# ---- block 1 ----
block_1/power_grid.png
Scale: 2 px per micron. Pins as bars on the die edge.
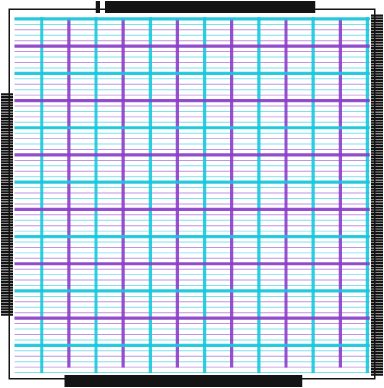

--- config.mk ---
export PLATFORM = sky130hd
export DESIGN_NAME = axi_lite_arbiter
export DESIGN_NICKNAME = d
export VERILOG_FILES = /design/src/rtl/axi_arb_pkg.sv /design/src/rtl/rr_arb2.sv /design/src/rtl/axi_lite_arbiter.sv
export SDC_FILE = /design/constraint.sdc
export NUM_CORES = 1
export LEC_CHECK = 0
export ABC_CLOCK_PERIOD_IN_PS = 2300
export CAP_MARGIN = 20
export CORE_AREA = 2 2 180 182
export DETAILED_ROUTE_END_ITERATION = 10
export DIE_AREA = 0 0 182 184
export SLEW_MARGIN = 5
export SYNTH_ARGS = -nofsm -noshare
export SYNTH_HDL_FRONTEND = slang
export SYNTH_SLANG_ARGS = --single-unit
export TNS_END_PERCENT = 10
--- constraint.sdc ---
create_clock -name clk -period 2.3 [get_ports clk]
set_clock_uncertainty 0.1 [all_clocks]
set_input_delay 0.69 -clock clk [delete_from_list [all_inputs] [get_ports clk]]
set_output_delay 0.69 -clock clk [all_outputs]
set_load 0.005 [all_outputs]
--- src/rtl/axi_arb_pkg.sv ---
// axi_arb_pkg: shared FSM encoding and AXI response codes for axi_lite_arbiter
package axi_arb_pkg;
  typedef enum logic [2:0] {IDLE, RD_ADDR, RD_DATA, WR_ADDR, WR_RESP} state_t;
  localparam logic [1:0] RESP_OKAY   = 2'b00;
  localparam logic [1:0] RESP_SLVERR = 2'b10;
  localparam logic [1:0] RESP_DECERR = 2'b11;
endpackage

--- src/rtl/rr_arb2.sv ---
// rr_arb2: two-requester round-robin pick; on a tie the master not served last wins
module rr_arb2 (
  input  logic [1:0] req,
  input  logic       last,
  output logic       gnt_idx
);
  assign gnt_idx = &req ? ~last : req[1];
endmodule

--- src/rtl/axi_lite_arbiter.sv ---
// axi_lite_arbiter: two-master to one-slave AXI4-Lite arbiter, one transaction at a time.
// Define ARB_TIMEOUT_EN to fabricate a DECERR response after TIMEOUT_CYCLES of response wait.
module axi_lite_arbiter
  import axi_arb_pkg::*;
#(
  parameter int TIMEOUT_CYCLES = 1024
) (
  input  logic        clk,
  input  logic        rst,
  input  logic [31:0] m0_araddr,
  input  logic [2:0]  m0_arprot,
  input  logic        m0_arvalid,
  output logic        m0_arready,
  output logic [31:0] m0_rdata,
  output logic [1:0]  m0_rresp,
  output logic        m0_rvalid,
  input  logic        m0_rready,
  input  logic [31:0] m0_awaddr,
  input  logic [2:0]  m0_awprot,
  input  logic        m0_awvalid,
  output logic        m0_awready,
  input  logic [31:0] m0_wdata,
  input  logic [3:0]  m0_wstrb,
  input  logic        m0_wvalid,
  output logic        m0_wready,
  output logic [1:0]  m0_bresp,
  output logic        m0_bvalid,
  input  logic        m0_bready,
  input  logic [31:0] m1_araddr,
  input  logic [2:0]  m1_arprot,
  input  logic        m1_arvalid,
  output logic        m1_arready,
  output logic [31:0] m1_rdata,
  output logic [1:0]  m1_rresp,
  output logic        m1_rvalid,
  input  logic        m1_rready,
  input  logic [31:0] m1_awaddr,
  input  logic [2:0]  m1_awprot,
  input  logic        m1_awvalid,
  output logic        m1_awready,
  input  logic [31:0] m1_wdata,
  input  logic [3:0]  m1_wstrb,
  input  logic        m1_wvalid,
  output logic        m1_wready,
  output logic [1:0]  m1_bresp,
  output logic        m1_bvalid,
  input  logic        m1_bready,
  output logic [31:0] s_araddr,
  output logic [2:0]  s_arprot,
  output logic        s_arvalid,
  input  logic        s_arready,
  input  logic [31:0] s_rdata,
  input  logic [1:0]  s_rresp,
  input  logic        s_rvalid,
  output logic        s_rready,
  output logic [31:0] s_awaddr,
  output logic [2:0]  s_awprot,
  output logic        s_awvalid,
  input  logic        s_awready,
  output logic [31:0] s_wdata,
  output logic [3:0]  s_wstrb,
  output logic        s_wvalid,
  input  logic        s_wready,
  input  logic [1:0]  s_bresp,
  input  logic        s_bvalid,
  output logic        s_bready,
  output logic        grant,
  output logic        busy
);
  state_t state, next_state;
  logic last, next_last, next_grant, aw_done, w_done, next_aw_done, next_w_done;
  logic gnt_idx, tmo, idle, rd_a, rd_d, wr_a, wr_r;
  logic g_arvalid, g_awvalid, g_wvalid, g_rready, g_bready;
  logic ar_hs, aw_hs, w_hs, r_hs, b_hs, r_valid, b_valid;
  logic [1:0] rd_req, wr_req;
  logic [31:0] r_data;
  logic [1:0] r_resp, b_resp;
  assign rd_req = {m1_arvalid, m0_arvalid};
  assign wr_req = {m1_awvalid & m1_wvalid, m0_awvalid & m0_wvalid};
  rr_arb2 u_rr (.req(rd_req | wr_req), .last(last), .gnt_idx(gnt_idx));
  assign idle = state == IDLE;
  assign rd_a = state == RD_ADDR;
  assign rd_d = state == RD_DATA;
  assign wr_a = state == WR_ADDR;
  assign wr_r = state == WR_RESP;
  assign busy = !idle;
  assign g_arvalid = grant ? m1_arvalid : m0_arvalid;
  assign g_awvalid = grant ? m1_awvalid : m0_awvalid;
  assign g_wvalid  = grant ? m1_wvalid  : m0_wvalid;
  assign g_rready  = grant ? m1_rready  : m0_rready;
  assign g_bready  = grant ? m1_bready  : m0_bready;
  assign s_araddr  = grant ? m1_araddr  : m0_araddr;
  assign s_arprot  = grant ? m1_arprot  : m0_arprot;
  assign s_awaddr  = grant ? m1_awaddr  : m0_awaddr;
  assign s_awprot  = grant ? m1_awprot  : m0_awprot;
  assign s_wdata   = grant ? m1_wdata   : m0_wdata;
  assign s_wstrb   = grant ? m1_wstrb   : m0_wstrb;
  assign s_arvalid = rd_a & g_arvalid;
  assign s_awvalid = wr_a & !aw_done & g_awvalid;
  assign s_wvalid  = wr_a & !w_done & g_wvalid;
  assign s_rready  = idle | (rd_d & !tmo & g_rready);
  assign s_bready  = idle | (wr_r & !tmo & g_bready);
  assign r_valid = rd_d & (tmo | s_rvalid);
  assign b_valid = wr_r & (tmo | s_bvalid);
  assign r_data  = tmo ? '0 : s_rdata;
  assign r_resp  = tmo ? RESP_DECERR : s_rresp;
  assign b_resp  = tmo ? RESP_DECERR : s_bresp;
  assign ar_hs = s_arvalid & s_arready;
  assign aw_hs = s_awvalid & s_awready;
  assign w_hs  = s_wvalid & s_wready;
  assign r_hs  = r_valid & g_rready;
  assign b_hs  = b_valid & g_bready;
  assign m0_arready = !grant & rd_a & s_arready;
  assign m1_arready =  grant & rd_a & s_arready;
  assign m0_awready = !grant & wr_a & !aw_done & s_awready;
  assign m1_awready =  grant & wr_a & !aw_done & s_awready;
  assign m0_wready  = !grant & wr_a & !w_done & s_wready;
  assign m1_wready  =  grant & wr_a & !w_done & s_wready;
  assign m0_rvalid  = !grant & r_valid;
  assign m1_rvalid  =  grant & r_valid;
  assign m0_bvalid  = !grant & b_valid;
  assign m1_bvalid  =  grant & b_valid;
  assign m0_rdata = r_data;
  assign m1_rdata = r_data;
  assign m0_rresp = r_resp;
  assign m1_rresp = r_resp;
  assign m0_bresp = b_resp;
  assign m1_bresp = b_resp;
`ifdef ARB_TIMEOUT_EN
  localparam int CW = $clog2(TIMEOUT_CYCLES) + 1;
  logic [CW-1:0] cnt;
  logic sat;
  assign sat = cnt == CW'(TIMEOUT_CYCLES);
  assign tmo = (rd_d | wr_r) & sat;
  always_ff @(posedge clk)
    if (rst || next_state != state) cnt <= '0;
    else if (!sat) cnt <= cnt + 1'b1;
`else
  logic unused_cfg;
  assign unused_cfg = |TIMEOUT_CYCLES;
  assign tmo = 1'b0;
`endif
  always_ff @(posedge clk) begin
    if (rst) begin
      state   <= IDLE;
      last    <= 1'b1;
      grant   <= 1'b0;
      aw_done <= 1'b0;
      w_done  <= 1'b0;
    end else begin
      state   <= next_state;
      last    <= next_last;
      grant   <= next_grant;
      aw_done <= next_aw_done;
      w_done  <= next_w_done;
    end
  end
  always_comb begin
    next_state   = state;
    next_last    = last;
    next_grant   = grant;
    next_aw_done = aw_done;
    next_w_done  = w_done;
    case (state)
      IDLE: if (|(rd_req | wr_req)) begin
        next_grant = gnt_idx;
        next_state = wr_req[gnt_idx] ? WR_ADDR : RD_ADDR;
      end
      RD_ADDR: next_state = ar_hs ? RD_DATA : RD_ADDR;
      RD_DATA: if (r_hs) begin
        next_last  = grant;
        next_state = IDLE;
      end
      WR_ADDR: begin
        next_aw_done = aw_done | aw_hs;
        next_w_done  = w_done | w_hs;
        if (next_aw_done && next_w_done) begin
          next_aw_done = 1'b0;
          next_w_done  = 1'b0;
          next_state   = WR_RESP;
        end
      end
      WR_RESP: if (b_hs) begin
        next_last  = grant;
        next_state = IDLE;
      end
      default: next_state = IDLE;
    endcase
  end
endmodule

# ---- block 2 ----
`src/rtl/key_pattern_ctrl.sv`:
```
// Front-panel key controller: four raw buttons share one round-robin debounce
// timer, and the debounced presses step the LCD test-pattern index.
//
// state  | meaning
// IDLE   | nothing being debounced; grants the next pending key
// WAIT   | timing the debounce window for key sel (a release restarts it)
// SAMPLE | window elapsed; emit an event if key sel is still pressed
module key_pattern_ctrl #(
  parameter int unsigned T_DEBOUNCE = 32'd1_250_000,
  parameter int unsigned T_AUTO     = 32'd250_000_000,
  parameter int unsigned N_PATTERN  = 8
) (
  input  logic       clk,
  input  logic       rst,
  input  logic [3:0] key_in,
  output logic [3:0] key_evt,
  output logic [3:0] pattern_idx,
  output logic       auto_mode,
  output logic       busy
);

  typedef enum logic [1:0] {
    ST_IDLE   = 2'd0,
    ST_WAIT   = 2'd1,
    ST_SAMPLE = 2'd2
  } state_t;

  localparam logic [31:0] DEB_LAST  = 32'(T_DEBOUNCE - 1);
  localparam logic [31:0] AUTO_LAST = 32'(T_AUTO - 1);
  localparam logic [3:0]  IDX_LAST  = 4'(N_PATTERN - 1);

  state_t      state_q, state_d;
  logic [3:0]  s1_q, s1_d, s2_q, s2_d, s3_q, s3_d;
  logic [3:0]  pending_q, pending_d;
  logic [1:0]  sel_q, sel_d, rr_q, rr_d;
  logic [31:0] cnt_q, cnt_d, auto_cnt_q, auto_cnt_d;
  logic [3:0]  key_evt_q, key_evt_d;
  logic [3:0]  idx_q, idx_d;
  logic        auto_q, auto_d, busy_q, busy_d;
  logic [3:0]  fall, rise, pend_clr;
  logic [1:0]  cand;
  logic [3:0]  idx_next;

  always_comb begin
    s1_d = key_in;
    s2_d = s1_q;
    s3_d = s2_q;
    fall = s3_q & ~s2_q;
    rise = ~s3_q & s2_q;
    state_d   = state_q;
    sel_d     = sel_q;
    rr_d      = rr_q;
    cnt_d     = cnt_q;
    pend_clr  = '0;
    key_evt_d = '0;
    cand      = rr_q;

    case (state_q)
      ST_IDLE: begin
        if (|pending_q) begin
          // Descending scan leaves cand at the first pending key from rr_q.
          for (int i = 3; i >= 0; i--) begin
            if (pending_q[rr_q + 2'(i)]) cand = rr_q + 2'(i);
          end
          sel_d   = cand;
          rr_d    = cand + 2'd1;
          cnt_d   = '0;
          state_d = ST_WAIT;
        end
      end
      ST_WAIT: begin
        if (rise[sel_q]) begin
          cnt_d = '0;
        end else begin
          cnt_d = cnt_q + 32'd1;
          if (cnt_q == DEB_LAST) state_d = ST_SAMPLE;
        end
      end
      ST_SAMPLE: begin
        key_evt_d[sel_q] = ~s2_q[sel_q];
        pend_clr[sel_q]  = 1'b1;
        state_d          = ST_IDLE;
      end
      default: state_d = ST_IDLE;
    endcase

    pending_d = (pending_q & ~pend_clr) | fall;
    busy_d    = (state_d != ST_IDLE);

    idx_next   = (idx_q == IDX_LAST) ? 4'd0 : idx_q + 4'd1;
    idx_d      = idx_q;
    auto_d     = auto_q;
    auto_cnt_d = auto_q ? auto_cnt_q + 32'd1 : 32'd0;

    // A manual event takes priority over a coincident auto tick.
    if (|key_evt_d) begin
      auto_cnt_d = '0;
      if (key_evt_d[0]) idx_d = idx_next;
      if (key_evt_d[1]) idx_d = (idx_q == 4'd0) ? IDX_LAST : idx_q - 4'd1;
      if (key_evt_d[2]) auto_d = ~auto_q;
      if (key_evt_d[3]) begin
        idx_d  = '0;
        auto_d = 1'b0;
      end
    end else if (auto_q && (auto_cnt_q == AUTO_LAST)) begin
      auto_cnt_d = '0;
      idx_d      = idx_next;
    end
  end

  always_ff @(posedge clk) begin
    if (rst) begin
      state_q    <= ST_IDLE;
      s1_q       <= 4'hF;
      s2_q       <= 4'hF;
      s3_q       <= 4'hF;
      pending_q  <= '0;
      sel_q      <= '0;
      rr_q       <= '0;
      cnt_q      <= '0;
      auto_cnt_q <= '0;
      key_evt_q  <= '0;
      idx_q      <= '0;
      auto_q     <= 1'b0;
      busy_q     <= 1'b0;
    end else begin
      state_q    <= state_d;
      s1_q       <= s1_d;
      s2_q       <= s2_d;
      s3_q       <= s3_d;
      pending_q  <= pending_d;
      sel_q      <= sel_d;
      rr_q       <= rr_d;
      cnt_q      <= cnt_d;
      auto_cnt_q <= auto_cnt_d;
      key_evt_q  <= key_evt_d;
      idx_q      <= idx_d;
      auto_q     <= auto_d;
      busy_q     <= busy_d;
    end
  end

  assign key_evt     = key_evt_q;
  assign pattern_idx = idx_q;
  assign auto_mode   = auto_q;
  assign busy        = busy_q;

endmodule

```
`config.mk`:
```
export PLATFORM = sky130hd
export DESIGN_NAME = key_pattern_ctrl
export DESIGN_NICKNAME = d
export VERILOG_FILES = /design/src/rtl/key_pattern_ctrl.sv
export SDC_FILE = /design/constraint.sdc
export NUM_CORES = 1
export LEC_CHECK = 0
export ABC_CLOCK_PERIOD_IN_PS = 6200
export CAP_MARGIN = 5
export CORE_UTILIZATION = 60
export CTS_CLUSTER_SIZE = 14
export DETAILED_ROUTE_END_ITERATION = 6
export GPL_ROUTABILITY_DRIVEN = 0
export PLACE_DENSITY = 0.78
export SLEW_MARGIN = 40
export SYNTH_ARGS = -nofsm -noshare
export SYNTH_HDL_FRONTEND = slang
export SYNTH_SLANG_ARGS = --single-unit
export TNS_END_PERCENT = 10
```
`constraint.sdc`:
```
create_clock -name clk -period 6.2 [get_ports clk]
set_input_delay 1.86 -clock clk [delete_from_list [all_inputs] [get_ports clk]]
set_output_delay 1.86 -clock clk [all_outputs]
set_load 0.02 [all_outputs]
```
# ---- block 3 ----
--- src/rtl/local_injector.sv ---
// Local injection/ejection port between a core and its mesh router.
// TX side queues core packets for the router; RX side buffers one ejected packet.
`ifndef PL
`define PL 32
`endif
`ifndef CS
`define CS 4
`endif
`ifndef REN
`define REN 5
`endif

module local_injector #(
  parameter int DEPTH = 4
) (
  input  logic                    clk,
  input  logic                    rst,
  input  logic [`CS-1:0]          router_X,
  input  logic [`CS-1:0]          router_Y,
  input  logic                    core_valid,
  output logic                    core_ready,
  input  logic [`CS-1:0]          core_dest_x,
  input  logic [`CS-1:0]          core_dest_y,
  input  logic [`PL-2-2*`CS:0]    core_payload,
  output logic [0:`PL-1]          router_data,
  input  logic                    router_avail,
  input  logic [0:`PL-1]          eject_data,
  output logic                    eject_avail,
  output logic                    rx_valid,
  input  logic                    rx_ready,
  output logic [`PL-2-2*`CS:0]    rx_payload,
  output logic [7:0]              misroute_count,
  output logic [7:0]              overflow_count
);

  localparam int AW = $clog2(DEPTH);

  typedef enum logic {IDLE, SEND} tx_t;
  typedef enum logic {EMPTY, FULL} rx_t;

  logic [0:`PL-1] mem [DEPTH];
  logic [AW:0]    wr_ptr;
  logic [AW:0]    rd_ptr;
  logic           alive;
  logic           full;
  logic           empty;
  logic           push;
  logic           pop;
  logic [0:`PL-1] data_q;
  tx_t            tx_q;
  tx_t            tx_d;
  rx_t            rx_q;
  rx_t            rx_d;
  logic           cap;
  logic           drop;
  logic           misroute;

  assign full  = (wr_ptr[AW] != rd_ptr[AW]) &&
                 (wr_ptr[AW-1:0] == rd_ptr[AW-1:0]);
  assign empty = (wr_ptr == rd_ptr);
  assign push  = core_valid && core_ready;
  assign pop   = !empty && router_avail;

  assign core_ready  = alive && !full;
  assign eject_avail = alive && (rx_q == EMPTY);
  assign rx_valid    = (rx_q == FULL);
  assign router_data = (tx_q == SEND) ? data_q : '0;

  // Handshakes stay low until the first edge after reset is released.
  always_ff @(posedge clk or posedge rst) begin
    if (rst) alive <= 1'b0;
    else     alive <= 1'b1;
  end

  // Packet storage; contents are don't-care while the pointers say empty.
  always_ff @(posedge clk) begin
    if (push)
      mem[wr_ptr[AW-1:0]] <= {1'b1, core_dest_x, core_dest_y, core_payload};
  end

  // FIFO pointers, wrapping modulo DEPTH with an extra lap bit.
  always_ff @(posedge clk or posedge rst) begin
    if (rst) begin
      wr_ptr <= '0;
      rd_ptr <= '0;
    end else begin
      if (push) wr_ptr <= wr_ptr + 1'b1;
      if (pop)  rd_ptr <= rd_ptr + 1'b1;
    end
  end

  // TX state register and the packet latched for the router.
  always_ff @(posedge clk or posedge rst) begin
    if (rst) begin
      tx_q   <= IDLE;
      data_q <= '0;
    end else begin
      tx_q <= tx_d;
      if (pop) data_q <= mem[rd_ptr[AW-1:0]];
    end
  end

  // TX next state: every pop yields exactly one SEND cycle.
  always_comb begin
    tx_d = IDLE;
    if (pop) tx_d = SEND;
  end

  // RX next state and capture/drop decisions.
  always_comb begin
    rx_d = rx_q;
    cap  = 1'b0;
    drop = 1'b0;
    unique case (rx_q)
      EMPTY: begin
        if (alive && eject_data[0]) begin
          cap  = 1'b1;
          rx_d = FULL;
        end
      end
      FULL: begin
        if (eject_data[0] && rx_ready) cap = 1'b1;
        else if (eject_data[0])        drop = 1'b1;
        else if (rx_ready)             rx_d = EMPTY;
      end
      default: rx_d = EMPTY;
    endcase
  end

  assign misroute = cap && ((eject_data[1:`CS] != router_X) ||
                            (eject_data[`CS+1:2*`CS] != router_Y));

  // RX state, buffered payload and saturating statistics.
  always_ff @(posedge clk or posedge rst) begin
    if (rst) begin
      rx_q           <= EMPTY;
      rx_payload     <= '0;
      misroute_count <= '0;
      overflow_count <= '0;
    end else begin
      rx_q <= rx_d;
      if (cap) rx_payload <= eject_data[2*`CS+1:`PL-1];
      if (misroute && misroute_count != 8'hff)
        misroute_count <= misroute_count + 8'd1;
      if (drop && overflow_count != 8'hff)
        overflow_count <= overflow_count + 8'd1;
    end
  end

endmodule

--- config.mk ---
export PLATFORM = sky130hd
export DESIGN_NAME = local_injector
export DESIGN_NICKNAME = d
export VERILOG_FILES = /design/src/rtl/local_injector.sv
export SDC_FILE = /design/constraint.sdc
export NUM_CORES = 1
export LEC_CHECK = 0
export CAP_MARGIN = 20
export CELL_PAD_IN_SITES_DETAIL_PLACEMENT = 0
export CELL_PAD_IN_SITES_GLOBAL_PLACEMENT = 1
export CORE_MARGIN = 2
export CORE_UTILIZATION = 48
export DETAILED_ROUTE_END_ITERATION = 8
export PLACE_DENSITY_LB_ADDON = 0.05
export SYNTH_ARGS = -nofsm -noshare
export SYNTH_HDL_FRONTEND = slang
export SYNTH_SLANG_ARGS = --single-unit
--- constraint.sdc ---
create_clock -name clk -period 7 [get_ports clk]
set_input_delay 0.7 -clock clk [delete_from_list [all_inputs] [get_ports clk]]
set_output_delay 0.7 -clock clk [all_outputs]
set_load 0.05 [all_outputs]
block_2/clk_routes.png
Scale: 6 px per micron.
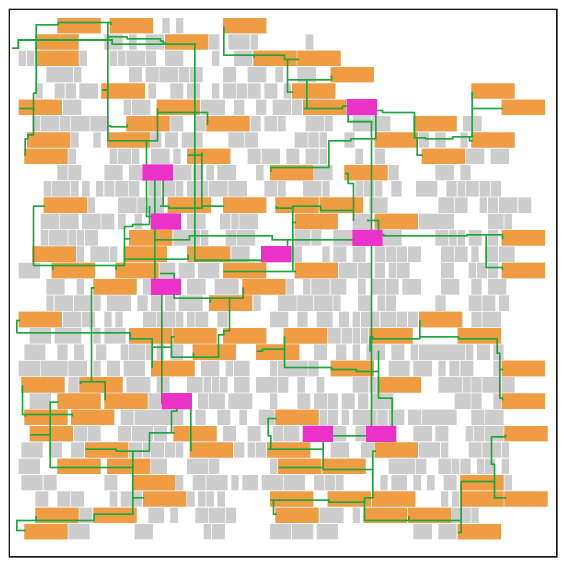
magenta -> clock drivers  # count 9
green -> clock wires  # length 1,050 microns
orange -> flip-flops  # count 96
flops lie = spread over the die
routed clock nets = 10

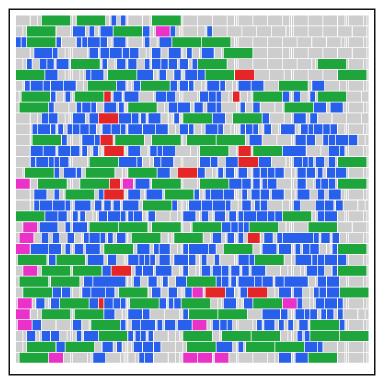
block_2/placement_by_type.png
Scale: 4 px per micron. Fill, decap, tap and diode cells in gray.
blue -> combinational and other logic  # cells 434, share of their area 54%
red -> clock drivers and dummy loads  # cells 16, share of their area 3.5%
magenta -> other buffers and delay cells  # cells 17, share of their area 3.3%
green -> flops  # cells 96, share of their area 39%

==> flow_summary.json, block 2 <==
{
  "crit_end": "cnt_q[31]",
  "inverters": 21,
  "drv_slew": 0,
  "dr.pass1.iters": 6,
  "final.setup.tns_ps": 0,
  "chip_area_sq_um": 8280,
  "die-height_microns": 91.0,
  "min_path_type": "register to register",
  "most_common_cell": "dfxtp_1",
  "buffers_excl_clock": 17,
  "yosysChipArea_sq_um": 4750,
  "cts.clk_slew.worst_paths_ps": 90,
  "sh_seq_area": 0.379,
  "p_clk_frac": 0.332,
  "seq_area_sq_um": 1920,
  "compound_area_frac": 0.127,
  "top_area_cell": "dfxtp_1",
  "hold_slack_ps": 417,
  "pin_count": 16,
  "async_flop_share": 0,
  "critPathLaunchType": "input pin",
  "nets": 568,
  "arrival_ps": 4100,
  "r2r_cells": 4,
  "sh_comb_area": 0.514,
  "adder_share": 0.0105,
  "drcViolationCount": 0,
  "path_max_fanout": 23,
  "initialDrtViolationCount": 309,
  "fin_util": 0.660,
  "ys_seq_share": 0.404,
  "outcome": "finished clean",
  "fmax_ghz": 0.263,
  "cp.depth": 6,
  "largest_class": "combinational gates",
  "powerComb_uw": 98.4,
  "ir_drop_mv": 0.129
}
-- block 2: metal layers --
layer | part of all wire | wire [microns] | up-vias | global-route usage
li1 | - | - | 2040 | -
met1 | 0.46 | 4610 | 1970 | 0.324
met2 | 0.49 | 4940 | 82 | 0.438
met3 | 0.034 | 347 | 14 | 0.0302
met4 | 0.018 | 178 | 0 | 0.0966
met5 | 0 | 0 | - | 0
-- block 2: sequential cells by signal, summed over array words and instances (netlist names) --
register     cells
sel_q            2
s1_q             4
pending_q        4
cnt_q           32
pattern_idx      4
state_q          2
rr_q             2
s2_q             4
s3_q             4
auto_mode        1
auto_cnt_q      32
key_evt          4
busy             1
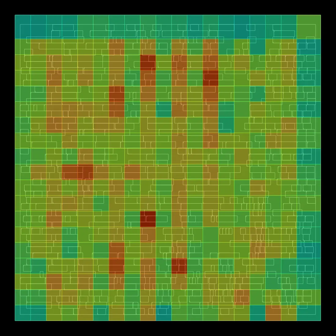
block_3/congestion.png
met3 Use GR: 0.0383
post-layout util: 0.640
met2 Track Usage GR: 0.285

==> flow_summary.json, block 3 <==
{
  "fp_util": 0.493,
  "outcome": "finished clean",
  "slew_headroom": 0.256,
  "initialDrtViolationCount": 175,
  "tool_warnings": 29,
  "vias_per_cell": 5.17,
  "drcViolationCount": 0,
  "grt_pass1_wl_mm": 23.8,
  "synth_area_per_cell_sq_um": 18.8,
  "dr.pass1.iters": 4,
  "numCtsBuffers": 22,
  "fin_skew_ps": 13.7,
  "grt_pass1_vias": 4477,
  "synth_flop_count": 204,
  "gp_congestion": 0.755,
  "path_cells": "xnor2_2 -> a31oi_2 -> clkdlybuf4s50_1",
  "n_tap_cell": 220,
  "xor_share": 0.0317,
  "r2r_cells": 5,
  "comb_area_sq_um": 2360
}
## block 3: per-stage QoR
stage / cells / cell area (sq um)
floorplan: 436 / 8200
global placement: 791 / 9890
detailed placement: 792 / 9920
CTS: 831 / 10600
global route: 833 / 10600
finish: 833 / 10600
## block 3: worst register-to-register path: stages (launching register included)
cell,delay [ps]
dfrtp_2,930
xnor2_2,190
nand2_2,120
o21ai_4,80
inv_2,810
mux2_2,430
## block 3: power by group
part	switching, uW	leakage, uW	internal (uW)
Clock	438	0.000334	650
Sequential	188	0.00208	1550
Combinational	939	0.00159	794
Total	1570	0.00400	3000
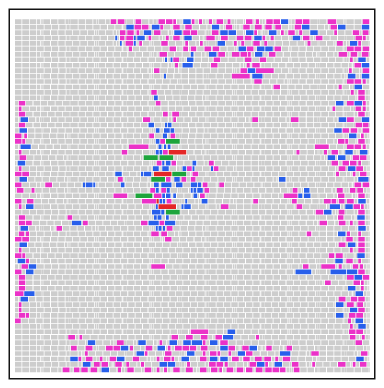
block_1/placement_by_type.png
Scale: 2 px per micron. Fill, decap, tap and diode cells in gray.
green -> flops  # cells 7, share of their area 2.6%
magenta -> other buffers and delay cells  # cells 394, share of their area 63%
blue -> combinational and other logic  # cells 183, share of their area 32%
red -> clock drivers and dummy loads  # cells 4, share of their area 1.4%

About block_1/power_grid.png:
purple -> VDD
cyan -> VSS
met4 straps = 13
met5 straps = 13
rows = 65
signal pins = 460

==> flow_summary.json, block 1 <==
{
  "outcome": "complete, but fails checks",
  "violations": "setup timing",
  "clk_path_buf_depth": 2,
  "most-common-layout-cells": "clkdlybuf4s50_1, mux2_2, clkbuf_2",
  "setup_viol": 2,
  "synth-cells-yosys": 278,
  "hold_viol": 0,
  "slowest_stage": "dfxtp_4",
  "fp_util": 0.0773,
  "met1_length_mm": 6.01,
  "fin_crit_sh": 1.00,
  "cts_hold_buf": 0,
  "async_flop_share": 0,
  "fin_area_sq_um": 5970,
  "largest_class": "non-clock buffers",
  "clock-root-buffer": "clkbuf_16",
  "fin_ws_ps": -6.90,
  "met3_length_mm": 1.85,
  "dp_hpwl_mm": 14.4,
  "drt_wl_total_mm": 16.8,
  "inverters": 3,
  "grt_remaining_overflow": 0,
  "crit_top_cell": "buf_12",
  "buffer_area_frac": 0.581,
  "grtUsageMet1": 0.0884,
  "path_max_fanout": 27,
  "ant_nets": 0,
  "dr.pass1.iters": 4,
  "hold_slack_ps": 463,
  "min_to": "last",
  "clockBufferCount": 4,
  "logic_gates": 180,
  "fp.dieW_microns": 182,
  "holdPathStages": 2,
  "powerSeq_uw": 152,
  "intPower_uw": 1320,
  "rrSetupSlack_ps": 220,
  "synth.cellmix.simpleShare": 0.0923
}
block 1: flip-flops by register name (all words and copies together) (netlist names):
register / count
aw_done: 1
grant: 1
state: 3
last: 1
w_done: 1
block 1: through the flow:
stage	utilization	total power, uW	cells	setup slack [ps]
after floorplan	-	749	278	236
after global placement	0.195	1740	976	-638
after detailed placement	0.195	1750	976	-636
after CTS	0.194	1960	984	-161
after global routing	0.190	2090	990	-67.4
final	0.190	1960	992	-6.90
block 1: worst register-to-register path: stages (launching register included):
cell and delay (ps):
dfxtp_4 370, buf_12 180, buf_12 160, mux2i_4 200, buf_4 150, or4b_1 450, a21oi_1 190, mux2i_1 200

# ---- block 4 ----
**src/rtl/mac_mul_seq.sv**
```systemverilog
// mac_mul_seq: job sequencer for the 4-lane multiply block.
//
// Accepts a job descriptor (mode, beat count), forwards each operand beat to
// the multiplier through one register stage, and accumulates the returned
// products into an unsigned wrapping accumulator. When the job ends the sum
// is presented on the result port until it is consumed.
//
// Ports
//   clk, rst         rising-edge clock, asynchronous active-low reset
//   cfg_valid/ready  descriptor handshake; cfg_mode, cfg_len (0 = empty job)
//   in_valid/ready   operand beat handshake; in_a = {A3,A2,A1,A0}, in_b = B
//   mul_en/cfg/a/b   registered operands and latched mode to the multiplier
//   mul_c            combinational product back from the multiplier
//   out_valid/ready  result handshake; out_data = sum, out_ovf = sticky carry
//   dbg_state        current FSM state (IDLE=0, RUN=1, DRAIN=2, DONE=3)
//
// Handshakes: a transfer happens on a rising edge where valid and ready are
// both 1. Ready never depends on valid. Once out_valid is 1, out_data and
// out_ovf hold until out_ready is seen. Each port's ready is 1 only in its
// own state (cfg in IDLE, in in RUN), so a descriptor and a result can
// never be exchanged in the same cycle.
//
// MAC_ACC_WIDTH must be >= MAC_INT_WIDTH.

module mac_mul_seq #(
  parameter int MAC_CONF_WIDTH = 3,
  parameter int MAC_MIN_WIDTH  = 8,
  parameter int MAC_INT_WIDTH  = 5 * MAC_MIN_WIDTH,
  parameter int MAC_ACC_WIDTH  = 48,
  parameter int LEN_WIDTH      = 8
) (
  input  logic                       clk,
  input  logic                       rst,
  input  logic                       cfg_valid,
  output logic                       cfg_ready,
  input  logic [MAC_CONF_WIDTH-1:0]  cfg_mode,
  input  logic [LEN_WIDTH-1:0]       cfg_len,
  input  logic                       in_valid,
  output logic                       in_ready,
  input  logic [4*MAC_MIN_WIDTH-1:0] in_a,
  input  logic [MAC_MIN_WIDTH-1:0]   in_b,
  output logic                       mul_en,
  output logic [MAC_CONF_WIDTH-1:0]  mul_cfg,
  output logic [4*MAC_MIN_WIDTH-1:0] mul_a,
  output logic [MAC_MIN_WIDTH-1:0]   mul_b,
  input  logic [MAC_INT_WIDTH-1:0]   mul_c,
  output logic                       out_valid,
  input  logic                       out_ready,
  output logic [MAC_ACC_WIDTH-1:0]   out_data,
  output logic                       out_ovf,
  output logic [1:0]                 dbg_state
);

  typedef enum logic [1:0] {
    IDLE  = 2'd0,
    RUN   = 2'd1,
    DRAIN = 2'd2,
    DONE  = 2'd3
  } state_t;

  state_t                   state;
  logic [LEN_WIDTH-1:0]     cnt;
  logic                     s1_v;
  logic [MAC_ACC_WIDTH-1:0] acc;
  logic                     ovf;

  logic                     cfg_fire;
  logic                     in_fire;
  logic [MAC_ACC_WIDTH:0]   prod_ext;
  logic [MAC_ACC_WIDTH:0]   sum;

  assign cfg_fire = cfg_valid & cfg_ready;
  assign in_fire  = in_valid & in_ready;

  // One extra bit on the adder captures the carry out of the accumulator.
  assign prod_ext = {{(MAC_ACC_WIDTH + 1 - MAC_INT_WIDTH){1'b0}}, mul_c};
  assign sum      = {1'b0, acc} + prod_ext;

  assign mul_en    = s1_v;
  assign out_data  = acc;
  assign out_ovf   = ovf;
  assign dbg_state = state;

  always_ff @(posedge clk or negedge rst) begin
    if (!rst) begin
      state     <= IDLE;
      cnt       <= '0;
      s1_v      <= 1'b0;
      acc       <= '0;
      ovf       <= 1'b0;
      cfg_ready <= 1'b0;
      in_ready  <= 1'b0;
      out_valid <= 1'b0;
      mul_cfg   <= '0;
      mul_a     <= '0;
      mul_b     <= '0;
    end else begin
      // Stage 2: the product of last cycle's registered beat lands in acc.
      // A cycle without a beat leaves s1_v low so nothing is added.
      if (s1_v) begin
        acc <= sum[MAC_ACC_WIDTH-1:0];
        if (sum[MAC_ACC_WIDTH]) ovf <= 1'b1;
      end
      s1_v <= 1'b0;

      case (state)
        IDLE: begin
          if (cfg_fire) begin
            mul_cfg   <= cfg_mode;
            cnt       <= cfg_len;
            acc       <= '0;
            ovf       <= 1'b0;
            cfg_ready <= 1'b0;
            if (cfg_len != '0) begin
              state    <= RUN;
              in_ready <= 1'b1;
            end else begin
              state     <= DONE;
              out_valid <= 1'b1;
            end
          end else begin
            // Ready rises on the first edge after reset is released.
            cfg_ready <= 1'b1;
          end
        end

        RUN: begin
          if (in_fire) begin
            mul_a <= in_a;
            mul_b <= in_b;
            s1_v  <= 1'b1;
            cnt   <= cnt - 1'b1;
            if (cnt == {{(LEN_WIDTH-1){1'b0}}, 1'b1}) begin
              state    <= DRAIN;
              in_ready <= 1'b0;
            end
          end
        end

        // The last beat's product is added during this cycle.
        DRAIN: begin
          state     <= DONE;
          out_valid <= 1'b1;
        end

        DONE: begin
          if (out_ready) begin
            state     <= IDLE;
            out_valid <= 1'b0;
            cfg_ready <= 1'b1;
          end
        end

        default: begin
          state <= IDLE;
        end
      endcase
    end
  end

endmodule

```
**config.mk**
```make
export PLATFORM = sky130hd
export DESIGN_NAME = mac_mul_seq
export DESIGN_NICKNAME = d
export VERILOG_FILES = /design/src/rtl/mac_mul_seq.sv
export SDC_FILE = /design/constraint.sdc
export NUM_CORES = 1
export LEC_CHECK = 0
export CORE_AREA = 4 4 158 160
export CTS_CLUSTER_DIAMETER = 80
export CTS_CLUSTER_SIZE = 24
export DETAILED_ROUTE_END_ITERATION = 8
export DIE_AREA = 0 0 162 164
export MAX_ROUTING_LAYER = met4
export PLACE_DENSITY = 0.57
export SETUP_SLACK_MARGIN = 0.5
export SLEW_MARGIN = 10
export SYNTH_ARGS = -nofsm -noshare
export SYNTH_HDL_FRONTEND = slang
export SYNTH_SLANG_ARGS = --single-unit
```
**constraint.sdc**
```tcl
create_clock -name clk -period 6.3 [get_ports clk]
set_clock_uncertainty 0.15 [all_clocks]
set_input_delay 0.945 -clock clk [delete_from_list [all_inputs] [get_ports clk]]
set_output_delay 0.945 -clock clk [all_outputs]
set_load 0.005 [all_outputs]
```
# ---- block 5 ----
===== src/rtl/uart_rx_packet_ctrl.sv =====
// uart_rx_packet_ctrl
// Framing controller that sits behind a UART byte receiver. It hunts for a
// sync byte, then takes LEN, LEN payload bytes and an XOR checksum. The payload
// is kept in an internal buffer, and each good packet is offered to the
// application, which reads it through a registered random-access port.
// Length, checksum, inter-byte timeout and overrun conditions raise one-cycle
// error pulses.
//
// Optional build macro: PKT_STATS_EN adds saturating o_good_cnt / o_err_cnt.
//
// Packet handshake: o_pkt_valid rises one cycle after a correct CHK byte. It
// stays high, with o_pkt_len and the buffer frozen, until i_pkt_ack is sampled
// high on a clock edge. The controller is back in HUNT on the following cycle.
// i_pkt_ack while o_pkt_valid is low has no effect. Any byte that arrives
// while a packet is held, including one in the same cycle as the ack, is
// dropped and flagged on o_overrun.
module uart_rx_packet_ctrl #(
    parameter logic [7:0] SYNC_BYTE      = 8'hA5,
    parameter int         MAX_LEN        = 16,
    parameter int         TIMEOUT_CYCLES = 4340
) (
    input  logic                         i_clk,
    input  logic                         i_rst,
    input  logic                         i_rx_valid,
    input  logic [7:0]                   i_rx_byte,
    output logic                         o_pkt_valid,
    input  logic                         i_pkt_ack,
    output logic [$clog2(MAX_LEN+1)-1:0] o_pkt_len,
    input  logic [$clog2(MAX_LEN)-1:0]   i_rd_addr,
    output logic [7:0]                   o_rd_data,
    output logic                         o_len_err,
    output logic                         o_chk_err,
    output logic                         o_timeout,
    output logic                         o_overrun,
    output logic [2:0]                   o_dbg_state
`ifdef PKT_STATS_EN
    ,
    output logic [15:0]                  o_good_cnt,
    output logic [15:0]                  o_err_cnt
`endif
);

    localparam int LW = $clog2(MAX_LEN + 1);
    localparam int AW = $clog2(MAX_LEN);
    localparam int TW = $clog2(TIMEOUT_CYCLES + 1);

    localparam int              TMO_LAST_I = TIMEOUT_CYCLES - 1;
    localparam logic [TW-1:0]   TMO_LAST   = TMO_LAST_I[TW-1:0];
    localparam logic [7:0]      MAX_LEN_B  = MAX_LEN[7:0];
    localparam logic [AW:0]     DEPTH      = MAX_LEN[AW:0];

    typedef enum logic [2:0] {
        ST_HUNT    = 3'd0,
        ST_LEN     = 3'd1,
        ST_PAYLOAD = 3'd2,
        ST_CHK     = 3'd3,
        ST_HOLD    = 3'd4
    } state_t;

    state_t        state;
    logic [LW-1:0] len_q;
    logic [LW-1:0] idx_q;
    logic [7:0]    chk_q;
    logic [TW-1:0] tmo_cnt;

    logic [7:0]    buffer [MAX_LEN];

    logic          in_frame;
    logic          tmo_hit;
    logic          len_bad;
    logic          chk_ok;
    logic          last_payload;

    // Frame decode helpers. The LEN test uses the full byte, before it is
    // truncated to the length width.
    assign in_frame     = (state == ST_LEN) || (state == ST_PAYLOAD) || (state == ST_CHK);
    assign tmo_hit      = (tmo_cnt == TMO_LAST);
    assign len_bad      = (i_rx_byte == 8'd0) || (i_rx_byte > MAX_LEN_B);
    assign chk_ok       = (i_rx_byte == chk_q);
    assign last_payload = (idx_q == (len_q - LW'(1)));

    assign o_dbg_state  = state;

    // Framing FSM with registered packet status and one-cycle error pulses
    always_ff @(posedge i_clk or posedge i_rst) begin
        if (i_rst) begin
            state       <= ST_HUNT;
            len_q       <= '0;
            idx_q       <= '0;
            chk_q       <= '0;
            tmo_cnt     <= '0;
            o_pkt_valid <= 1'b0;
            o_pkt_len   <= '0;
            o_len_err   <= 1'b0;
            o_chk_err   <= 1'b0;
            o_timeout   <= 1'b0;
            o_overrun   <= 1'b0;
        end else begin
            o_len_err <= 1'b0;
            o_chk_err <= 1'b0;
            o_timeout <= 1'b0;
            o_overrun <= 1'b0;

            // Inter-byte watchdog. It only acts when no byte arrives, so a
            // byte that lands on the expiry cycle always wins.
            if (in_frame) begin
                if (i_rx_valid) begin
                    tmo_cnt <= '0;
                end else if (tmo_hit) begin
                    tmo_cnt   <= '0;
                    o_timeout <= 1'b1;
                    state     <= ST_HUNT;
                end else begin
                    tmo_cnt <= tmo_cnt + TW'(1);
                end
            end else begin
                tmo_cnt <= '0;
            end

            case (state)
                ST_HUNT: begin
                    if (i_rx_valid && (i_rx_byte == SYNC_BYTE)) begin
                        state <= ST_LEN;
                    end
                end

                ST_LEN: begin
                    if (i_rx_valid) begin
                        if (len_bad) begin
                            o_len_err <= 1'b1;
                            state     <= ST_HUNT;
                        end else begin
                            len_q <= i_rx_byte[LW-1:0];
                            chk_q <= i_rx_byte;
                            idx_q <= '0;
                            state <= ST_PAYLOAD;
                        end
                    end
                end

                ST_PAYLOAD: begin
                    if (i_rx_valid) begin
                        chk_q <= chk_q ^ i_rx_byte;
                        idx_q <= idx_q + LW'(1);
                        if (last_payload) begin
                            state <= ST_CHK;
                        end
                    end
                end

                ST_CHK: begin
                    if (i_rx_valid) begin
                        if (chk_ok) begin
                            o_pkt_valid <= 1'b1;
                            o_pkt_len   <= len_q;
                            state       <= ST_HOLD;
                        end else begin
                            o_chk_err <= 1'b1;
                            state     <= ST_HUNT;
                        end
                    end
                end

                ST_HOLD: begin
                    if (i_rx_valid) begin
                        o_overrun <= 1'b1;
                    end
                    if (i_pkt_ack) begin
                        o_pkt_valid <= 1'b0;
                        state       <= ST_HUNT;
                    end
                end

                default: begin
                    state <= ST_HUNT;
                end
            endcase
        end
    end

    // Payload store. Writes only happen in PAYLOAD, so a held packet is never
    // disturbed. The contents are deliberately left unreset.
    always_ff @(posedge i_clk) begin
        if ((state == ST_PAYLOAD) && i_rx_valid) begin
            buffer[idx_q[AW-1:0]] <= i_rx_byte;
        end
    end

    // Registered read port. Addresses beyond the buffer keep the previous data.
    always_ff @(posedge i_clk or posedge i_rst) begin
        if (i_rst) begin
            o_rd_data <= 8'h00;
        end else if ({1'b0, i_rd_addr} < DEPTH) begin
            o_rd_data <= buffer[i_rd_addr];
        end
    end

`ifdef PKT_STATS_EN
    logic good_accept;
    logic any_err;

    assign good_accept = (state == ST_CHK) && i_rx_valid && chk_ok;
    assign any_err     = o_len_err || o_chk_err || o_timeout;

    // Saturating counters of accepted packets and framing errors (overrun excluded)
    always_ff @(posedge i_clk or posedge i_rst) begin
        if (i_rst) begin
            o_good_cnt <= 16'h0000;
            o_err_cnt  <= 16'h0000;
        end else begin
            if (good_accept && (o_good_cnt != 16'hFFFF)) begin
                o_good_cnt <= o_good_cnt + 16'd1;
            end
            if (any_err && (o_err_cnt != 16'hFFFF)) begin
                o_err_cnt <= o_err_cnt + 16'd1;
            end
        end
    end
`endif

endmodule


===== config.mk =====
export PLATFORM = sky130hd
export DESIGN_NAME = uart_rx_packet_ctrl
export DESIGN_NICKNAME = d
export VERILOG_FILES = /design/src/rtl/uart_rx_packet_ctrl.sv
export SDC_FILE = /design/constraint.sdc
export NUM_CORES = 1
export LEC_CHECK = 0
export CAP_MARGIN = 25
export CORE_ASPECT_RATIO = 0.9
export CORE_MARGIN = 2
export CORE_UTILIZATION = 40
export CTS_BUF_LIST = sky130_fd_sc_hd__clkbuf_4
export CTS_CLUSTER_SIZE = 30
export DETAILED_ROUTE_END_ITERATION = 12
export HOLD_SLACK_MARGIN = 0.06
export PLACE_DENSITY = 0.59
export SYNTH_ARGS = -nofsm -noshare
export SYNTH_HDL_FRONTEND = slang
export SYNTH_SLANG_ARGS = --single-unit

===== constraint.sdc =====
create_clock -name i_clk -period 2.6 [get_ports i_clk]
set_clock_uncertainty 0.2 [all_clocks]
set_input_delay 0.52 -clock i_clk [delete_from_list [all_inputs] [get_ports i_clk]]
set_output_delay 0.52 -clock i_clk [all_outputs]
set_load 0.1 [all_outputs]

block_4/flops_by_reg.png
Scale: 3 px per micron. Other sequential cells in the stronger gray, the rest of the logic in the fainter gray.
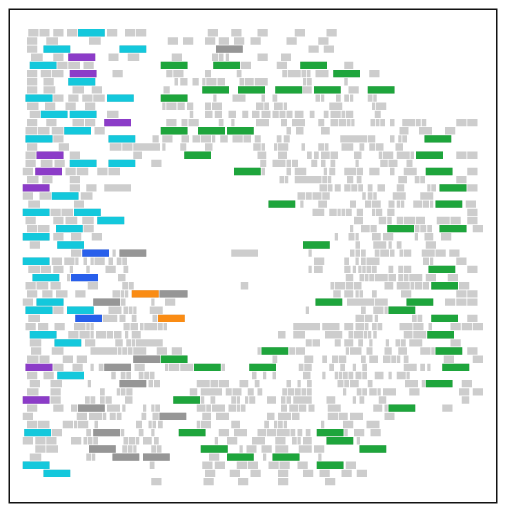
cyan -> `mul_a`  # sequential cells 32, where a vertical strip on the left
purple -> `mul_b`  # sequential cells 8
orange -> `dbg_state`  # sequential cells 2
green -> `out_data`  # sequential cells 48
blue -> `mul_cfg`  # sequential cells 3
not colored = 13

==> flow_summary.json, block 4 <==
{
  "p_sw_uw": 1810,
  "swShare": 0.412,
  "top_area_cell": "dfrtp_1",
  "die-height_microns": 164,
  "clockBufferCount": 10,
  "critPathKind": "input pin to register",
  "power_density_nw_per_um2": 465,
  "tightest_slew_ps": 1080,
  "dp.cells": 1232,
  "grt_remaining_overflow": 0,
  "place_area_sq_um": 9170,
  "synth_flop_count": 106,
  "ys_seq_share": 0.380,
  "rsz0062_at_grt": "false",
  "critPathLaunchType": "input pin",
  "hold_viol": 0,
  "cts_tree": "done",
  "r2r_cells": 8,
  "setup_viol": 0,
  "ir_drop_mv": 0.211,
  "pin_count": 194,
  "grt_pass1_vias": 6335,
  "compound_area_frac": 0.187,
  "tool_warnings": 30,
  "sh_seq_area": 0.280,
  "synth.distinct_cells": 66,
  "min_to": "out_ovf",
  "synth_area_per_cell_sq_um": 9.34,
  "fin_ws_ps": 2570,
  "outcome": "finished clean",
  "mux_area_frac": 0.107,
  "fp_util": 0.298,
  "cts.repair.resized": 0,
  "sh_comb_area": 0.430,
  "clk_share": 0.0316,
  "place_ws_ps": 2190,
  "drive_gt1_frac": 0.0840,
  "hold_slack_ps": 335,
  "slowest_delay_ps": 520,
  "grt_pass1_wl_mm": 34.0,
  "grtUsageTotal": 0.165,
  "h-tree-depth": 3,
  "vias": 6257,
  "final.setup.tns_ps": 0
}
## block 4: layer usage
metal,track usage,share of wire,up-vias
li1,-,-,3082
met1,0.206,0.45,2950
met2,0.260,0.45,209
met3,0.0642,0.093,16
met4,0.0269,0.0086,0
met5,-,0,-
## block 4: synthesized netlist by cell type (all sizes together) (15+ instances only)
cell type	count
mux2i	30
dfrtp	106
clkbuf	20
xnor2	15
a21oi	69
a21o	17
o21ai	55
nand3	20
inv	21
mux2	40
nor2	44
nand2	81
ha	46
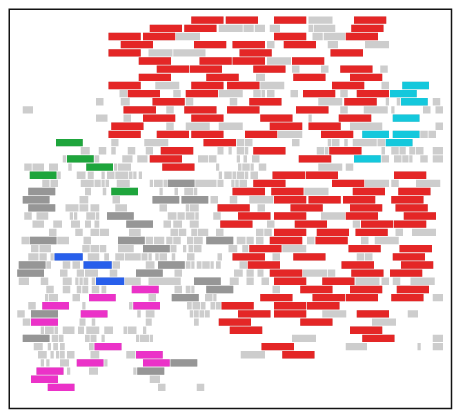
block_5/flops_by_reg.png
Scale: 3 px per micron. Other sequential cells in the stronger gray, the rest of the logic in the fainter gray.
blue -> `o_dbg_state`  # sequential cells 3
green -> `idx_q`  # sequential cells 5, where left middle
cyan -> `o_rd_data`  # sequential cells 8
magenta -> `tmo_cnt`  # sequential cells 13, where bottom left
red -> `buffer`  # sequential cells 128
not colored = 23

==> flow_summary.json, block 5 <==
{
  "buffer_area_frac": 0.0863,
  "outcome": "finished clean",
  "cts_sinks": 180,
  "buffers_excl_clock": 88,
  "clk_share": 0.0362,
  "met3_length_mm": 1.11,
  "seq_area_sq_um": 5150,
  "timing.rr.start": "tmo_cnt[0]",
  "logic_gates": 242,
  "place_ws_ps": -188,
  "drv_slew": 0,
  "dp_hpwl_mm": 10.4,
  "hp-start": "o_pkt_valid",
  "path_cells": "ha_1 -> or4bb_1 -> or3_1 -> nor4_1 -> o21ai_0",
  "ff_type": "edfxtp_1",
  "path_buffers": 0,
  "met2_usage": 0.270,
  "vias": 4080,
  "clock-root-buffer": "clkbuf_4",
  "total_power_uw": 5180,
  "fin_util": 0.475,
  "io_buffer_count": 36,
  "seq_cell_count": 180,
  "tightest_slew_ps": 502,
  "r2r_cells": 5,
  "initialDrtViolationCount": 307,
  "yosys.area.top_type_share": 0.523,
  "leakagePower_uw": 0.00314,
  "comb_area_sq_um": 2090,
  "n_tap_cell": 245,
  "final.setup.tns_ps": 0,
  "antenna_found_initial": 1,
  "swShare": 0.236,
  "clk_path_buf_depth": 2,
  "cts.clk_slew.worst_paths_ps": 150,
  "ant_nets": 0
}
==> block 5: cells by family after synthesis <==
family                   count (synthesis)  share of synthesized area
buffers and inverters                   28                     0.0172
multiplexers                            42                      0.115
AND/OR/NAND/NOR                        127                     0.0861
AND-OR/OR-AND                           35                     0.0334
XOR/XNOR                                32                     0.0381
adder cells (fa/ha/maj)                  6                     0.0102
flip-flops                             180                      0.700
==> block 5: power groups by stage <==
stage,registers [uW],logic (uW),clock network [uW]
5_1_grt,3110,434,1830
2_1_floorplan,3260,137,0
3_5_place_dp,3170,408,0
4_1_cts,3110,410,1710
3_3_place_gp,3170,401,0
6_report,3110,404,1670

# ---- block 6 ----
block_6/clk_routes.png
Scale: 8 px per micron.
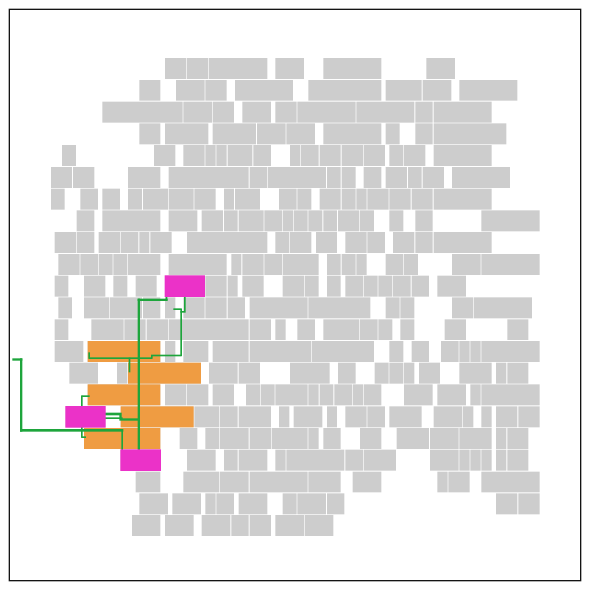

File: src/rtl/control_sequencer.sv
`default_nettype none
// ============================================================================
// Module      : control_sequencer
// Description : Moore control FSM that fetches and sequences ALU, MUL/DIV, NOP
//               and HALT instructions, driving datapath strobes.
// Revision    : 1.0 - initial release
// ============================================================================
module control_sequencer #(
    parameter int MEM_WAIT_EN = 1
) (
    input  logic        clock,
    input  logic        clear,
    input  logic        run,
    input  logic [31:0] ir,
    input  logic        mem_ready,
    output logic        PCout,
    output logic        Zlowout,
    output logic        Zhighout,
    output logic        MDRout,
    output logic        MARin,
    output logic        PCin,
    output logic        MDRin,
    output logic        IRin,
    output logic        Yin,
    output logic        Zlowin,
    output logic        Zhighin,
    output logic        HIin,
    output logic        LOin,
    output logic        IncPC,
    output logic        Read,
    output logic [15:0] R0_15_in,
    output logic [15:0] R0_15_out,
    output logic [4:0]  opcode,
    output logic        halted,
    output logic        illegal
);

    localparam logic [3:0] S_IDLE = 4'd0;
    localparam logic [3:0] S_T0   = 4'd1;
    localparam logic [3:0] S_T1   = 4'd2;
    localparam logic [3:0] S_T2   = 4'd3;
    localparam logic [3:0] S_T3   = 4'd4;
    localparam logic [3:0] S_T4   = 4'd5;
    localparam logic [3:0] S_T5   = 4'd6;
    localparam logic [3:0] S_T6   = 4'd7;
    localparam logic [3:0] S_HALT = 4'd8;

    logic [3:0] state;
    logic [3:0] next_state;
    logic [4:0] op;
    logic [3:0] ra;
    logic [3:0] rb;
    logic [3:0] rc;
    logic       is_alu3;
    logic       is_muldiv;
    logic       is_nop;
    logic       is_haltop;
    logic       is_illegal;
    logic       ready;
    logic [3:0] instr_end;
    logic       unused_ir;

    assign op         = ir[31:27];
    assign ra         = ir[26:23];
    assign rb         = ir[22:19];
    assign rc         = ir[18:15];
    assign unused_ir  = ^ir[14:0];

    assign is_alu3    = (op <= 5'b01010);
    assign is_muldiv  = (op == 5'b01111) || (op == 5'b10000);
    assign is_nop     = (op == 5'b11010);
    assign is_haltop  = (op == 5'b11011);
    assign is_illegal = !(is_alu3 || is_muldiv || is_nop || is_haltop);

    assign ready      = (MEM_WAIT_EN == 0) ? 1'b1 : mem_ready;
    // A dropped run lets the current instruction finish, then parks in IDLE.
    assign instr_end  = run ? S_T0 : S_IDLE;

    always_ff @(posedge clock or negedge clear) begin
        if (!clear) begin
            state   <= S_IDLE;
            illegal <= 1'b0;
        end else begin
            state <= next_state;
            if (state == S_T3 && is_illegal) begin
                illegal <= 1'b1;
            end
        end
    end

    always_comb begin
        next_state = state;
        case (state)
            S_IDLE: next_state = run ? S_T0 : S_IDLE;
            S_T0:   next_state = S_T1;
            S_T1:   next_state = ready ? S_T2 : S_T1;
            S_T2:   next_state = S_T3;
            S_T3: begin
                if (is_nop)                       next_state = instr_end;
                else if (is_haltop || is_illegal) next_state = S_HALT;
                else                              next_state = S_T4;
            end
            S_T4:   next_state = S_T5;
            S_T5:   next_state = is_muldiv ? S_T6 : instr_end;
            S_T6:   next_state = instr_end;
            S_HALT: next_state = S_HALT;
            default: next_state = S_IDLE;
        endcase
    end

    always_comb begin
        PCout     = 1'b0;
        Zlowout   = 1'b0;
        Zhighout  = 1'b0;
        MDRout    = 1'b0;
        MARin     = 1'b0;
        PCin      = 1'b0;
        MDRin     = 1'b0;
        IRin      = 1'b0;
        Yin       = 1'b0;
        Zlowin    = 1'b0;
        Zhighin   = 1'b0;
        HIin      = 1'b0;
        LOin      = 1'b0;
        IncPC     = 1'b0;
        Read      = 1'b0;
        R0_15_in  = 16'd0;
        R0_15_out = 16'd0;
        opcode    = 5'd0;
        halted    = 1'b0;
        case (state)
            S_T0: begin
                PCout  = 1'b1;
                MARin  = 1'b1;
                IncPC  = 1'b1;
                Zlowin = 1'b1;
            end
            S_T1: begin
                // PC and MDR load only on the exit cycle so a stall loads PC once.
                Zlowout = 1'b1;
                Read    = 1'b1;
                PCin    = ready;
                MDRin   = ready;
            end
            S_T2: begin
                MDRout = 1'b1;
                IRin   = 1'b1;
            end
            S_T3: begin
                if (is_alu3) begin
                    R0_15_out = 16'd1 << rb;
                    Yin       = 1'b1;
                end else if (is_muldiv) begin
                    R0_15_out = 16'd1 << ra;
                    Yin       = 1'b1;
                end
            end
            S_T4: begin
                opcode = op;
                Zlowin = 1'b1;
                if (is_muldiv) begin
                    R0_15_out = 16'd1 << rb;
                    Zhighin   = 1'b1;
                end else begin
                    R0_15_out = 16'd1 << rc;
                end
            end
            S_T5: begin
                Zlowout = 1'b1;
                if (is_muldiv) LOin     = 1'b1;
                else           R0_15_in = 16'd1 << ra;
            end
            S_T6: begin
                Zhighout = 1'b1;
                HIin     = 1'b1;
            end
            S_HALT: halted = 1'b1;
            default: ;
        endcase
    end

endmodule
`default_nettype wire

File: config.mk
export PLATFORM = sky130hd
export DESIGN_NAME = control_sequencer
export DESIGN_NICKNAME = d
export VERILOG_FILES = /design/src/rtl/control_sequencer.sv
export SDC_FILE = /design/constraint.sdc
export NUM_CORES = 1
export LEC_CHECK = 0
export CAP_MARGIN = 30
export CORE_MARGIN = 5
export CORE_UTILIZATION = 37
export CTS_CLUSTER_DIAMETER = 30
export DETAILED_ROUTE_END_ITERATION = 7
export PLACE_DENSITY = 0.9
export SYNTH_ARGS = -nofsm -noshare
export SYNTH_HDL_FRONTEND = slang
export SYNTH_SLANG_ARGS = --single-unit
File: constraint.sdc
create_clock -name clock -period 3.01 [get_ports clock]
set_input_delay 0.602 -clock clock [delete_from_list [all_inputs] [get_ports clock]]
set_output_delay 0.602 -clock clock [all_outputs]
set_load 0.05 [all_outputs]
# ---- block 7 ----
==> config.mk <==
export PLATFORM = sky130hd
export DESIGN_NAME = n8_responder
export DESIGN_NICKNAME = d
export VERILOG_FILES = /design/src/rtl/n8_responder.sv
export SDC_FILE = /design/constraint.sdc
export NUM_CORES = 1
export LEC_CHECK = 0
export ABC_AREA = 1
export CAP_MARGIN = 10
export CORE_MARGIN = 5
export CORE_UTILIZATION = 48
export CTS_CLUSTER_SIZE = 12
export DETAILED_ROUTE_END_ITERATION = 16
export PLACE_DENSITY = 0.76
export SYNTH_ARGS = -nofsm -noshare
export SYNTH_HDL_FRONTEND = slang
export SYNTH_SLANG_ARGS = --single-unit
==> constraint.sdc <==
create_clock -name clk -period 1.5 [get_ports clk]
set_clock_uncertainty 0.1 [all_clocks]
set_input_delay 0.3 -clock clk [delete_from_list [all_inputs] [get_ports clk]]
set_output_delay 0.3 -clock clk [all_outputs]
set_load 0.01 [all_outputs]
==> src/rtl/n8_responder.sv <==
// rtl/n8_responder.sv - N8 serial pad responder: answers an external latch/pulse master with 8 button bits.
module n8_responder #(
    parameter int SYNC_STAGES = 2,
    parameter int FILTER      = 4,
    parameter int ACTIVE_LOW  = 1,
    parameter int TAIL_BIT    = 1
) (
    input  logic       clk,
    input  logic       reset,
    input  logic       latch,
    input  logic       pulse,
    input  logic [7:0] buttons,
    output logic       data_out,
    output logic [3:0] bit_index,
    output logic       busy,
    output logic       frame_done
);

    localparam int   CW       = $clog2(FILTER + 1);
    localparam logic TAIL     = (TAIL_BIT != 0);
    localparam logic IDLE_OUT = (ACTIVE_LOW != 0);

    typedef enum logic [1:0] {S_IDLE, S_LOAD, S_SHIFT, S_DONE} state_t;

    // Index 0 carries latch, index 1 carries pulse.
    logic [1:0]                  raw;
    logic [1:0][SYNC_STAGES-1:0] sync_q, sync_d;
    logic [1:0][CW-1:0]          cnt_q, cnt_d;
    logic [1:0]                  filt_q, filt_d;
    logic [1:0]                  filt_prev_q, filt_prev_d;
    logic [1:0]                  rise_q, rise_d;
    logic                        latch_fall_q, latch_fall_d;

    state_t     state_q, state_d;
    logic [7:0] shadow_q, shadow_d;
    logic [3:0] bit_index_q, bit_index_d;
    logic       busy_q, busy_d;
    logic       frame_done_q, frame_done_d;
    logic       data_out_q, data_out_d;
    logic       out_bit;

    assign raw = {pulse, latch};

    always_comb begin
        sync_d      = sync_q;
        cnt_d       = cnt_q;
        filt_d      = filt_q;
        filt_prev_d = filt_q;
        rise_d      = filt_q & ~filt_prev_q;
        for (int i = 0; i < 2; i++) begin
            sync_d[i] = {sync_q[i][SYNC_STAGES-2:0], raw[i]};
            if (sync_q[i][SYNC_STAGES-1] == filt_q[i]) begin
                cnt_d[i] = '0;
            end else if (cnt_q[i] == CW'(FILTER - 1)) begin
                filt_d[i] = sync_q[i][SYNC_STAGES-1];
                cnt_d[i]  = '0;
            end else begin
                cnt_d[i] = cnt_q[i] + CW'(1);
            end
        end
        latch_fall_d = ~filt_q[0] & filt_prev_q[0];
    end

    always_comb begin
        state_d      = state_q;
        shadow_d     = shadow_q;
        bit_index_d  = bit_index_q;
        frame_done_d = 1'b0;
        // A new latch always restarts the frame, even mid-shift; a coincident pulse is lost.
        if (rise_q[0]) begin
            state_d     = S_LOAD;
            shadow_d    = buttons;
            bit_index_d = '0;
        end else begin
            case (state_q)
                S_LOAD: begin
                    shadow_d    = buttons;
                    bit_index_d = '0;
                    if (latch_fall_q) state_d = S_SHIFT;
                end
                S_SHIFT: begin
                    if (rise_q[1]) begin
                        shadow_d    = {TAIL, shadow_q[7:1]};
                        bit_index_d = bit_index_q + 4'd1;
                        if (bit_index_q == 4'd7) begin
                            state_d      = S_DONE;
                            frame_done_d = 1'b1;
                        end
                    end
                end
                default: ;
            endcase
        end
        busy_d     = (state_d == S_LOAD) || (state_d == S_SHIFT);
        out_bit    = (state_q == S_IDLE) ? 1'b0 : shadow_q[0];
        data_out_d = (ACTIVE_LOW != 0) ? ~out_bit : out_bit;
    end

    always_ff @(posedge clk) begin
        if (reset) begin
            sync_q       <= '0;
            cnt_q        <= '0;
            filt_q       <= '0;
            filt_prev_q  <= '0;
            rise_q       <= '0;
            latch_fall_q <= 1'b0;
            state_q      <= S_IDLE;
            shadow_q     <= '0;
            bit_index_q  <= '0;
            busy_q       <= 1'b0;
            frame_done_q <= 1'b0;
            data_out_q   <= IDLE_OUT;
        end else begin
            sync_q       <= sync_d;
            cnt_q        <= cnt_d;
            filt_q       <= filt_d;
            filt_prev_q  <= filt_prev_d;
            rise_q       <= rise_d;
            latch_fall_q <= latch_fall_d;
            state_q      <= state_d;
            shadow_q     <= shadow_d;
            bit_index_q  <= bit_index_d;
            busy_q       <= busy_d;
            frame_done_q <= frame_done_d;
            data_out_q   <= data_out_d;
        end
    end

    assign data_out   = data_out_q;
    assign bit_index  = bit_index_q;
    assign busy       = busy_q;
    assign frame_done = frame_done_q;

endmodule

block_6/placement_by_type.png
Scale: 6 px per micron. Fill, decap, tap and diode cells in gray.
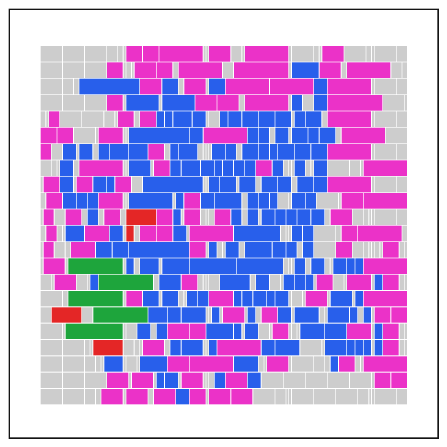
magenta -> other buffers and delay cells  # cells 107, share of their area 46%
red -> clock drivers and dummy loads  # cells 4, share of their area 1.7%
blue -> combinational and other logic  # cells 168, share of their area 47%
green -> flops  # cells 5, share of their area 4.9%

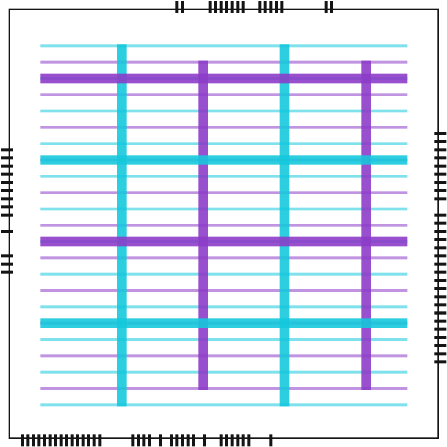
block_6/power_grid.png
Scale: 6 px per micron. Pins as bars on the die edge.
cyan -> VSS
purple -> VDD
met5 straps = 4
rows = 22

Notes on block_6/clk_routes.png above:
orange -> flip-flops  # count 5
green -> clock wires  # length 100 microns
magenta -> clock drivers  # count 3
routed clock nets = 4

==> flow_summary.json, block 6 <==
{
  "routed.top_layer": "met4",
  "top_cells_by_count": "nand3_1, nor2_1, o211ai_1, buf_2, nor3_1",
  "grt_pass1_wl_mm": 8.77,
  "cts_tree": "done",
  "maxCapViolations": 0,
  "fin_area_sq_um": 2670,
  "synth_warnings": 0,
  "ant_nets": 0,
  "crit_end": "R0_15_out[4]",
  "logic_gates": 164,
  "top_area_cell": "nand3_1",
  "buffers_excl_clock": 107,
  "swShare": 0.561,
  "tool_warnings": 41,
  "slowest_stage": "or4b_4",
  "outcome": "finished clean",
  "drcViolationCount": 0,
  "hold_viol": 0,
  "r2r_cells": 3,
  "crit_start": "state[0]"
}
[block 6: stage by stage]
step / util / std cells / TNS, ps / power [uW] / setup slack [ps]
after floorplan: - / 194 / 0 / 740 / 51.4
after CTS: 0.713 / 328 / 0 / 1120 / 3.53
after global placement: 0.673 / 319 / -1790 / 947 / -176
final: 0.728 / 332 / 0 / 1140 / 76.8
after detailed placement: 0.673 / 319 / -2740 / 967 / -215
after global routing: 0.728 / 332 / -75.8 / 1200 / -44.7
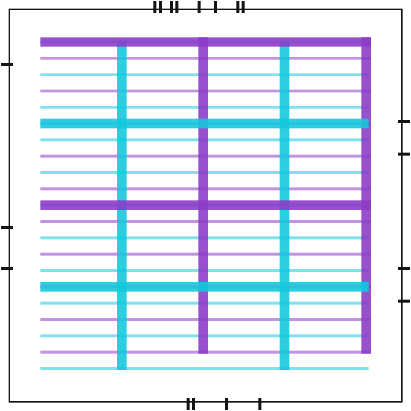
block_7/power_grid.png
Scale: 6 px per micron. Pins as bars on the die edge.
purple -> VDD
cyan -> VSS
met5 straps = 4
met1 rails = 21

==> flow_summary.json, block 7 <==
{
  "slowest_stage": "dfxtp_4",
  "fp.dieW_microns": 65.2,
  "syn-instance-count": 179,
  "crit_family": "flip-flops",
  "nets": 233,
  "routed.top_layer": "met4",
  "fp_util": 0.491,
  "synth.cellmix.simpleShare": 0.200,
  "async_flop_share": 0,
  "path_buffers": 3,
  "cts_sinks": 34,
  "fin_util": 0.632,
  "powerComb_uw": 196,
  "holdPathStages": 1,
  "grtUsageMet3": 0.0308,
  "outcome": "finished clean",
  "critPathLaunchType": "register",
  "tightest_slew_ps": 284,
  "ys_seq_share": 0.466,
  "dp_hpwl_mm": 2.06,
  "synth_warnings": 0,
  "largest_reg_flops": 8,
  "most_common_cell": "dfxtp_1",
  "hold_slack_ps": 300
}
[block 7: layout make-up]
cell class	instances	area, sq um
fillers	257	1100
well taps	33	41.3
repair buffers	31	285
multi-input cells	109	681
flip-flops and latches	34	689
clock buffers	7	55.1
inverters	32	125
clock inverters	1	5.00
[block 7: through the flow]
| step | cell area (sq um) | TNS [ps] | instances |
|---|---|---|---|
| 2_1_floorplan | 1460 | 0 | 179 |
| 3_3_place_gp | 1740 | 0 | 237 |
| 3_5_place_dp | 1740 | -510 | 237 |
| 4_1_cts | 1830 | 0 | 246 |
| 5_1_grt | 1880 | -346 | 247 |
| 6_report | 1880 | 0 | 247 |

# ---- block 8 ----
block_8/placement_by_type.png
Scale: 2 px per micron. Fill, decap, tap and diode cells in gray.
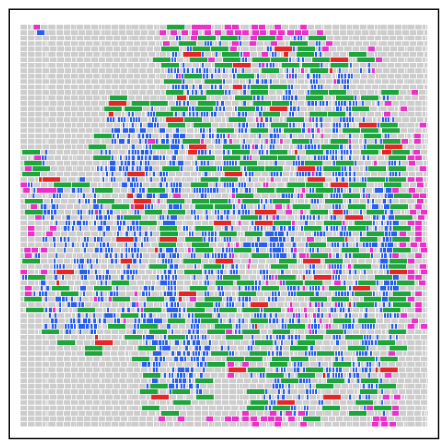

### src/rtl/mpu_sample_sequencer.sv
// MPU6050 sample sequencer: issues init and periodic burst-read requests to the I2C master,
// assembles the returned bytes into signed words and supervises the master with a watchdog.
module mpu_sample_sequencer #(
    parameter int unsigned CLK_MAIN         = 50000000,
    parameter int unsigned POWERUP_CYCLES   = 5000000,
    parameter int unsigned SAMPLE_CYCLES    = 50000,
    parameter int unsigned NUM_BYTES        = 14,
    parameter int unsigned TIMEOUT_CYCLES   = 200000,
    parameter int unsigned RST_PULSE_CYCLES = 4
) (
    input  logic               clk,
    input  logic               rst,
    input  logic               enable,
    output logic               iic_init,
    output logic               iic_transfer,
    output logic               iic_rst,
    input  logic               iic_busy,
    input  logic               iic_data_valid,
    input  logic [7:0]         iic_data,
    output logic               sample_valid,
    output logic signed [15:0] accel_x,
    output logic signed [15:0] accel_y,
    output logic signed [15:0] accel_z,
    output logic signed [15:0] temp,
    output logic signed [15:0] gyro_x,
    output logic signed [15:0] gyro_y,
    output logic signed [15:0] gyro_z,
    output logic [15:0]        sample_cnt,
    output logic               err_timeout,
    output logic [2:0]         state_dbg
);
    if (CLK_MAIN == 0 || NUM_BYTES < 2 || NUM_BYTES > 14 || (NUM_BYTES % 2) != 0) begin : g_bad_params
        $error("mpu_sample_sequencer: invalid parameters");
    end

    localparam int unsigned PW = $clog2(POWERUP_CYCLES + 1);
    localparam int unsigned SW = $clog2(SAMPLE_CYCLES + 1);
    localparam int unsigned TW = $clog2(TIMEOUT_CYCLES + 1);
    localparam int unsigned RW = $clog2(RST_PULSE_CYCLES + 1);

    localparam logic [PW-1:0] PWR_LAST    = PW'(POWERUP_CYCLES - 1);
    localparam logic [PW-1:0] PWR_RESTART = PW'(POWERUP_CYCLES - POWERUP_CYCLES / 16);
    localparam logic [SW-1:0] SAMPLE_MAX  = SW'(SAMPLE_CYCLES);
    localparam logic [TW-1:0] WDOG_LAST   = TW'(TIMEOUT_CYCLES - 1);
    localparam logic [RW-1:0] RST_LAST    = RW'(RST_PULSE_CYCLES - 1);
    localparam logic [3:0]    NB_IDX      = 4'(NUM_BYTES);
    localparam logic [3:0]    LAST_IDX    = 4'(NUM_BYTES - 1);

    typedef enum logic [2:0] {
        PWRUP     = 3'd0,
        INIT_REQ  = 3'd1,
        INIT_WAIT = 3'd2,
        IDLE      = 3'd3,
        COLLECT   = 3'd4,
        PUBLISH   = 3'd5,
        RECOVER   = 3'd6
    } state_t;

    state_t          state;
    logic [PW-1:0]   pwr_cnt;
    logic [SW-1:0]   period_cnt;
    logic [TW-1:0]   wdog_cnt;
    logic [RW-1:0]   rst_cnt;
    logic [3:0]      byte_idx;
    logic            seen_busy;
    logic [7:0]      byte_q   [NUM_BYTES];
    logic [7:0]      byte_nxt [NUM_BYTES];
    logic [15:0]     word_q   [7];

    // Byte buffer as it will look once the current strobe is stored; lets the final
    // byte feed the published words in the same edge it arrives.
    always_comb begin
        for (int unsigned i = 0; i < NUM_BYTES; i++) begin
            byte_nxt[i] = (4'(i) == byte_idx) ? iic_data : byte_q[i];
        end
    end

    always_ff @(posedge clk or posedge rst) begin
        if (rst) begin
            state        <= PWRUP;
            pwr_cnt      <= '0;
            period_cnt   <= '0;
            wdog_cnt     <= '0;
            rst_cnt      <= '0;
            byte_idx     <= '0;
            seen_busy    <= 1'b0;
            iic_init     <= 1'b0;
            iic_transfer <= 1'b0;
            iic_rst      <= 1'b0;
            sample_valid <= 1'b0;
            sample_cnt   <= '0;
            err_timeout  <= 1'b0;
            for (int unsigned i = 0; i < NUM_BYTES; i++) byte_q[i] <= '0;
            for (int unsigned k = 0; k < 7; k++) word_q[k] <= '0;
        end else begin
            iic_init     <= 1'b0;
            iic_transfer <= 1'b0;
            sample_valid <= 1'b0;
            if (period_cnt != SAMPLE_MAX) period_cnt <= period_cnt + 1'b1;

            unique case (state)
                PWRUP: begin
                    if (pwr_cnt >= PWR_LAST) state <= INIT_REQ;
                    else                     pwr_cnt <= pwr_cnt + 1'b1;
                end
                INIT_REQ: begin
                    if (enable && !iic_busy) begin
                        iic_init  <= 1'b1;
                        wdog_cnt  <= '0;
                        seen_busy <= 1'b0;
                        state     <= INIT_WAIT;
                    end
                end
                INIT_WAIT: begin
                    if (seen_busy && !iic_busy) begin
                        state <= IDLE;
                    end else if (wdog_cnt == WDOG_LAST) begin
                        err_timeout <= 1'b1;
                        iic_rst     <= 1'b1;
                        rst_cnt     <= '0;
                        state       <= RECOVER;
                    end else begin
                        wdog_cnt <= wdog_cnt + 1'b1;
                        if (iic_busy) seen_busy <= 1'b1;
                    end
                end
                IDLE: begin
                    if (period_cnt == SAMPLE_MAX && enable && !iic_busy) begin
                        iic_transfer <= 1'b1;
                        period_cnt   <= '0;
                        byte_idx     <= '0;
                        wdog_cnt     <= '0;
                        state        <= COLLECT;
                    end
                end
                COLLECT: begin
                    if (iic_data_valid && byte_idx < NB_IDX) begin
                        for (int unsigned i = 0; i < NUM_BYTES; i++) byte_q[i] <= byte_nxt[i];
                        byte_idx <= byte_idx + 1'b1;
                    end
                    // Final byte takes priority over a watchdog expiry in the same cycle.
                    if (iic_data_valid && byte_idx == LAST_IDX) begin
                        for (int unsigned k = 0; k < NUM_BYTES / 2; k++) begin
                            word_q[k] <= {byte_nxt[2*k], byte_nxt[2*k+1]};
                        end
                        sample_valid <= 1'b1;
                        sample_cnt   <= sample_cnt + 1'b1;
                        state        <= PUBLISH;
                    end else if (wdog_cnt == WDOG_LAST) begin
                        err_timeout <= 1'b1;
                        iic_rst     <= 1'b1;
                        rst_cnt     <= '0;
                        state       <= RECOVER;
                    end else begin
                        wdog_cnt <= wdog_cnt + 1'b1;
                    end
                end
                PUBLISH: begin
                    state <= IDLE;
                end
                RECOVER: begin
                    if (rst_cnt == RST_LAST) begin
                        iic_rst <= 1'b0;
                        pwr_cnt <= PWR_RESTART;
                        state   <= PWRUP;
                    end else begin
                        rst_cnt <= rst_cnt + 1'b1;
                    end
                end
                default: state <= PWRUP;
            endcase
        end
    end

    assign accel_x   = word_q[0];
    assign accel_y   = word_q[1];
    assign accel_z   = word_q[2];
    assign temp      = word_q[3];
    assign gyro_x    = word_q[4];
    assign gyro_y    = word_q[5];
    assign gyro_z    = word_q[6];
    assign state_dbg = state;
endmodule

### config.mk
export PLATFORM = sky130hd
export DESIGN_NAME = mpu_sample_sequencer
export DESIGN_NICKNAME = d
export VERILOG_FILES = /design/src/rtl/mpu_sample_sequencer.sv
export SDC_FILE = /design/constraint.sdc
export NUM_CORES = 1
export LEC_CHECK = 0
export ABC_AREA = 1
export CORE_MARGIN = 5
export CORE_UTILIZATION = 35
export DETAILED_ROUTE_END_ITERATION = 8
export GPL_TIMING_DRIVEN = 0
export SETUP_SLACK_MARGIN = 0.3
export SYNTH_ARGS = -nofsm -noshare
export SYNTH_HDL_FRONTEND = slang
export SYNTH_SLANG_ARGS = --single-unit
### constraint.sdc
create_clock -name clk -period 11.1 [get_ports clk]
set_input_delay 1.665 -clock clk [delete_from_list [all_inputs] [get_ports clk]]
set_output_delay 1.665 -clock clk [all_outputs]
set_load 0.005 [all_outputs]
# ---- block 9 ----
$ cat src/rtl/hazard_ctrl.sv
// Hazard and pipeline-control unit: load-use stalls across NUM_EX execute stages,
// redirect flushing, MDU start/hold/kill FSM and saturating stall/flush counters.

module hazard_lu_cmp #(
  parameter int REG_AW = 5
) (
  input  logic [REG_AW-1:0] rd_i,
  input  logic              load_i,
  input  logic [REG_AW-1:0] rs1_i,
  input  logic [REG_AW-1:0] rs2_i,
  input  logic              rs1_use_i,
  input  logic              rs2_use_i,
  output logic              lu_o
);
  // x0 never carries a real dependency
  assign lu_o = load_i && (rd_i != '0) &&
                ((rs1_use_i && (rd_i == rs1_i)) || (rs2_use_i && (rd_i == rs2_i)));
endmodule

module hazard_ctrl #(
  parameter int NUM_EX = 2,
  parameter int REG_AW = 5,
  parameter int CNT_W  = 32
) (
  input  logic                     clk,
  input  logic                     n_rst,
  input  logic [REG_AW-1:0]        rs1_d_i,
  input  logic [REG_AW-1:0]        rs2_d_i,
  input  logic                     rs1_use_d_i,
  input  logic                     rs2_use_d_i,
  input  logic                     mdu_op_d_i,
  input  logic [NUM_EX*REG_AW-1:0] rd_e_i,
  input  logic [NUM_EX-1:0]        load_e_i,
  input  logic [NUM_EX-1:0]        redirect_e_i,
  input  logic                     mdu_done_i,
  output logic                     stall_f_o,
  output logic                     stall_d_o,
  output logic                     flush_d_o,
  output logic [NUM_EX-1:0]        flush_e_o,
  output logic                     mdu_start_o,
  output logic                     mdu_kill_o,
  output logic [CNT_W-1:0]         stall_cnt_o,
  output logic [CNT_W-1:0]         flush_cnt_o
);

  typedef enum logic {IDLE, BUSY} state_e;

  state_e             state_q, state_d;
  logic [NUM_EX-1:0]  lu_e;
  logic [NUM_EX-1:0]  redir_mask;
  logic               lu, redir, start_c, hold;
  logic [CNT_W-1:0]   stall_cnt_q, flush_cnt_q;

  for (genvar k = 0; k < NUM_EX; k++) begin : g_stage
    hazard_lu_cmp #(.REG_AW(REG_AW)) u_cmp (
      .rd_i      (rd_e_i[k*REG_AW +: REG_AW]),
      .load_i    (load_e_i[k]),
      .rs1_i     (rs1_d_i),
      .rs2_i     (rs2_d_i),
      .rs1_use_i (rs1_use_d_i),
      .rs2_use_i (rs2_use_d_i),
      .lu_o      (lu_e[k])
    );
  end

  assign lu      = |lu_e;
  assign redir   = |redirect_e_i;
  assign start_c = mdu_op_d_i && !lu && !redir;

  // Stage j is flushed when any stage at or beyond it redirects (oldest wins).
  always_comb begin
    redir_mask = '0;
    for (int j = 0; j < NUM_EX; j++) redir_mask[j] = |(redirect_e_i >> j);
  end

  always_comb begin
    state_d     = state_q;
    mdu_start_o = 1'b0;
    mdu_kill_o  = 1'b0;
    case (state_q)
      IDLE: if (start_c) begin
        state_d     = BUSY;
        mdu_start_o = n_rst;
      end
      BUSY: if (redir) begin
        state_d    = IDLE;
        mdu_kill_o = 1'b1;
      end else if (mdu_done_i) begin
        state_d = IDLE;
      end
    endcase
  end

  assign hold = lu || ((state_q == IDLE) && start_c) || ((state_q == BUSY) && !mdu_done_i);

  always_comb begin
    stall_f_o = hold;
    stall_d_o = hold;
    flush_d_o = 1'b0;
    flush_e_o = '0;
    flush_e_o[0] = hold;
    if (redir) begin
      stall_f_o = 1'b0;
      stall_d_o = 1'b0;
      flush_d_o = 1'b1;
      flush_e_o = redir_mask;
    end
  end

  always_ff @(posedge clk or negedge n_rst) begin
    if (!n_rst) begin
      state_q     <= IDLE;
      stall_cnt_q <= '0;
      flush_cnt_q <= '0;
    end else begin
      state_q <= state_d;
      if (stall_d_o && !(&stall_cnt_q)) stall_cnt_q <= stall_cnt_q + CNT_W'(1);
      if (flush_d_o && !(&flush_cnt_q)) flush_cnt_q <= flush_cnt_q + CNT_W'(1);
    end
  end

  assign stall_cnt_o = stall_cnt_q;
  assign flush_cnt_o = flush_cnt_q;

endmodule

$ cat config.mk
export PLATFORM = sky130hd
export DESIGN_NAME = hazard_ctrl
export DESIGN_NICKNAME = d
export VERILOG_FILES = /design/src/rtl/hazard_ctrl.sv
export SDC_FILE = /design/constraint.sdc
export NUM_CORES = 1
export LEC_CHECK = 0
export CORE_AREA = 2 2 74 104
export CTS_CLUSTER_SIZE = 28
export DETAILED_ROUTE_END_ITERATION = 7
export DIE_AREA = 0 0 76 106
export PLACE_DENSITY = 0.81
export SLEW_MARGIN = 20
export SYNTH_ARGS = -nofsm -noshare
export SYNTH_HDL_FRONTEND = slang
export SYNTH_HIERARCHICAL = 1
export SYNTH_SLANG_ARGS = --single-unit
export TNS_END_PERCENT = 20
$ cat constraint.sdc
create_clock -name clk -period 4.7 [get_ports clk]
set_input_delay 0.94 -clock clk [delete_from_list [all_inputs] [get_ports clk]]
set_output_delay 0.94 -clock clk [all_outputs]
set_load 0.02 [all_outputs]
block_9/placement_by_type.png
Scale: 4 px per micron. Fill, decap, tap and diode cells in gray.
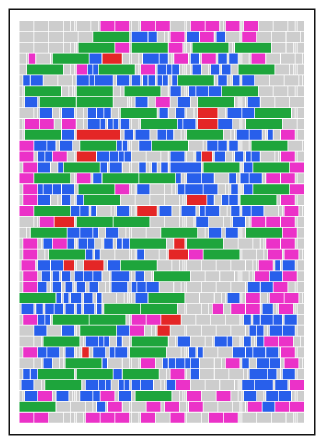
blue -> combinational and other logic  # cells 263, share of their area 39%
red -> clock drivers and dummy loads  # cells 16, share of their area 4.4%
green -> flops  # cells 65, share of their area 35%
magenta -> other buffers and delay cells  # cells 102, share of their area 22%

==> flow_summary.json, block 9 <==
{
  "cp.depth": 8,
  "hp-start": "flush_cnt_o[11]",
  "ys_seq_share": 0.470,
  "grtUsageMet1": 0.256,
  "compound_area_frac": 0.0279,
  "fin_crit_sh": 0.928,
  "synth.cellmix.simpleShare": 0.265,
  "critPathKind": "input pin to output port",
  "outcome": "finished clean",
  "crit_end": "stall_f_o",
  "fmax_ghz": 0.229,
  "path_cells": "clkdlybuf4s50_1 -> or4_1 -> o21ai_1 -> a21oi_1 -> o41ai_1 -> buf_4 -> inv_1 -> clkdlybuf4s50_1",
  "fin_util": 0.661,
  "most_common_cell": "dfrtp_1",
  "grt_remaining_overflow": 0,
  "yosysChipArea_sq_um": 3460,
  "grtUsageTotal": 0.215,
  "fin_area_sq_um": 4740,
  "final_common_cell": "clkdlybuf4s50_1",
  "top_power_group": "registers",
  "gp_congestion": 0.854,
  "critPathLaunchType": "input pin",
  "met1_length_mm": 3.51,
  "syn-instance-count": 336,
  "place_ws_ps": 339,
  "fin_ws_ps": 340,
  "enable_flop_cells": 0,
  "syn-num-nets": 368,
  "postCtsSetupBuffers": 0,
  "fin_cells": 543,
  "nets": 473,
  "dp_hpwl_mm": 6.25,
  "slowest_stage": "clkdlybuf4s50_1",
  "arrival_ps": 3420,
  "fp_util": 0.482,
  "intPower_uw": 1050
}
[block 9: final cells by class]
cell class	instances	area share
Multi-Input combinational cell	258	0.372
Sequential cell	65	0.343
Timing Repair Buffer	102	0.213
Clock buffer	10	0.0290
Tap cell	97	0.0256
Clock inverter	6	0.0140
Inverter	5	0.00396
[block 9: flip-flops by register name (all words and copies together), names as in the netlist]
signal / cells
stall_cnt_o: 32
state_q: 1
flush_cnt_o: 32
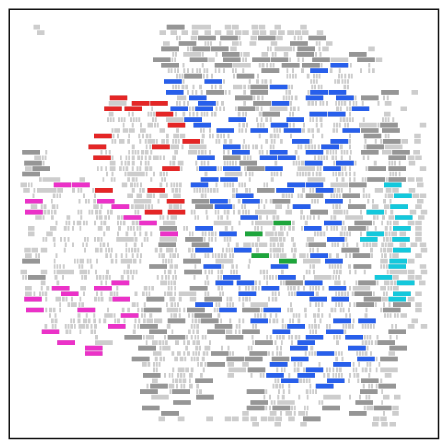
block_8/flops_by_reg.png
Scale: 2 px per micron. Other sequential cells in the stronger gray, the rest of the logic in the fainter gray.
magenta -> `pwr_cnt`  # sequential cells 23
blue -> `byte_q`  # sequential cells 104
green -> `byte_idx`  # sequential cells 4, where middle
cyan -> `sample_cnt`  # sequential cells 16, where right middle
red -> `wdog_cnt`  # sequential cells 18
not colored = 140

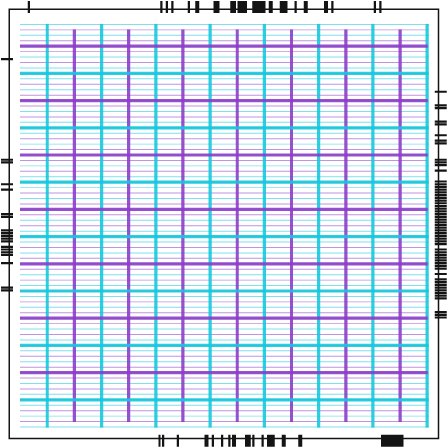
block_8/power_grid.png
Scale: 2 px per micron. Pins as bars on the die edge.
cyan -> VSS
purple -> VDD
met1 rails = 75
rows = 74
met5 straps = 14

## Picture notes: block_8/placement_by_type.png
blue -> combinational and other logic  # cells 1,517, share of their area 38%
magenta -> other buffers and delay cells  # cells 233, share of their area 11%
red -> clock drivers and dummy loads  # cells 61, share of their area 6.5%
green -> flops  # cells 305, share of their area 44%

==> flow_summary.json, block 8 <==
{
  "numCtsBuffers": 36,
  "timing.rr.start": "byte_idx[1]",
  "top_power_group": "registers",
  "area_leaders": "dfrtp_1, nand2_1, o21ai_0",
  "hold_viol": 0,
  "critPathLaunchType": "register",
  "path_max_fanout": 6,
  "min_path_type": "register to register",
  "intPower_uw": 1910,
  "grt_remaining_overflow": 0,
  "r2r-end": "accel_x[8]",
  "cts.clk_slew.worst_paths_ps": 60,
  "place_area_sq_um": 16800,
  "fillCellCount": 4086,
  "path_buffers": 1,
  "syn-num-nets": 1929,
  "fp_util": 0.355,
  "ant_nets": 0,
  "fin_crit_ps": 3360,
  "final_common_cell": "nand2_1",
  "largest_class": "registers",
  "power_density_nw_per_um2": 148,
  "outcome": "finished clean",
  "yosysChipArea_sq_um": 14600,
  "grtUsageTotal": 0.183,
  "rsz0062_at_grt": "false",
  "h-tree-depth": 2,
  "total_power_uw": 2650,
  "grt_pass1_vias": 12775,
  "powerComb_uw": 349,
  "chip_area_sq_um": 45800,
  "antenna-diode-count": 0,
  "clockBufferCount": 49,
  "seq_cell_count": 305,
  "fin_skew_ps": 30.2,
  "cp.depth": 1,
  "most-common-layout-cells": "nand2_1, dfrtp_1, clkdlybuf4s50_1"
}
==> block 8: per-layer routing <==
metal  vias to the layer above  share of wire  track usage
met5                         -              0            0
met4                         0          0.024       0.0477
met3                        62          0.051       0.0309
met2                       349           0.47        0.309
met1                      6197           0.45        0.248
li1                       6349              -            -
==> block 8: worst reg2reg max path, delay by kind of cell, from the launching register on <==
family | cells | cell delay (ps)
adders and majority gates | 1 | 240
DFF | 1 | 410
buffers and inverters | 3 | 960
and+or+nand+nor | 4 | 680

# ---- block 10 ----
block_10/clk_routes.png
Scale: 10 px per micron.
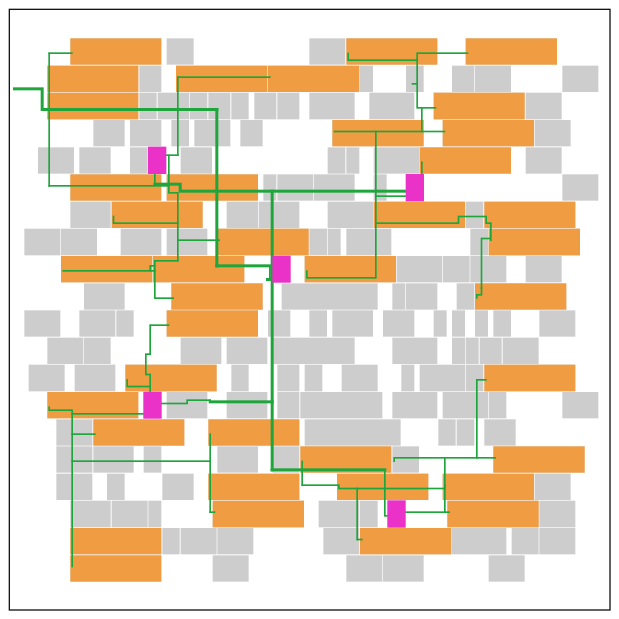

==> config.mk <==
export PLATFORM = sky130hd
export DESIGN_NAME = zjh_scan_disp
export DESIGN_NICKNAME = d
export VERILOG_FILES = /design/src/rtl/zjh_scan_disp.sv
export SDC_FILE = /design/constraint.sdc
export NUM_CORES = 1
export LEC_CHECK = 0
export CAP_MARGIN = 15
export CORE_UTILIZATION = 54
export CTS_BUF_LIST = sky130_fd_sc_hd__clkbuf_2
export CTS_CLUSTER_SIZE = 10
export DETAILED_ROUTE_END_ITERATION = 10
export HOLD_SLACK_MARGIN = 0.08
export MAX_ROUTING_LAYER = met4
export PLACE_DENSITY_LB_ADDON = 0.1
export SLEW_MARGIN = 40
export SYNTH_ARGS = -nofsm -noshare
export SYNTH_HDL_FRONTEND = slang
export SYNTH_SLANG_ARGS = --single-unit
export TNS_END_PERCENT = 30
==> constraint.sdc <==
create_clock -name Clk -period 2.5 [get_ports Clk]
set_clock_uncertainty 0.05 [all_clocks]
set_input_delay 0.5 -clock Clk [delete_from_list [all_inputs] [get_ports Clk]]
set_output_delay 0.5 -clock Clk [all_outputs]
set_load 0.005 [all_outputs]
==> src/rtl/zjh_scan_disp.sv <==
// ============================================================================
// Module   : zjh_scan_disp
// Brief    : Four-digit multiplexed seven-segment driver with leading-zero blank
// Revision : 1.0 - initial release
// ============================================================================
`default_nettype none

module zjh_scan_disp #(
  parameter int unsigned SCAN_DIV = 4,
  parameter bit          LZB      = 1'b1
) (
  input  logic        Clk,
  input  logic        MR,
  input  logic        Load,
  input  logic [15:0] D,
  output logic        a,
  output logic        b,
  output logic        c,
  output logic        d,
  output logic        e,
  output logic        f,
  output logic        g,
  output logic        Y4,
  output logic        Y3,
  output logic        Y2,
  output logic        Y1,
  output logic        Frame,
  output logic        Err
);

  localparam logic [7:0] c_TC = 8'(SCAN_DIV - 1);

  logic [15:0] data_q, data_d;
  logic        err_q, err_d;
  logic [7:0]  pre_q, pre_d;
  logic [1:0]  idx_q, idx_d;
  logic [6:0]  seg_q, seg_d;
  logic [3:0]  y_q, y_d;
  logic        frame_q, frame_d;

  logic [3:0]  blank_k;
  logic [3:0]  digit;

  // {a,b,c,d,e,f,g}; non-BCD codes render blank
  function automatic logic [6:0] decode(input logic [3:0] v);
    logic [6:0] s;
    case (v)
      4'd0:    s = 7'b1111110;
      4'd1:    s = 7'b0110000;
      4'd2:    s = 7'b1101101;
      4'd3:    s = 7'b1111001;
      4'd4:    s = 7'b0110011;
      4'd5:    s = 7'b1011011;
      4'd6:    s = 7'b1011111;
      4'd7:    s = 7'b1110000;
      4'd8:    s = 7'b1111111;
      4'd9:    s = 7'b1111011;
      default: s = 7'b0000000;
    endcase
    return s;
  endfunction

  function automatic logic has_bad_nibble(input logic [15:0] v);
    return (v[3:0] > 4'd9) || (v[7:4] > 4'd9) ||
           (v[11:8] > 4'd9) || (v[15:12] > 4'd9);
  endfunction

  // Digit k blanks when it and every higher digit are zero; digit0 never blanks
  assign blank_k[0] = 1'b0;
  generate
    for (genvar k = 1; k < 4; k++) begin : g_blank
      assign blank_k[k] = LZB && (data_q[15:4*k] == '0);
    end
  endgenerate

  assign digit = data_q[{idx_q, 2'b00} +: 4];

  always_comb begin
    pre_d   = (pre_q == c_TC) ? 8'd0 : pre_q + 8'd1;
    idx_d   = (pre_q == c_TC) ? idx_q + 2'd1 : idx_q;
    data_d  = Load ? D : data_q;
    err_d   = Load ? has_bad_nibble(D) : err_q;
    y_d     = 4'b0001 << idx_q;
    seg_d   = blank_k[idx_q] ? 7'b0000000 : decode(digit);
    frame_d = y_q[3] && (idx_q == 2'd0);
  end

  always_ff @(posedge Clk or negedge MR) begin
    if (!MR) begin
      data_q  <= '0;
      err_q   <= 1'b0;
      pre_q   <= '0;
      idx_q   <= '0;
      seg_q   <= '0;
      y_q     <= '0;
      frame_q <= 1'b0;
    end else begin
      data_q  <= data_d;
      err_q   <= err_d;
      pre_q   <= pre_d;
      idx_q   <= idx_d;
      seg_q   <= seg_d;
      y_q     <= y_d;
      frame_q <= frame_d;
    end
  end

  assign {a, b, c, d, e, f, g} = seg_q;
  assign {Y4, Y3, Y2, Y1}      = y_q;
  assign Frame                 = frame_q;
  assign Err                   = err_q;

endmodule

`default_nettype wire

# ---- block 11 ----
File: src/rtl/axil_bridge_1xm.sv
// AXI4-Lite 1-to-M address-decoding bridge.
// One upstream master fans out to M downstream slaves by address window.
// Unmapped addresses are answered locally with DECERR. Write and read paths
// are independent FSMs with one outstanding transaction each.
module axil_bridge_1xm #(
    parameter int M          = 4,
    parameter int ADDR_WIDTH = 32,
    parameter int DATA_WIDTH = 32,
    parameter logic [M*ADDR_WIDTH-1:0] BASE_ADDR_PACKED =
        {32'h3000, 32'h2000, 32'h1000, 32'h0000},
    parameter logic [M*ADDR_WIDTH-1:0] SIZE_PACKED = {4{32'h1000}}
) (
    input  logic                         clk,
    input  logic                         rst,
    // upstream write address / data / response
    input  logic [ADDR_WIDTH-1:0]        up_aw_addr,
    input  logic                         up_aw_valid,
    output logic                         up_aw_ready,
    input  logic [DATA_WIDTH-1:0]        up_w_data,
    input  logic [DATA_WIDTH/8-1:0]      up_w_strb,
    input  logic                         up_w_valid,
    output logic                         up_w_ready,
    output logic [1:0]                   up_b_resp,
    output logic                         up_b_valid,
    input  logic                         up_b_ready,
    // upstream read address / data
    input  logic [ADDR_WIDTH-1:0]        up_ar_addr,
    input  logic                         up_ar_valid,
    output logic                         up_ar_ready,
    output logic [DATA_WIDTH-1:0]        up_r_data,
    output logic [1:0]                   up_r_resp,
    output logic                         up_r_valid,
    input  logic                         up_r_ready,
    // downstream ports, slave i in slice i
    output logic [M*ADDR_WIDTH-1:0]      dn_aw_addr,
    output logic [M-1:0]                 dn_aw_valid,
    input  logic [M-1:0]                 dn_aw_ready,
    output logic [M*DATA_WIDTH-1:0]      dn_w_data,
    output logic [M*DATA_WIDTH/8-1:0]    dn_w_strb,
    output logic [M-1:0]                 dn_w_valid,
    input  logic [M-1:0]                 dn_w_ready,
    input  logic [M*2-1:0]               dn_b_resp,
    input  logic [M-1:0]                 dn_b_valid,
    output logic [M-1:0]                 dn_b_ready,
    output logic [M*ADDR_WIDTH-1:0]      dn_ar_addr,
    output logic [M-1:0]                 dn_ar_valid,
    input  logic [M-1:0]                 dn_ar_ready,
    input  logic [M*DATA_WIDTH-1:0]      dn_r_data,
    input  logic [M*2-1:0]               dn_r_resp,
    input  logic [M-1:0]                 dn_r_valid,
    output logic [M-1:0]                 dn_r_ready
);

    localparam int IW = (M > 1) ? $clog2(M) : 1;
    localparam logic [1:0] DECERR = 2'b11;

    typedef struct packed {
        logic          hit;
        logic [IW-1:0] idx;
    } dec_t;

    typedef enum logic [2:0] {WR_IDLE, WR_FWD, WR_RESP, WR_ERR_W, WR_ERR_B} wr_state_t;
    typedef enum logic [1:0] {RD_IDLE, RD_FWD, RD_RESP, RD_ERR} rd_state_t;

    // Window compare is done one bit wider so base+size cannot wrap.
    // Scanning downwards lets the lowest matching index win.
    function automatic dec_t decode(input logic [ADDR_WIDTH-1:0] addr);
        dec_t d;
        logic [ADDR_WIDTH:0] a, lo, hi;
        d = '0;
        a = {1'b0, addr};
        for (int i = M - 1; i >= 0; i--) begin
            lo = {1'b0, BASE_ADDR_PACKED[i*ADDR_WIDTH +: ADDR_WIDTH]};
            hi = lo + {1'b0, SIZE_PACKED[i*ADDR_WIDTH +: ADDR_WIDTH]};
            if (a >= lo && a < hi) begin
                d.hit = 1'b1;
                d.idx = IW'(i);
            end
        end
        return d;
    endfunction

    dec_t aw_dec, ar_dec;
    assign aw_dec = decode(up_aw_addr);
    assign ar_dec = decode(up_ar_addr);

    // Unpacked views of the per-slave response buses for indexed muxing.
    logic [1:0]            b_resp_a [M];
    logic [DATA_WIDTH-1:0] r_data_a [M];
    logic [1:0]            r_resp_a [M];

    for (genvar g = 0; g < M; g++) begin : g_unpack
        assign b_resp_a[g] = dn_b_resp[g*2 +: 2];
        assign r_data_a[g] = dn_r_data[g*DATA_WIDTH +: DATA_WIDTH];
        assign r_resp_a[g] = dn_r_resp[g*2 +: 2];
    end

    wr_state_t             wr_state, wr_next;
    logic [ADDR_WIDTH-1:0] wr_addr;
    logic [IW-1:0]         wr_sel;
    logic                  aw_done, aw_done_n, w_done, w_done_n;

    rd_state_t             rd_state, rd_next;
    logic [ADDR_WIDTH-1:0] rd_addr;
    logic [IW-1:0]         rd_sel;

    // Address and W payload are broadcast; only valid/ready are steered.
    assign dn_aw_addr = {M{wr_addr}};
    assign dn_ar_addr = {M{rd_addr}};
    assign dn_w_data  = {M{up_w_data}};
    assign dn_w_strb  = {M{up_w_strb}};

    // Write path state, latched address/index and AW/W completion flags.
    always_ff @(posedge clk) begin
        if (rst) begin
            wr_state <= WR_IDLE;
            wr_addr  <= '0;
            wr_sel   <= '0;
            aw_done  <= 1'b0;
            w_done   <= 1'b0;
        end else begin
            wr_state <= wr_next;
            aw_done  <= aw_done_n;
            w_done   <= w_done_n;
            if (wr_state == WR_IDLE && up_aw_valid) begin
                wr_addr <= up_aw_addr;
                wr_sel  <= aw_dec.idx;
            end
        end
    end

    // Write next-state and handshake steering.
    always_comb begin
        wr_next     = wr_state;
        aw_done_n   = aw_done;
        w_done_n    = w_done;
        up_aw_ready = 1'b0;
        up_w_ready  = 1'b0;
        up_b_valid  = 1'b0;
        up_b_resp   = 2'b00;
        dn_aw_valid = '0;
        dn_w_valid  = '0;
        dn_b_ready  = '0;
        case (wr_state)
            WR_IDLE: begin
                up_aw_ready = 1'b1;
                aw_done_n   = 1'b0;
                w_done_n    = 1'b0;
                if (up_aw_valid)
                    wr_next = aw_dec.hit ? WR_FWD : WR_ERR_W;
            end
            WR_FWD: begin
                // AW and W finish independently; either may come first.
                dn_aw_valid[wr_sel] = !aw_done;
                dn_w_valid[wr_sel]  = up_w_valid && !w_done;
                up_w_ready          = dn_w_ready[wr_sel] && !w_done;
                if (!aw_done && dn_aw_ready[wr_sel])
                    aw_done_n = 1'b1;
                if (up_w_valid && up_w_ready)
                    w_done_n = 1'b1;
                if (aw_done_n && w_done_n)
                    wr_next = WR_RESP;
            end
            WR_RESP: begin
                up_b_valid         = dn_b_valid[wr_sel];
                up_b_resp          = b_resp_a[wr_sel];
                dn_b_ready[wr_sel] = up_b_ready;
                if (dn_b_valid[wr_sel] && up_b_ready)
                    wr_next = WR_IDLE;
            end
            WR_ERR_W: begin
                up_w_ready = 1'b1;
                if (up_w_valid)
                    wr_next = WR_ERR_B;
            end
            WR_ERR_B: begin
                up_b_valid = 1'b1;
                up_b_resp  = DECERR;
                if (up_b_ready)
                    wr_next = WR_IDLE;
            end
            default: wr_next = WR_IDLE;
        endcase
    end

    // Read path state and latched address/index.
    always_ff @(posedge clk) begin
        if (rst) begin
            rd_state <= RD_IDLE;
            rd_addr  <= '0;
            rd_sel   <= '0;
        end else begin
            rd_state <= rd_next;
            if (rd_state == RD_IDLE && up_ar_valid) begin
                rd_addr <= up_ar_addr;
                rd_sel  <= ar_dec.idx;
            end
        end
    end

    // Read next-state and response steering.
    always_comb begin
        rd_next     = rd_state;
        up_ar_ready = 1'b0;
        up_r_valid  = 1'b0;
        up_r_data   = '0;
        up_r_resp   = 2'b00;
        dn_ar_valid = '0;
        dn_r_ready  = '0;
        case (rd_state)
            RD_IDLE: begin
                up_ar_ready = 1'b1;
                if (up_ar_valid)
                    rd_next = ar_dec.hit ? RD_FWD : RD_ERR;
            end
            RD_FWD: begin
                dn_ar_valid[rd_sel] = 1'b1;
                if (dn_ar_ready[rd_sel])
                    rd_next = RD_RESP;
            end
            RD_RESP: begin
                up_r_valid         = dn_r_valid[rd_sel];
                up_r_data          = r_data_a[rd_sel];
                up_r_resp          = r_resp_a[rd_sel];
                dn_r_ready[rd_sel] = up_r_ready;
                if (dn_r_valid[rd_sel] && up_r_ready)
                    rd_next = RD_IDLE;
            end
            RD_ERR: begin
                up_r_valid = 1'b1;
                up_r_resp  = DECERR;
                if (up_r_ready)
                    rd_next = RD_IDLE;
            end
            default: rd_next = RD_IDLE;
        endcase
    end

endmodule

File: config.mk
export PLATFORM = sky130hd
export DESIGN_NAME = axil_bridge_1xm
export DESIGN_NICKNAME = d
export VERILOG_FILES = /design/src/rtl/axil_bridge_1xm.sv
export SDC_FILE = /design/constraint.sdc
export NUM_CORES = 1
export LEC_CHECK = 0
export CORE_AREA = 2 2 288 290
export CTS_CLUSTER_DIAMETER = 150
export DETAILED_ROUTE_END_ITERATION = 7
export DIE_AREA = 0 0 290 292
export GPL_TIMING_DRIVEN = 0
export HOLD_SLACK_MARGIN = 0.08
export PLACE_DENSITY = 0.32
export REMOVE_ABC_BUFFERS = 1
export SYNTH_ARGS = -nofsm -noshare
export SYNTH_HDL_FRONTEND = slang
export SYNTH_SLANG_ARGS = --single-unit
File: constraint.sdc
create_clock -name clk -period 2.2 [get_ports clk]
set_input_delay 0.44 -clock clk [delete_from_list [all_inputs] [get_ports clk]]
set_output_delay 0.44 -clock clk [all_outputs]
set_load 0.1 [all_outputs]
# ---- block 12 ----
## src/rtl/divider_pkg.sv

```systemverilog
// Shared constants and helpers for the divider flow controller and its result FIFO.
package divider_pkg;

  typedef enum logic {
    FLOW_DRAIN = 1'b0,
    FLOW_RUN   = 1'b1
  } flow_state_e;

  // Values substituted for a divide-by-zero result; sliced to the operand widths.
  localparam logic [63:0] DIV0_QUOTIENT  = '1;
  localparam logic [63:0] DIV0_REMAINDER = '0;

  // The external divider resolves one quotient bit per cycle.
  function automatic int latency_of(input int dividend_width);
    return dividend_width;
  endfunction

  // Wide enough to hold every value from 0 up to and including depth.
  function automatic int level_width(input int depth);
    return $clog2(depth) + 1;
  endfunction

endpackage

```

## src/rtl/divider_result_fifo.sv

```systemverilog
// Synchronous result FIFO with occupancy count and a registered head entry.
module divider_result_fifo
  import divider_pkg::*;
#(
  parameter int DATA_W = 16,
  parameter int DEPTH  = 16
) (
  input  logic                          in_clk,
  input  logic                          in_rst_n,
  input  logic                          push,
  input  logic [DATA_W-1:0]             push_data,
  input  logic                          pop,
  output logic [DATA_W-1:0]             head_data,
  output logic [level_width(DEPTH)-1:0] count
);

  localparam int PTR_W = $clog2(DEPTH);
  localparam int CNT_W = level_width(DEPTH);

  logic [DATA_W-1:0] mem_q [DEPTH];
  logic [PTR_W-1:0]  wr_ptr_q;
  logic [PTR_W-1:0]  rd_ptr_q;
  logic [PTR_W-1:0]  rd_next;
  logic [CNT_W-1:0]  count_q;
  logic [DATA_W-1:0] head_q;
  logic              pop_ok;

  assign rd_next   = rd_ptr_q + PTR_W'(1);
  assign pop_ok    = pop && (count_q != '0);
  assign head_data = head_q;
  assign count     = count_q;

  always_ff @(posedge in_clk) begin
    if (push) begin
      mem_q[wr_ptr_q] <= push_data;
    end
  end

  // The head register always mirrors mem_q[rd_ptr_q] one cycle after it changes.
  always_ff @(posedge in_clk) begin
    if (!in_rst_n) begin
      wr_ptr_q <= '0;
      rd_ptr_q <= '0;
      count_q  <= '0;
      head_q   <= '0;
    end else begin
      if (push) begin
        wr_ptr_q <= wr_ptr_q + PTR_W'(1);
      end
      if (pop_ok) begin
        rd_ptr_q <= rd_next;
      end
      if (push && !pop_ok) begin
        count_q <= count_q + CNT_W'(1);
      end else if (pop_ok && !push) begin
        count_q <= count_q - CNT_W'(1);
      end
      if (pop_ok) begin
        head_q <= (count_q == CNT_W'(1)) ? push_data : mem_q[rd_next];
      end else if (push && (count_q == '0)) begin
        head_q <= push_data;
      end
    end
  end

endmodule

```

## src/rtl/divider_flow_ctrl.sv

```systemverilog
// Credit-based flow control around a fixed-latency, non-resettable divider.
// Optional divide-by-zero tracking is enabled by DIVIDER_FLOW_DIV0_CHECK_EN.
//
// state      | meaning
// FLOW_DRAIN | after reset: divider outputs ignored, no requests accepted
// FLOW_RUN   | normal issue / return / response operation
module divider_flow_ctrl
  import divider_pkg::*;
#(
  parameter int DIVIDEND_WIDTH = 8,
  parameter int DIVIDER_WIDTH  = 8,
  parameter int FIFO_DEPTH     = 16
) (
  input  logic                               in_clk,
  input  logic                               in_rst_n,
  input  logic                               in_req_valid,
  output logic                               out_req_ready,
  input  logic [DIVIDEND_WIDTH-1:0]          in_req_dividend,
  input  logic [DIVIDER_WIDTH-1:0]           in_req_divider,
  output logic                               out_div_valid,
  output logic [DIVIDEND_WIDTH-1:0]          out_div_dividend,
  output logic [DIVIDER_WIDTH-1:0]           out_div_divider,
  input  logic                               in_div_valid,
  input  logic [DIVIDEND_WIDTH-1:0]          in_div_quotient,
  input  logic [DIVIDER_WIDTH-1:0]           in_div_remainder,
  output logic                               out_rsp_valid,
  input  logic                               in_rsp_ready,
  output logic [DIVIDEND_WIDTH-1:0]          out_rsp_quotient,
  output logic [DIVIDER_WIDTH-1:0]           out_rsp_remainder,
  output logic                               out_rsp_div_zero,
  output logic [level_width(FIFO_DEPTH)-1:0] out_fifo_level,
  output logic                               out_err
);

  localparam int LATENCY = latency_of(DIVIDEND_WIDTH);
  localparam int LVL_W   = level_width(FIFO_DEPTH);
  localparam int DRAIN_W = $clog2(LATENCY + 2);
  localparam logic [LVL_W:0] CREDITS = (LVL_W + 1)'(FIFO_DEPTH);
`ifdef DIVIDER_FLOW_DIV0_CHECK_EN
  localparam int DATA_W = DIVIDEND_WIDTH + DIVIDER_WIDTH + 1;
`else
  localparam int DATA_W = DIVIDEND_WIDTH + DIVIDER_WIDTH;
`endif

  flow_state_e        state_q, state_d;
  logic [DRAIN_W-1:0] drain_cnt_q, drain_cnt_d;
  logic [LVL_W-1:0]   inflight_q;
  logic [LVL_W-1:0]   fifo_count;
  logic [LVL_W:0]     credit_used;
  logic               running;
  logic               issue;
  logic               div_accept;
  logic               div_stray;
  logic               rsp_pop;
  logic [DATA_W-1:0]  fifo_wdata;
  logic [DATA_W-1:0]  fifo_head;

  // Drain timer loads LATENCY at reset and runs down to zero: LATENCY+1 cycles.
  always_ff @(posedge in_clk) begin
    if (!in_rst_n) begin
      state_q     <= FLOW_DRAIN;
      drain_cnt_q <= DRAIN_W'(LATENCY);
    end else begin
      state_q     <= state_d;
      drain_cnt_q <= drain_cnt_d;
    end
  end

  always_comb begin
    state_d     = state_q;
    drain_cnt_d = drain_cnt_q;
    case (state_q)
      FLOW_DRAIN: begin
        if (drain_cnt_q == '0) begin
          state_d = FLOW_RUN;
        end else begin
          drain_cnt_d = drain_cnt_q - DRAIN_W'(1);
        end
      end
      FLOW_RUN: state_d = FLOW_RUN;
      default:  state_d = FLOW_DRAIN;
    endcase
  end

  assign running       = (state_q == FLOW_RUN);
  assign credit_used   = {1'b0, inflight_q} + {1'b0, fifo_count};
  assign out_req_ready = running && (credit_used < CREDITS);
  assign issue         = in_req_valid && out_req_ready;
  assign div_accept    = in_div_valid && running && (inflight_q != '0);
  assign div_stray     = in_div_valid && running && (inflight_q == '0);
  assign out_rsp_valid = (fifo_count != '0);
  assign rsp_pop       = out_rsp_valid && in_rsp_ready;
  assign out_fifo_level = fifo_count;

  always_ff @(posedge in_clk) begin
    if (!in_rst_n) begin
      inflight_q    <= '0;
      out_div_valid <= 1'b0;
      out_err       <= 1'b0;
    end else begin
      out_div_valid <= issue;
      if (issue && !div_accept) begin
        inflight_q <= inflight_q + LVL_W'(1);
      end else if (div_accept && !issue) begin
        inflight_q <= inflight_q - LVL_W'(1);
      end
      if (div_stray) begin
        out_err <= 1'b1;
      end
    end
  end

  always_ff @(posedge in_clk) begin
    if (issue) begin
      out_div_dividend <= in_req_dividend;
      out_div_divider  <= in_req_divider;
    end
  end

`ifdef DIVIDER_FLOW_DIV0_CHECK_EN
  logic               div0_issue_q;
  logic [LATENCY-1:0] div0_pipe_q;
  logic               div0_hit;

  // Flag rides alongside out_div_valid, then LATENCY stages to meet in_div_valid.
  always_ff @(posedge in_clk) begin
    if (!in_rst_n) begin
      div0_issue_q <= 1'b0;
      div0_pipe_q  <= '0;
    end else begin
      div0_issue_q <= issue && (in_req_divider == '0);
      div0_pipe_q  <= (div0_pipe_q << 1) | LATENCY'(div0_issue_q);
    end
  end

  assign div0_hit   = div0_pipe_q[LATENCY-1];
  assign fifo_wdata = div0_hit
                    ? {DIV0_QUOTIENT[DIVIDEND_WIDTH-1:0], DIV0_REMAINDER[DIVIDER_WIDTH-1:0], 1'b1}
                    : {in_div_quotient, in_div_remainder, 1'b0};
  assign {out_rsp_quotient, out_rsp_remainder, out_rsp_div_zero} = fifo_head;
`else
  assign fifo_wdata       = {in_div_quotient, in_div_remainder};
  assign {out_rsp_quotient, out_rsp_remainder} = fifo_head;
  assign out_rsp_div_zero = 1'b0;
`endif

  divider_result_fifo #(
    .DATA_W (DATA_W),
    .DEPTH  (FIFO_DEPTH)
  ) u_result_fifo (
    .in_clk    (in_clk),
    .in_rst_n  (in_rst_n),
    .push      (div_accept),
    .push_data (fifo_wdata),
    .pop       (rsp_pop),
    .head_data (fifo_head),
    .count     (fifo_count)
  );

endmodule

```

## config.mk

```make
export PLATFORM = sky130hd
export DESIGN_NAME = divider_flow_ctrl
export DESIGN_NICKNAME = d
export VERILOG_FILES = /design/src/rtl/divider_pkg.sv /design/src/rtl/divider_result_fifo.sv /design/src/rtl/divider_flow_ctrl.sv
export SDC_FILE = /design/constraint.sdc
export NUM_CORES = 1
export LEC_CHECK = 0
export CAP_MARGIN = 20
export CORE_MARGIN = 2
export CORE_UTILIZATION = 45
export CTS_BUF_LIST = sky130_fd_sc_hd__clkbuf_16
export CTS_CLUSTER_SIZE = 24
export DETAILED_ROUTE_END_ITERATION = 10
export HOLD_SLACK_MARGIN = 0.08
export PLACE_DENSITY_LB_ADDON = 0.05
export SLEW_MARGIN = 20
export SYNTH_ARGS = -nofsm -noshare
export SYNTH_HDL_FRONTEND = slang
export SYNTH_SLANG_ARGS = --single-unit
```

## constraint.sdc

```tcl
create_clock -name in_clk -period 10.6 [get_ports in_clk]
set_input_delay 2.12 -clock in_clk [delete_from_list [all_inputs] [get_ports in_clk]]
set_output_delay 2.12 -clock in_clk [all_outputs]
set_load 0.03 [all_outputs]
```

block_11/placement_by_type.png
Scale: 1.5 px per micron. Fill, decap, tap and diode cells in gray.
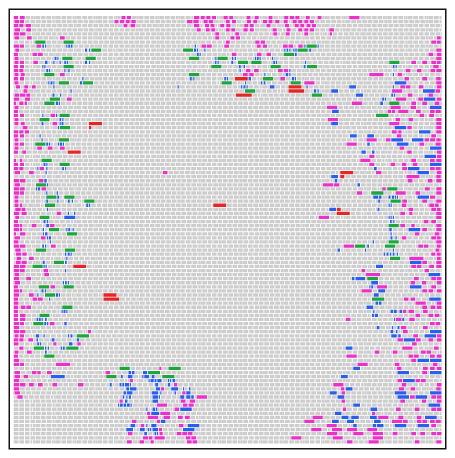
green -> flops  # cells 75, share of their area 14%
red -> clock drivers and dummy loads  # cells 15, share of their area 3.1%
magenta -> other buffers and delay cells  # cells 589, share of their area 56%
blue -> combinational and other logic  # cells 385, share of their area 27%

==> flow_summary.json, block 11 <==
{
  "violations": "setup timing",
  "routed.top_layer": "met5",
  "met3_length_mm": 5.58,
  "path_buffers": 3,
  "syn-instance-count": 836,
  "r2r-end": "wr_addr[21]",
  "swShare": 0.627,
  "outcome": "complete, but fails checks",
  "powerSeq_uw": 1890,
  "fin_cells": 2136,
  "grtUsageTotal": 0.102,
  "drive_gt1_frac": 0.299,
  "grt_remaining_overflow": 0,
  "yosysChipArea_sq_um": 6790,
  "synth_area_per_cell_sq_um": 8.12,
  "total_power_uw": 11700,
  "top_cells_by_count": "buf_4, nand2_1, dfxtp_1, a21oi_1, mux4_2",
  "grt_max_degree": 61,
  "fin_ws_ps": -188,
  "most-common-layout-cells": "clkdlybuf4s50_1, dlygate4sd2_1, nand2_1",
  "met2_usage": 0.172,
  "p_clk_uw": 1840,
  "io_buffer_count": 551,
  "r2r_cells": 4,
  "cts_hold_buf": 0,
  "setup_viol": 37
}
-- block 11: final cells by class --
| class | instances | area [sq um] |
|---|---|---|
| clock buffer | 9 | 225 |
| inverter | 3 | 11.3 |
| fill | 9175 | 69200 |
| clock inverter | 6 | 113 |
| timing repair buffer | 589 | 6240 |
| multi-input combinational | 382 | 2930 |
| sequential | 75 | 1530 |
| antenna | 2 | 5.00 |
| tap | 1070 | 1340 |
-- block 11: sequential cells by signal, indices dropped and copies added (netlist names) --
signal,count
wr_addr,32
rd_sel,2
wr_state,3
w_done,1
aw_done,1
rd_addr,32
rd_state,2
wr_sel,2
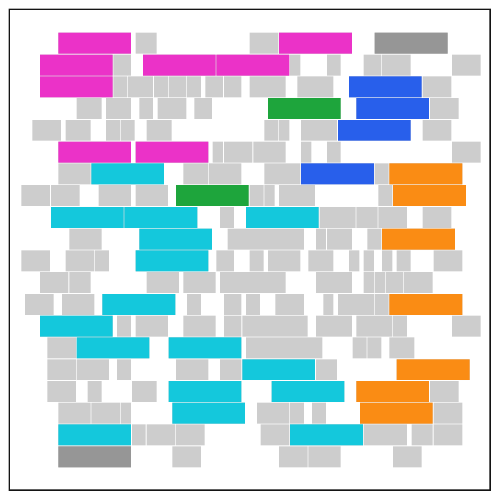
block_10/flops_by_reg.png
Scale: 8 px per micron. Other sequential cells in the stronger gray, the rest of the logic in the fainter gray.
blue -> `y_q`  # sequential cells 4, where top right
orange -> `seg_q`  # sequential cells 7
cyan -> `data_q`  # sequential cells 16
green -> `idx_q`  # sequential cells 2
magenta -> `pre_q`  # sequential cells 8

## Picture notes: block_10/clk_routes.png
magenta -> clock drivers  # count 5
green -> clock wires  # length 424 microns
orange -> flip-flops  # count 39
routed clock nets = 6
flops lie = spread over the die

==> flow_summary.json, block 10 <==
{
  "comb_area_sq_um": 774,
  "path_buffers": 2,
  "holdPathStages": 1,
  "fmax_ghz": 0.474,
  "outcome": "finished clean",
  "vias_per_cell": 5.43,
  "drcViolationCount": 0,
  "min_to": "pre_q[0]",
  "fp_util": 0.579,
  "largest_reg_flops": 16,
  "min_path_type": "register to register",
  "die-height_microns": 59.9,
  "xor_share": 0.0290,
  "final_common_cell": "dfrtp_1",
  "fp.dieW_microns": 59.9,
  "power_density_nw_per_um2": 537,
  "fin_area_sq_um": 2200,
  "clk_latency_ps": 400,
  "top_area_cell": "dfrtp_1",
  "postCtsSetupBuffers": 0,
  "met2_usage": 0.335,
  "synth-cells-yosys": 138,
  "grtUsageMet3": 0.0606,
  "fillCellCount": 245,
  "core.rowCount": 20,
  "grtUsageTotal": 0.221,
  "crit_end": "seg_q[2]",
  "dp_hpwl_mm": 2.37,
  "yosysChipArea_sq_um": 1810,
  "avgRoutedWirePerCell_microns": 14.5,
  "drt_wl_total_mm": 3.16,
  "compound_area_frac": 0.0691,
  "top_register": "data_q",
  "cts.clk_slew.worst_paths_ps": 190,
  "synth.distinct_cells": 31,
  "synth.cellmix.simpleShare": 0.0760,
  "total_power_uw": 1180,
  "path_cells": "mux4_1 -> inv_1 -> ha_1 -> inv_1 -> a21oi_1 -> o21ai_0 -> a21oi_1",
  "area_leaders": "dfrtp_1, mux2_2, ha_1",
  "grt_remaining_overflow": 0,
  "clk_path_buf_depth": 2,
  "timing.rr.start": "idx_q[0]"
}
-- block 10: power by group through the flow --
stage          clock (uW)  sequential (uW)  combinational (uW)
2_1_floorplan           0              711                 101
3_3_place_gp            0              717                 195
3_5_place_dp            0              718                 204
4_1_cts               282              706                 204
5_1_grt               316              713                 225
6_report              272              706                 203
-- block 10: final cells by class --
type,count,area share
multi-input combinational,87,0.352
sequential,39,0.444
clock buffer,6,0.0137
tap,44,0.0250
timing repair buffer,33,0.148
inverter,7,0.0119
clock inverter,2,0.00569
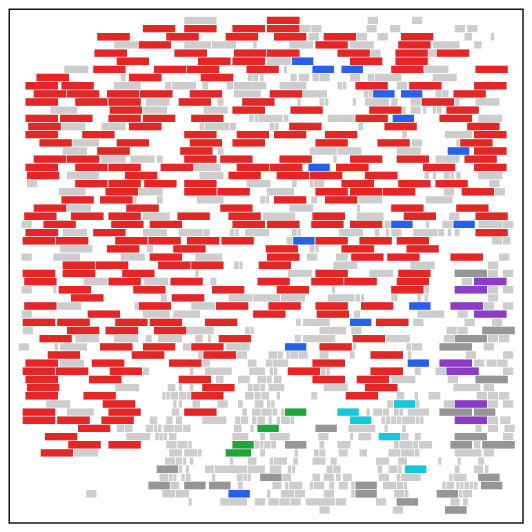
block_12/flops_by_reg.png
Scale: 3 px per micron. Other sequential cells in the stronger gray, the rest of the logic in the fainter gray.
cyan -> `inflight_q`  # sequential cells 5, where bottom right
green -> `u_result_fifo.rd_ptr_q`  # sequential cells 4, where bottom middle
purple -> `out_div_divider`  # sequential cells 8
blue -> `u_result_fifo.head_data`  # sequential cells 16
red -> `u_result_fifo.mem_q`  # sequential cells 256
not colored = 24

==> flow_summary.json, block 12 <==
{
  "path_cells": "ha_1 -> or4b_2 -> a21oi_1 -> clkdlybuf4s50_1",
  "area_leaders": "edfxtp_1, mux4_2, dfxtp_1",
  "drt_wl_total_mm": 27.0,
  "slowest_stage": "clkdlybuf4s50_1",
  "initialDrtViolationCount": 520,
  "p_sw_uw": 952,
  "fin_skew_ps": 17.1,
  "antenna_found_initial": 0,
  "busiest_layer": "met2",
  "drv_slew": 0,
  "seqPwrFrac": 0.420,
  "synth.distinct_cells": 59,
  "grtUsageTotal": 0.192,
  "cts.clk_slew.worst_paths_ps": 60,
  "chip_area_sq_um": 29200,
  "fp_util": 0.454,
  "leakagePower_uw": 0.00485,
  "cts.repair.resized": 0,
  "ir_drop_mv": 0.102,
  "top_register": "u_result_fifo.mem_q",
  "clk_latency_ps": 500,
  "dp.cells": 1150,
  "met1_length_mm": 12.8,
  "clockBufferCount": 35,
  "rsz0062_at_grt": "false",
  "p_clk_frac": 0.354,
  "nets": 864,
  "total_power_uw": 3460,
  "pin_count": 79,
  "p_clk_uw": 1220,
  "hold_viol": 0,
  "met3_length_mm": 1.63,
  "tool_warnings": 31,
  "syn-instance-count": 709,
  "min_to": "u_result_fifo.head_data[0]",
  "outcome": "finished clean",
  "slowest_delay_ps": 740,
  "dr.pass1.iters": 5,
  "clk_path_buf_depth": 3,
  "die-height_microns": 171,
  "fin_util": 0.542
}
block 12: logic make-up (layout without fill, tap and decap cells):
| family | count (synthesis) | in the layout | share of synthesized area |
|---|---|---|---|
| adders and majority gates | 19 | 19 | 0.0196 |
| other | 1 | 2 | 0.000300 |
| xor gates and xnor gates | 15 | 15 | 0.0105 |
| and+or+nand+nor | 148 | 148 | 0.0573 |
| buffers and inverters | 51 | 175 | 0.0212 |
| AOI/OAI and AO/OA | 93 | 93 | 0.0535 |
| muxes | 69 | 69 | 0.119 |
| DFF | 313 | 313 | 0.718 |

==> gallery <==
Routing congestion map.
(a)
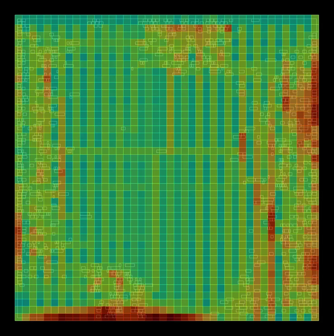
(b)
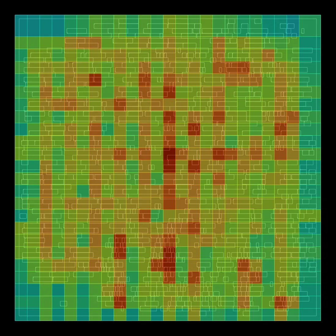
(c)
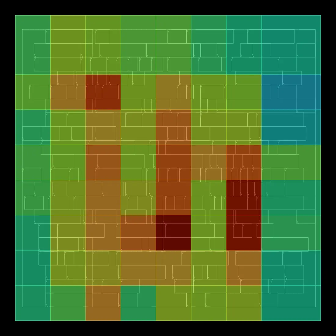
(a) -> block 11
(c) -> block 10
(b) -> block 12
Of these, least wire per cell: (c)
Of these, lowest track usage: (a)



==> notes/layouts.md <==
Pictures saved along the way, in no particular order.

Routing congestion map.
shot_01.png
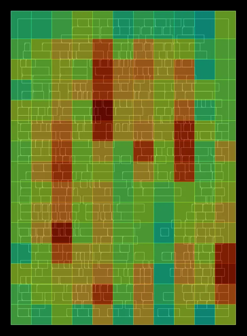
shot_02.png
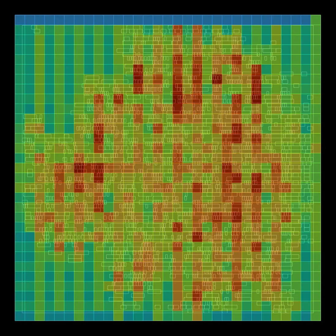
shot_03.png
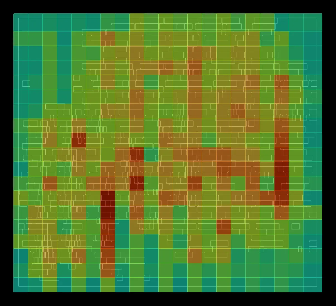
shot_04.png
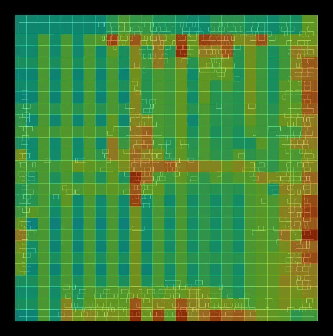
shot_05.png
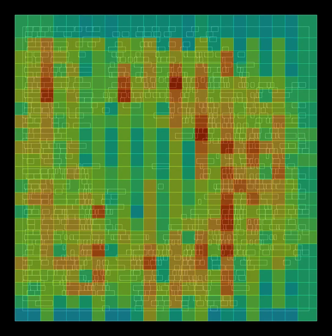
shot_06.png
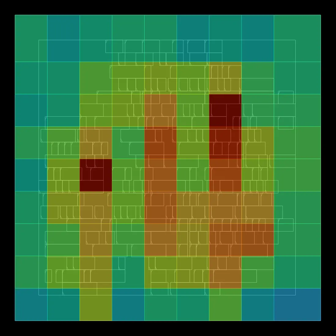
For block 8, see shot_02.png.
For block 5, see shot_03.png.
For block 7, see shot_06.png.
For block 4, see shot_05.png.
For block 9, see shot_01.png.
For block 1, see shot_04.png.
- least wire per cell: shot_06.png
- lowest track usage: shot_04.png


==> notes/layouts.md <==
Pictures saved along the way, in no particular order.

Placed cells, one color a class.
image #1
Scale: 3 px per micron. Fill, decap, tap and diode cells in gray.
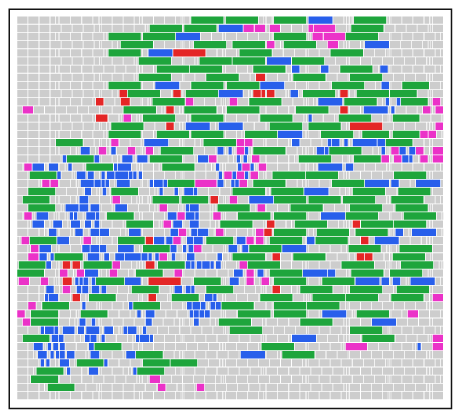
image #2
Scale: 4 px per micron. Fill, decap, tap and diode cells in gray.
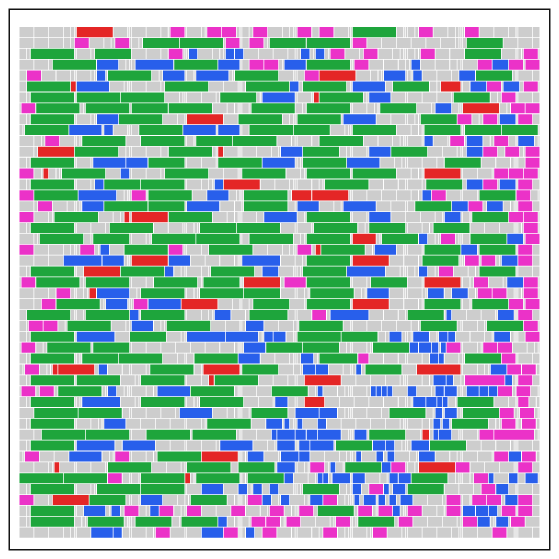
image #3
Scale: 8 px per micron. Fill, decap, tap and diode cells in gray.
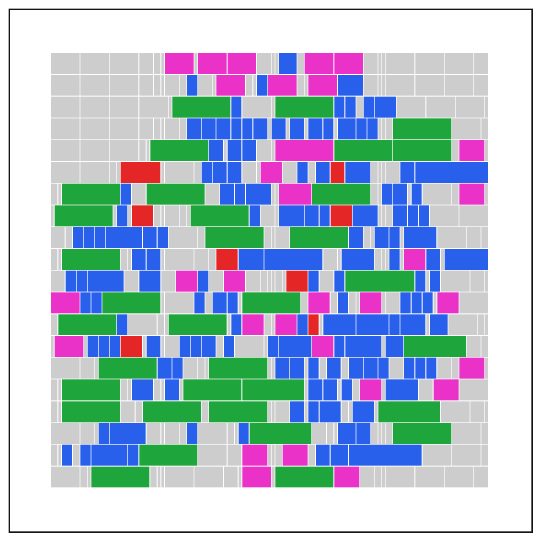
image #4
Scale: 3 px per micron. Fill, decap, tap and diode cells in gray.
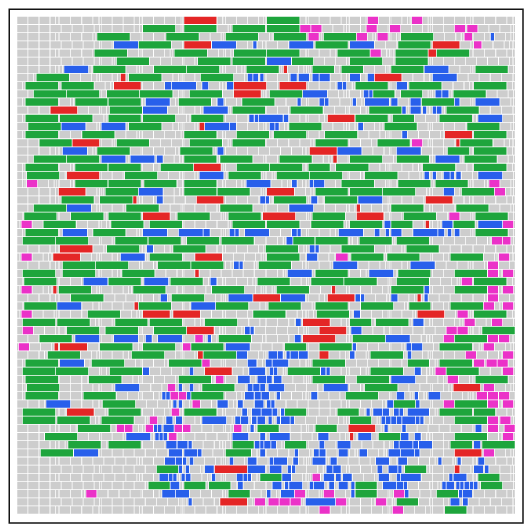
image #5
Scale: 8 px per micron. Fill, decap, tap and diode cells in gray.
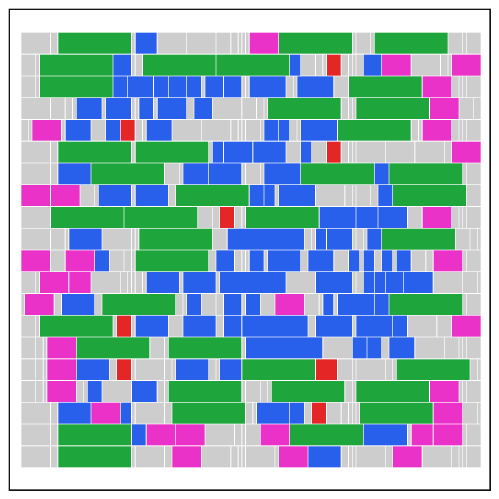
image #6
Scale: 3 px per micron. Fill, decap, tap and diode cells in gray.
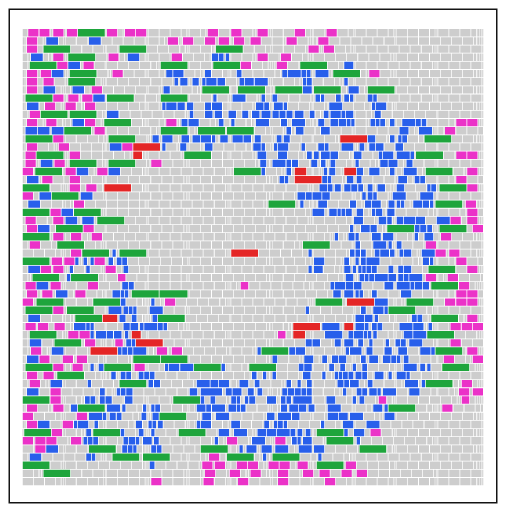
block 4 -> image #6
block 10 -> image #5
block 7 -> image #3
block 12 -> image #4
block 3 -> image #2
block 5 -> image #1

Power and IR drop assume default switching activity.
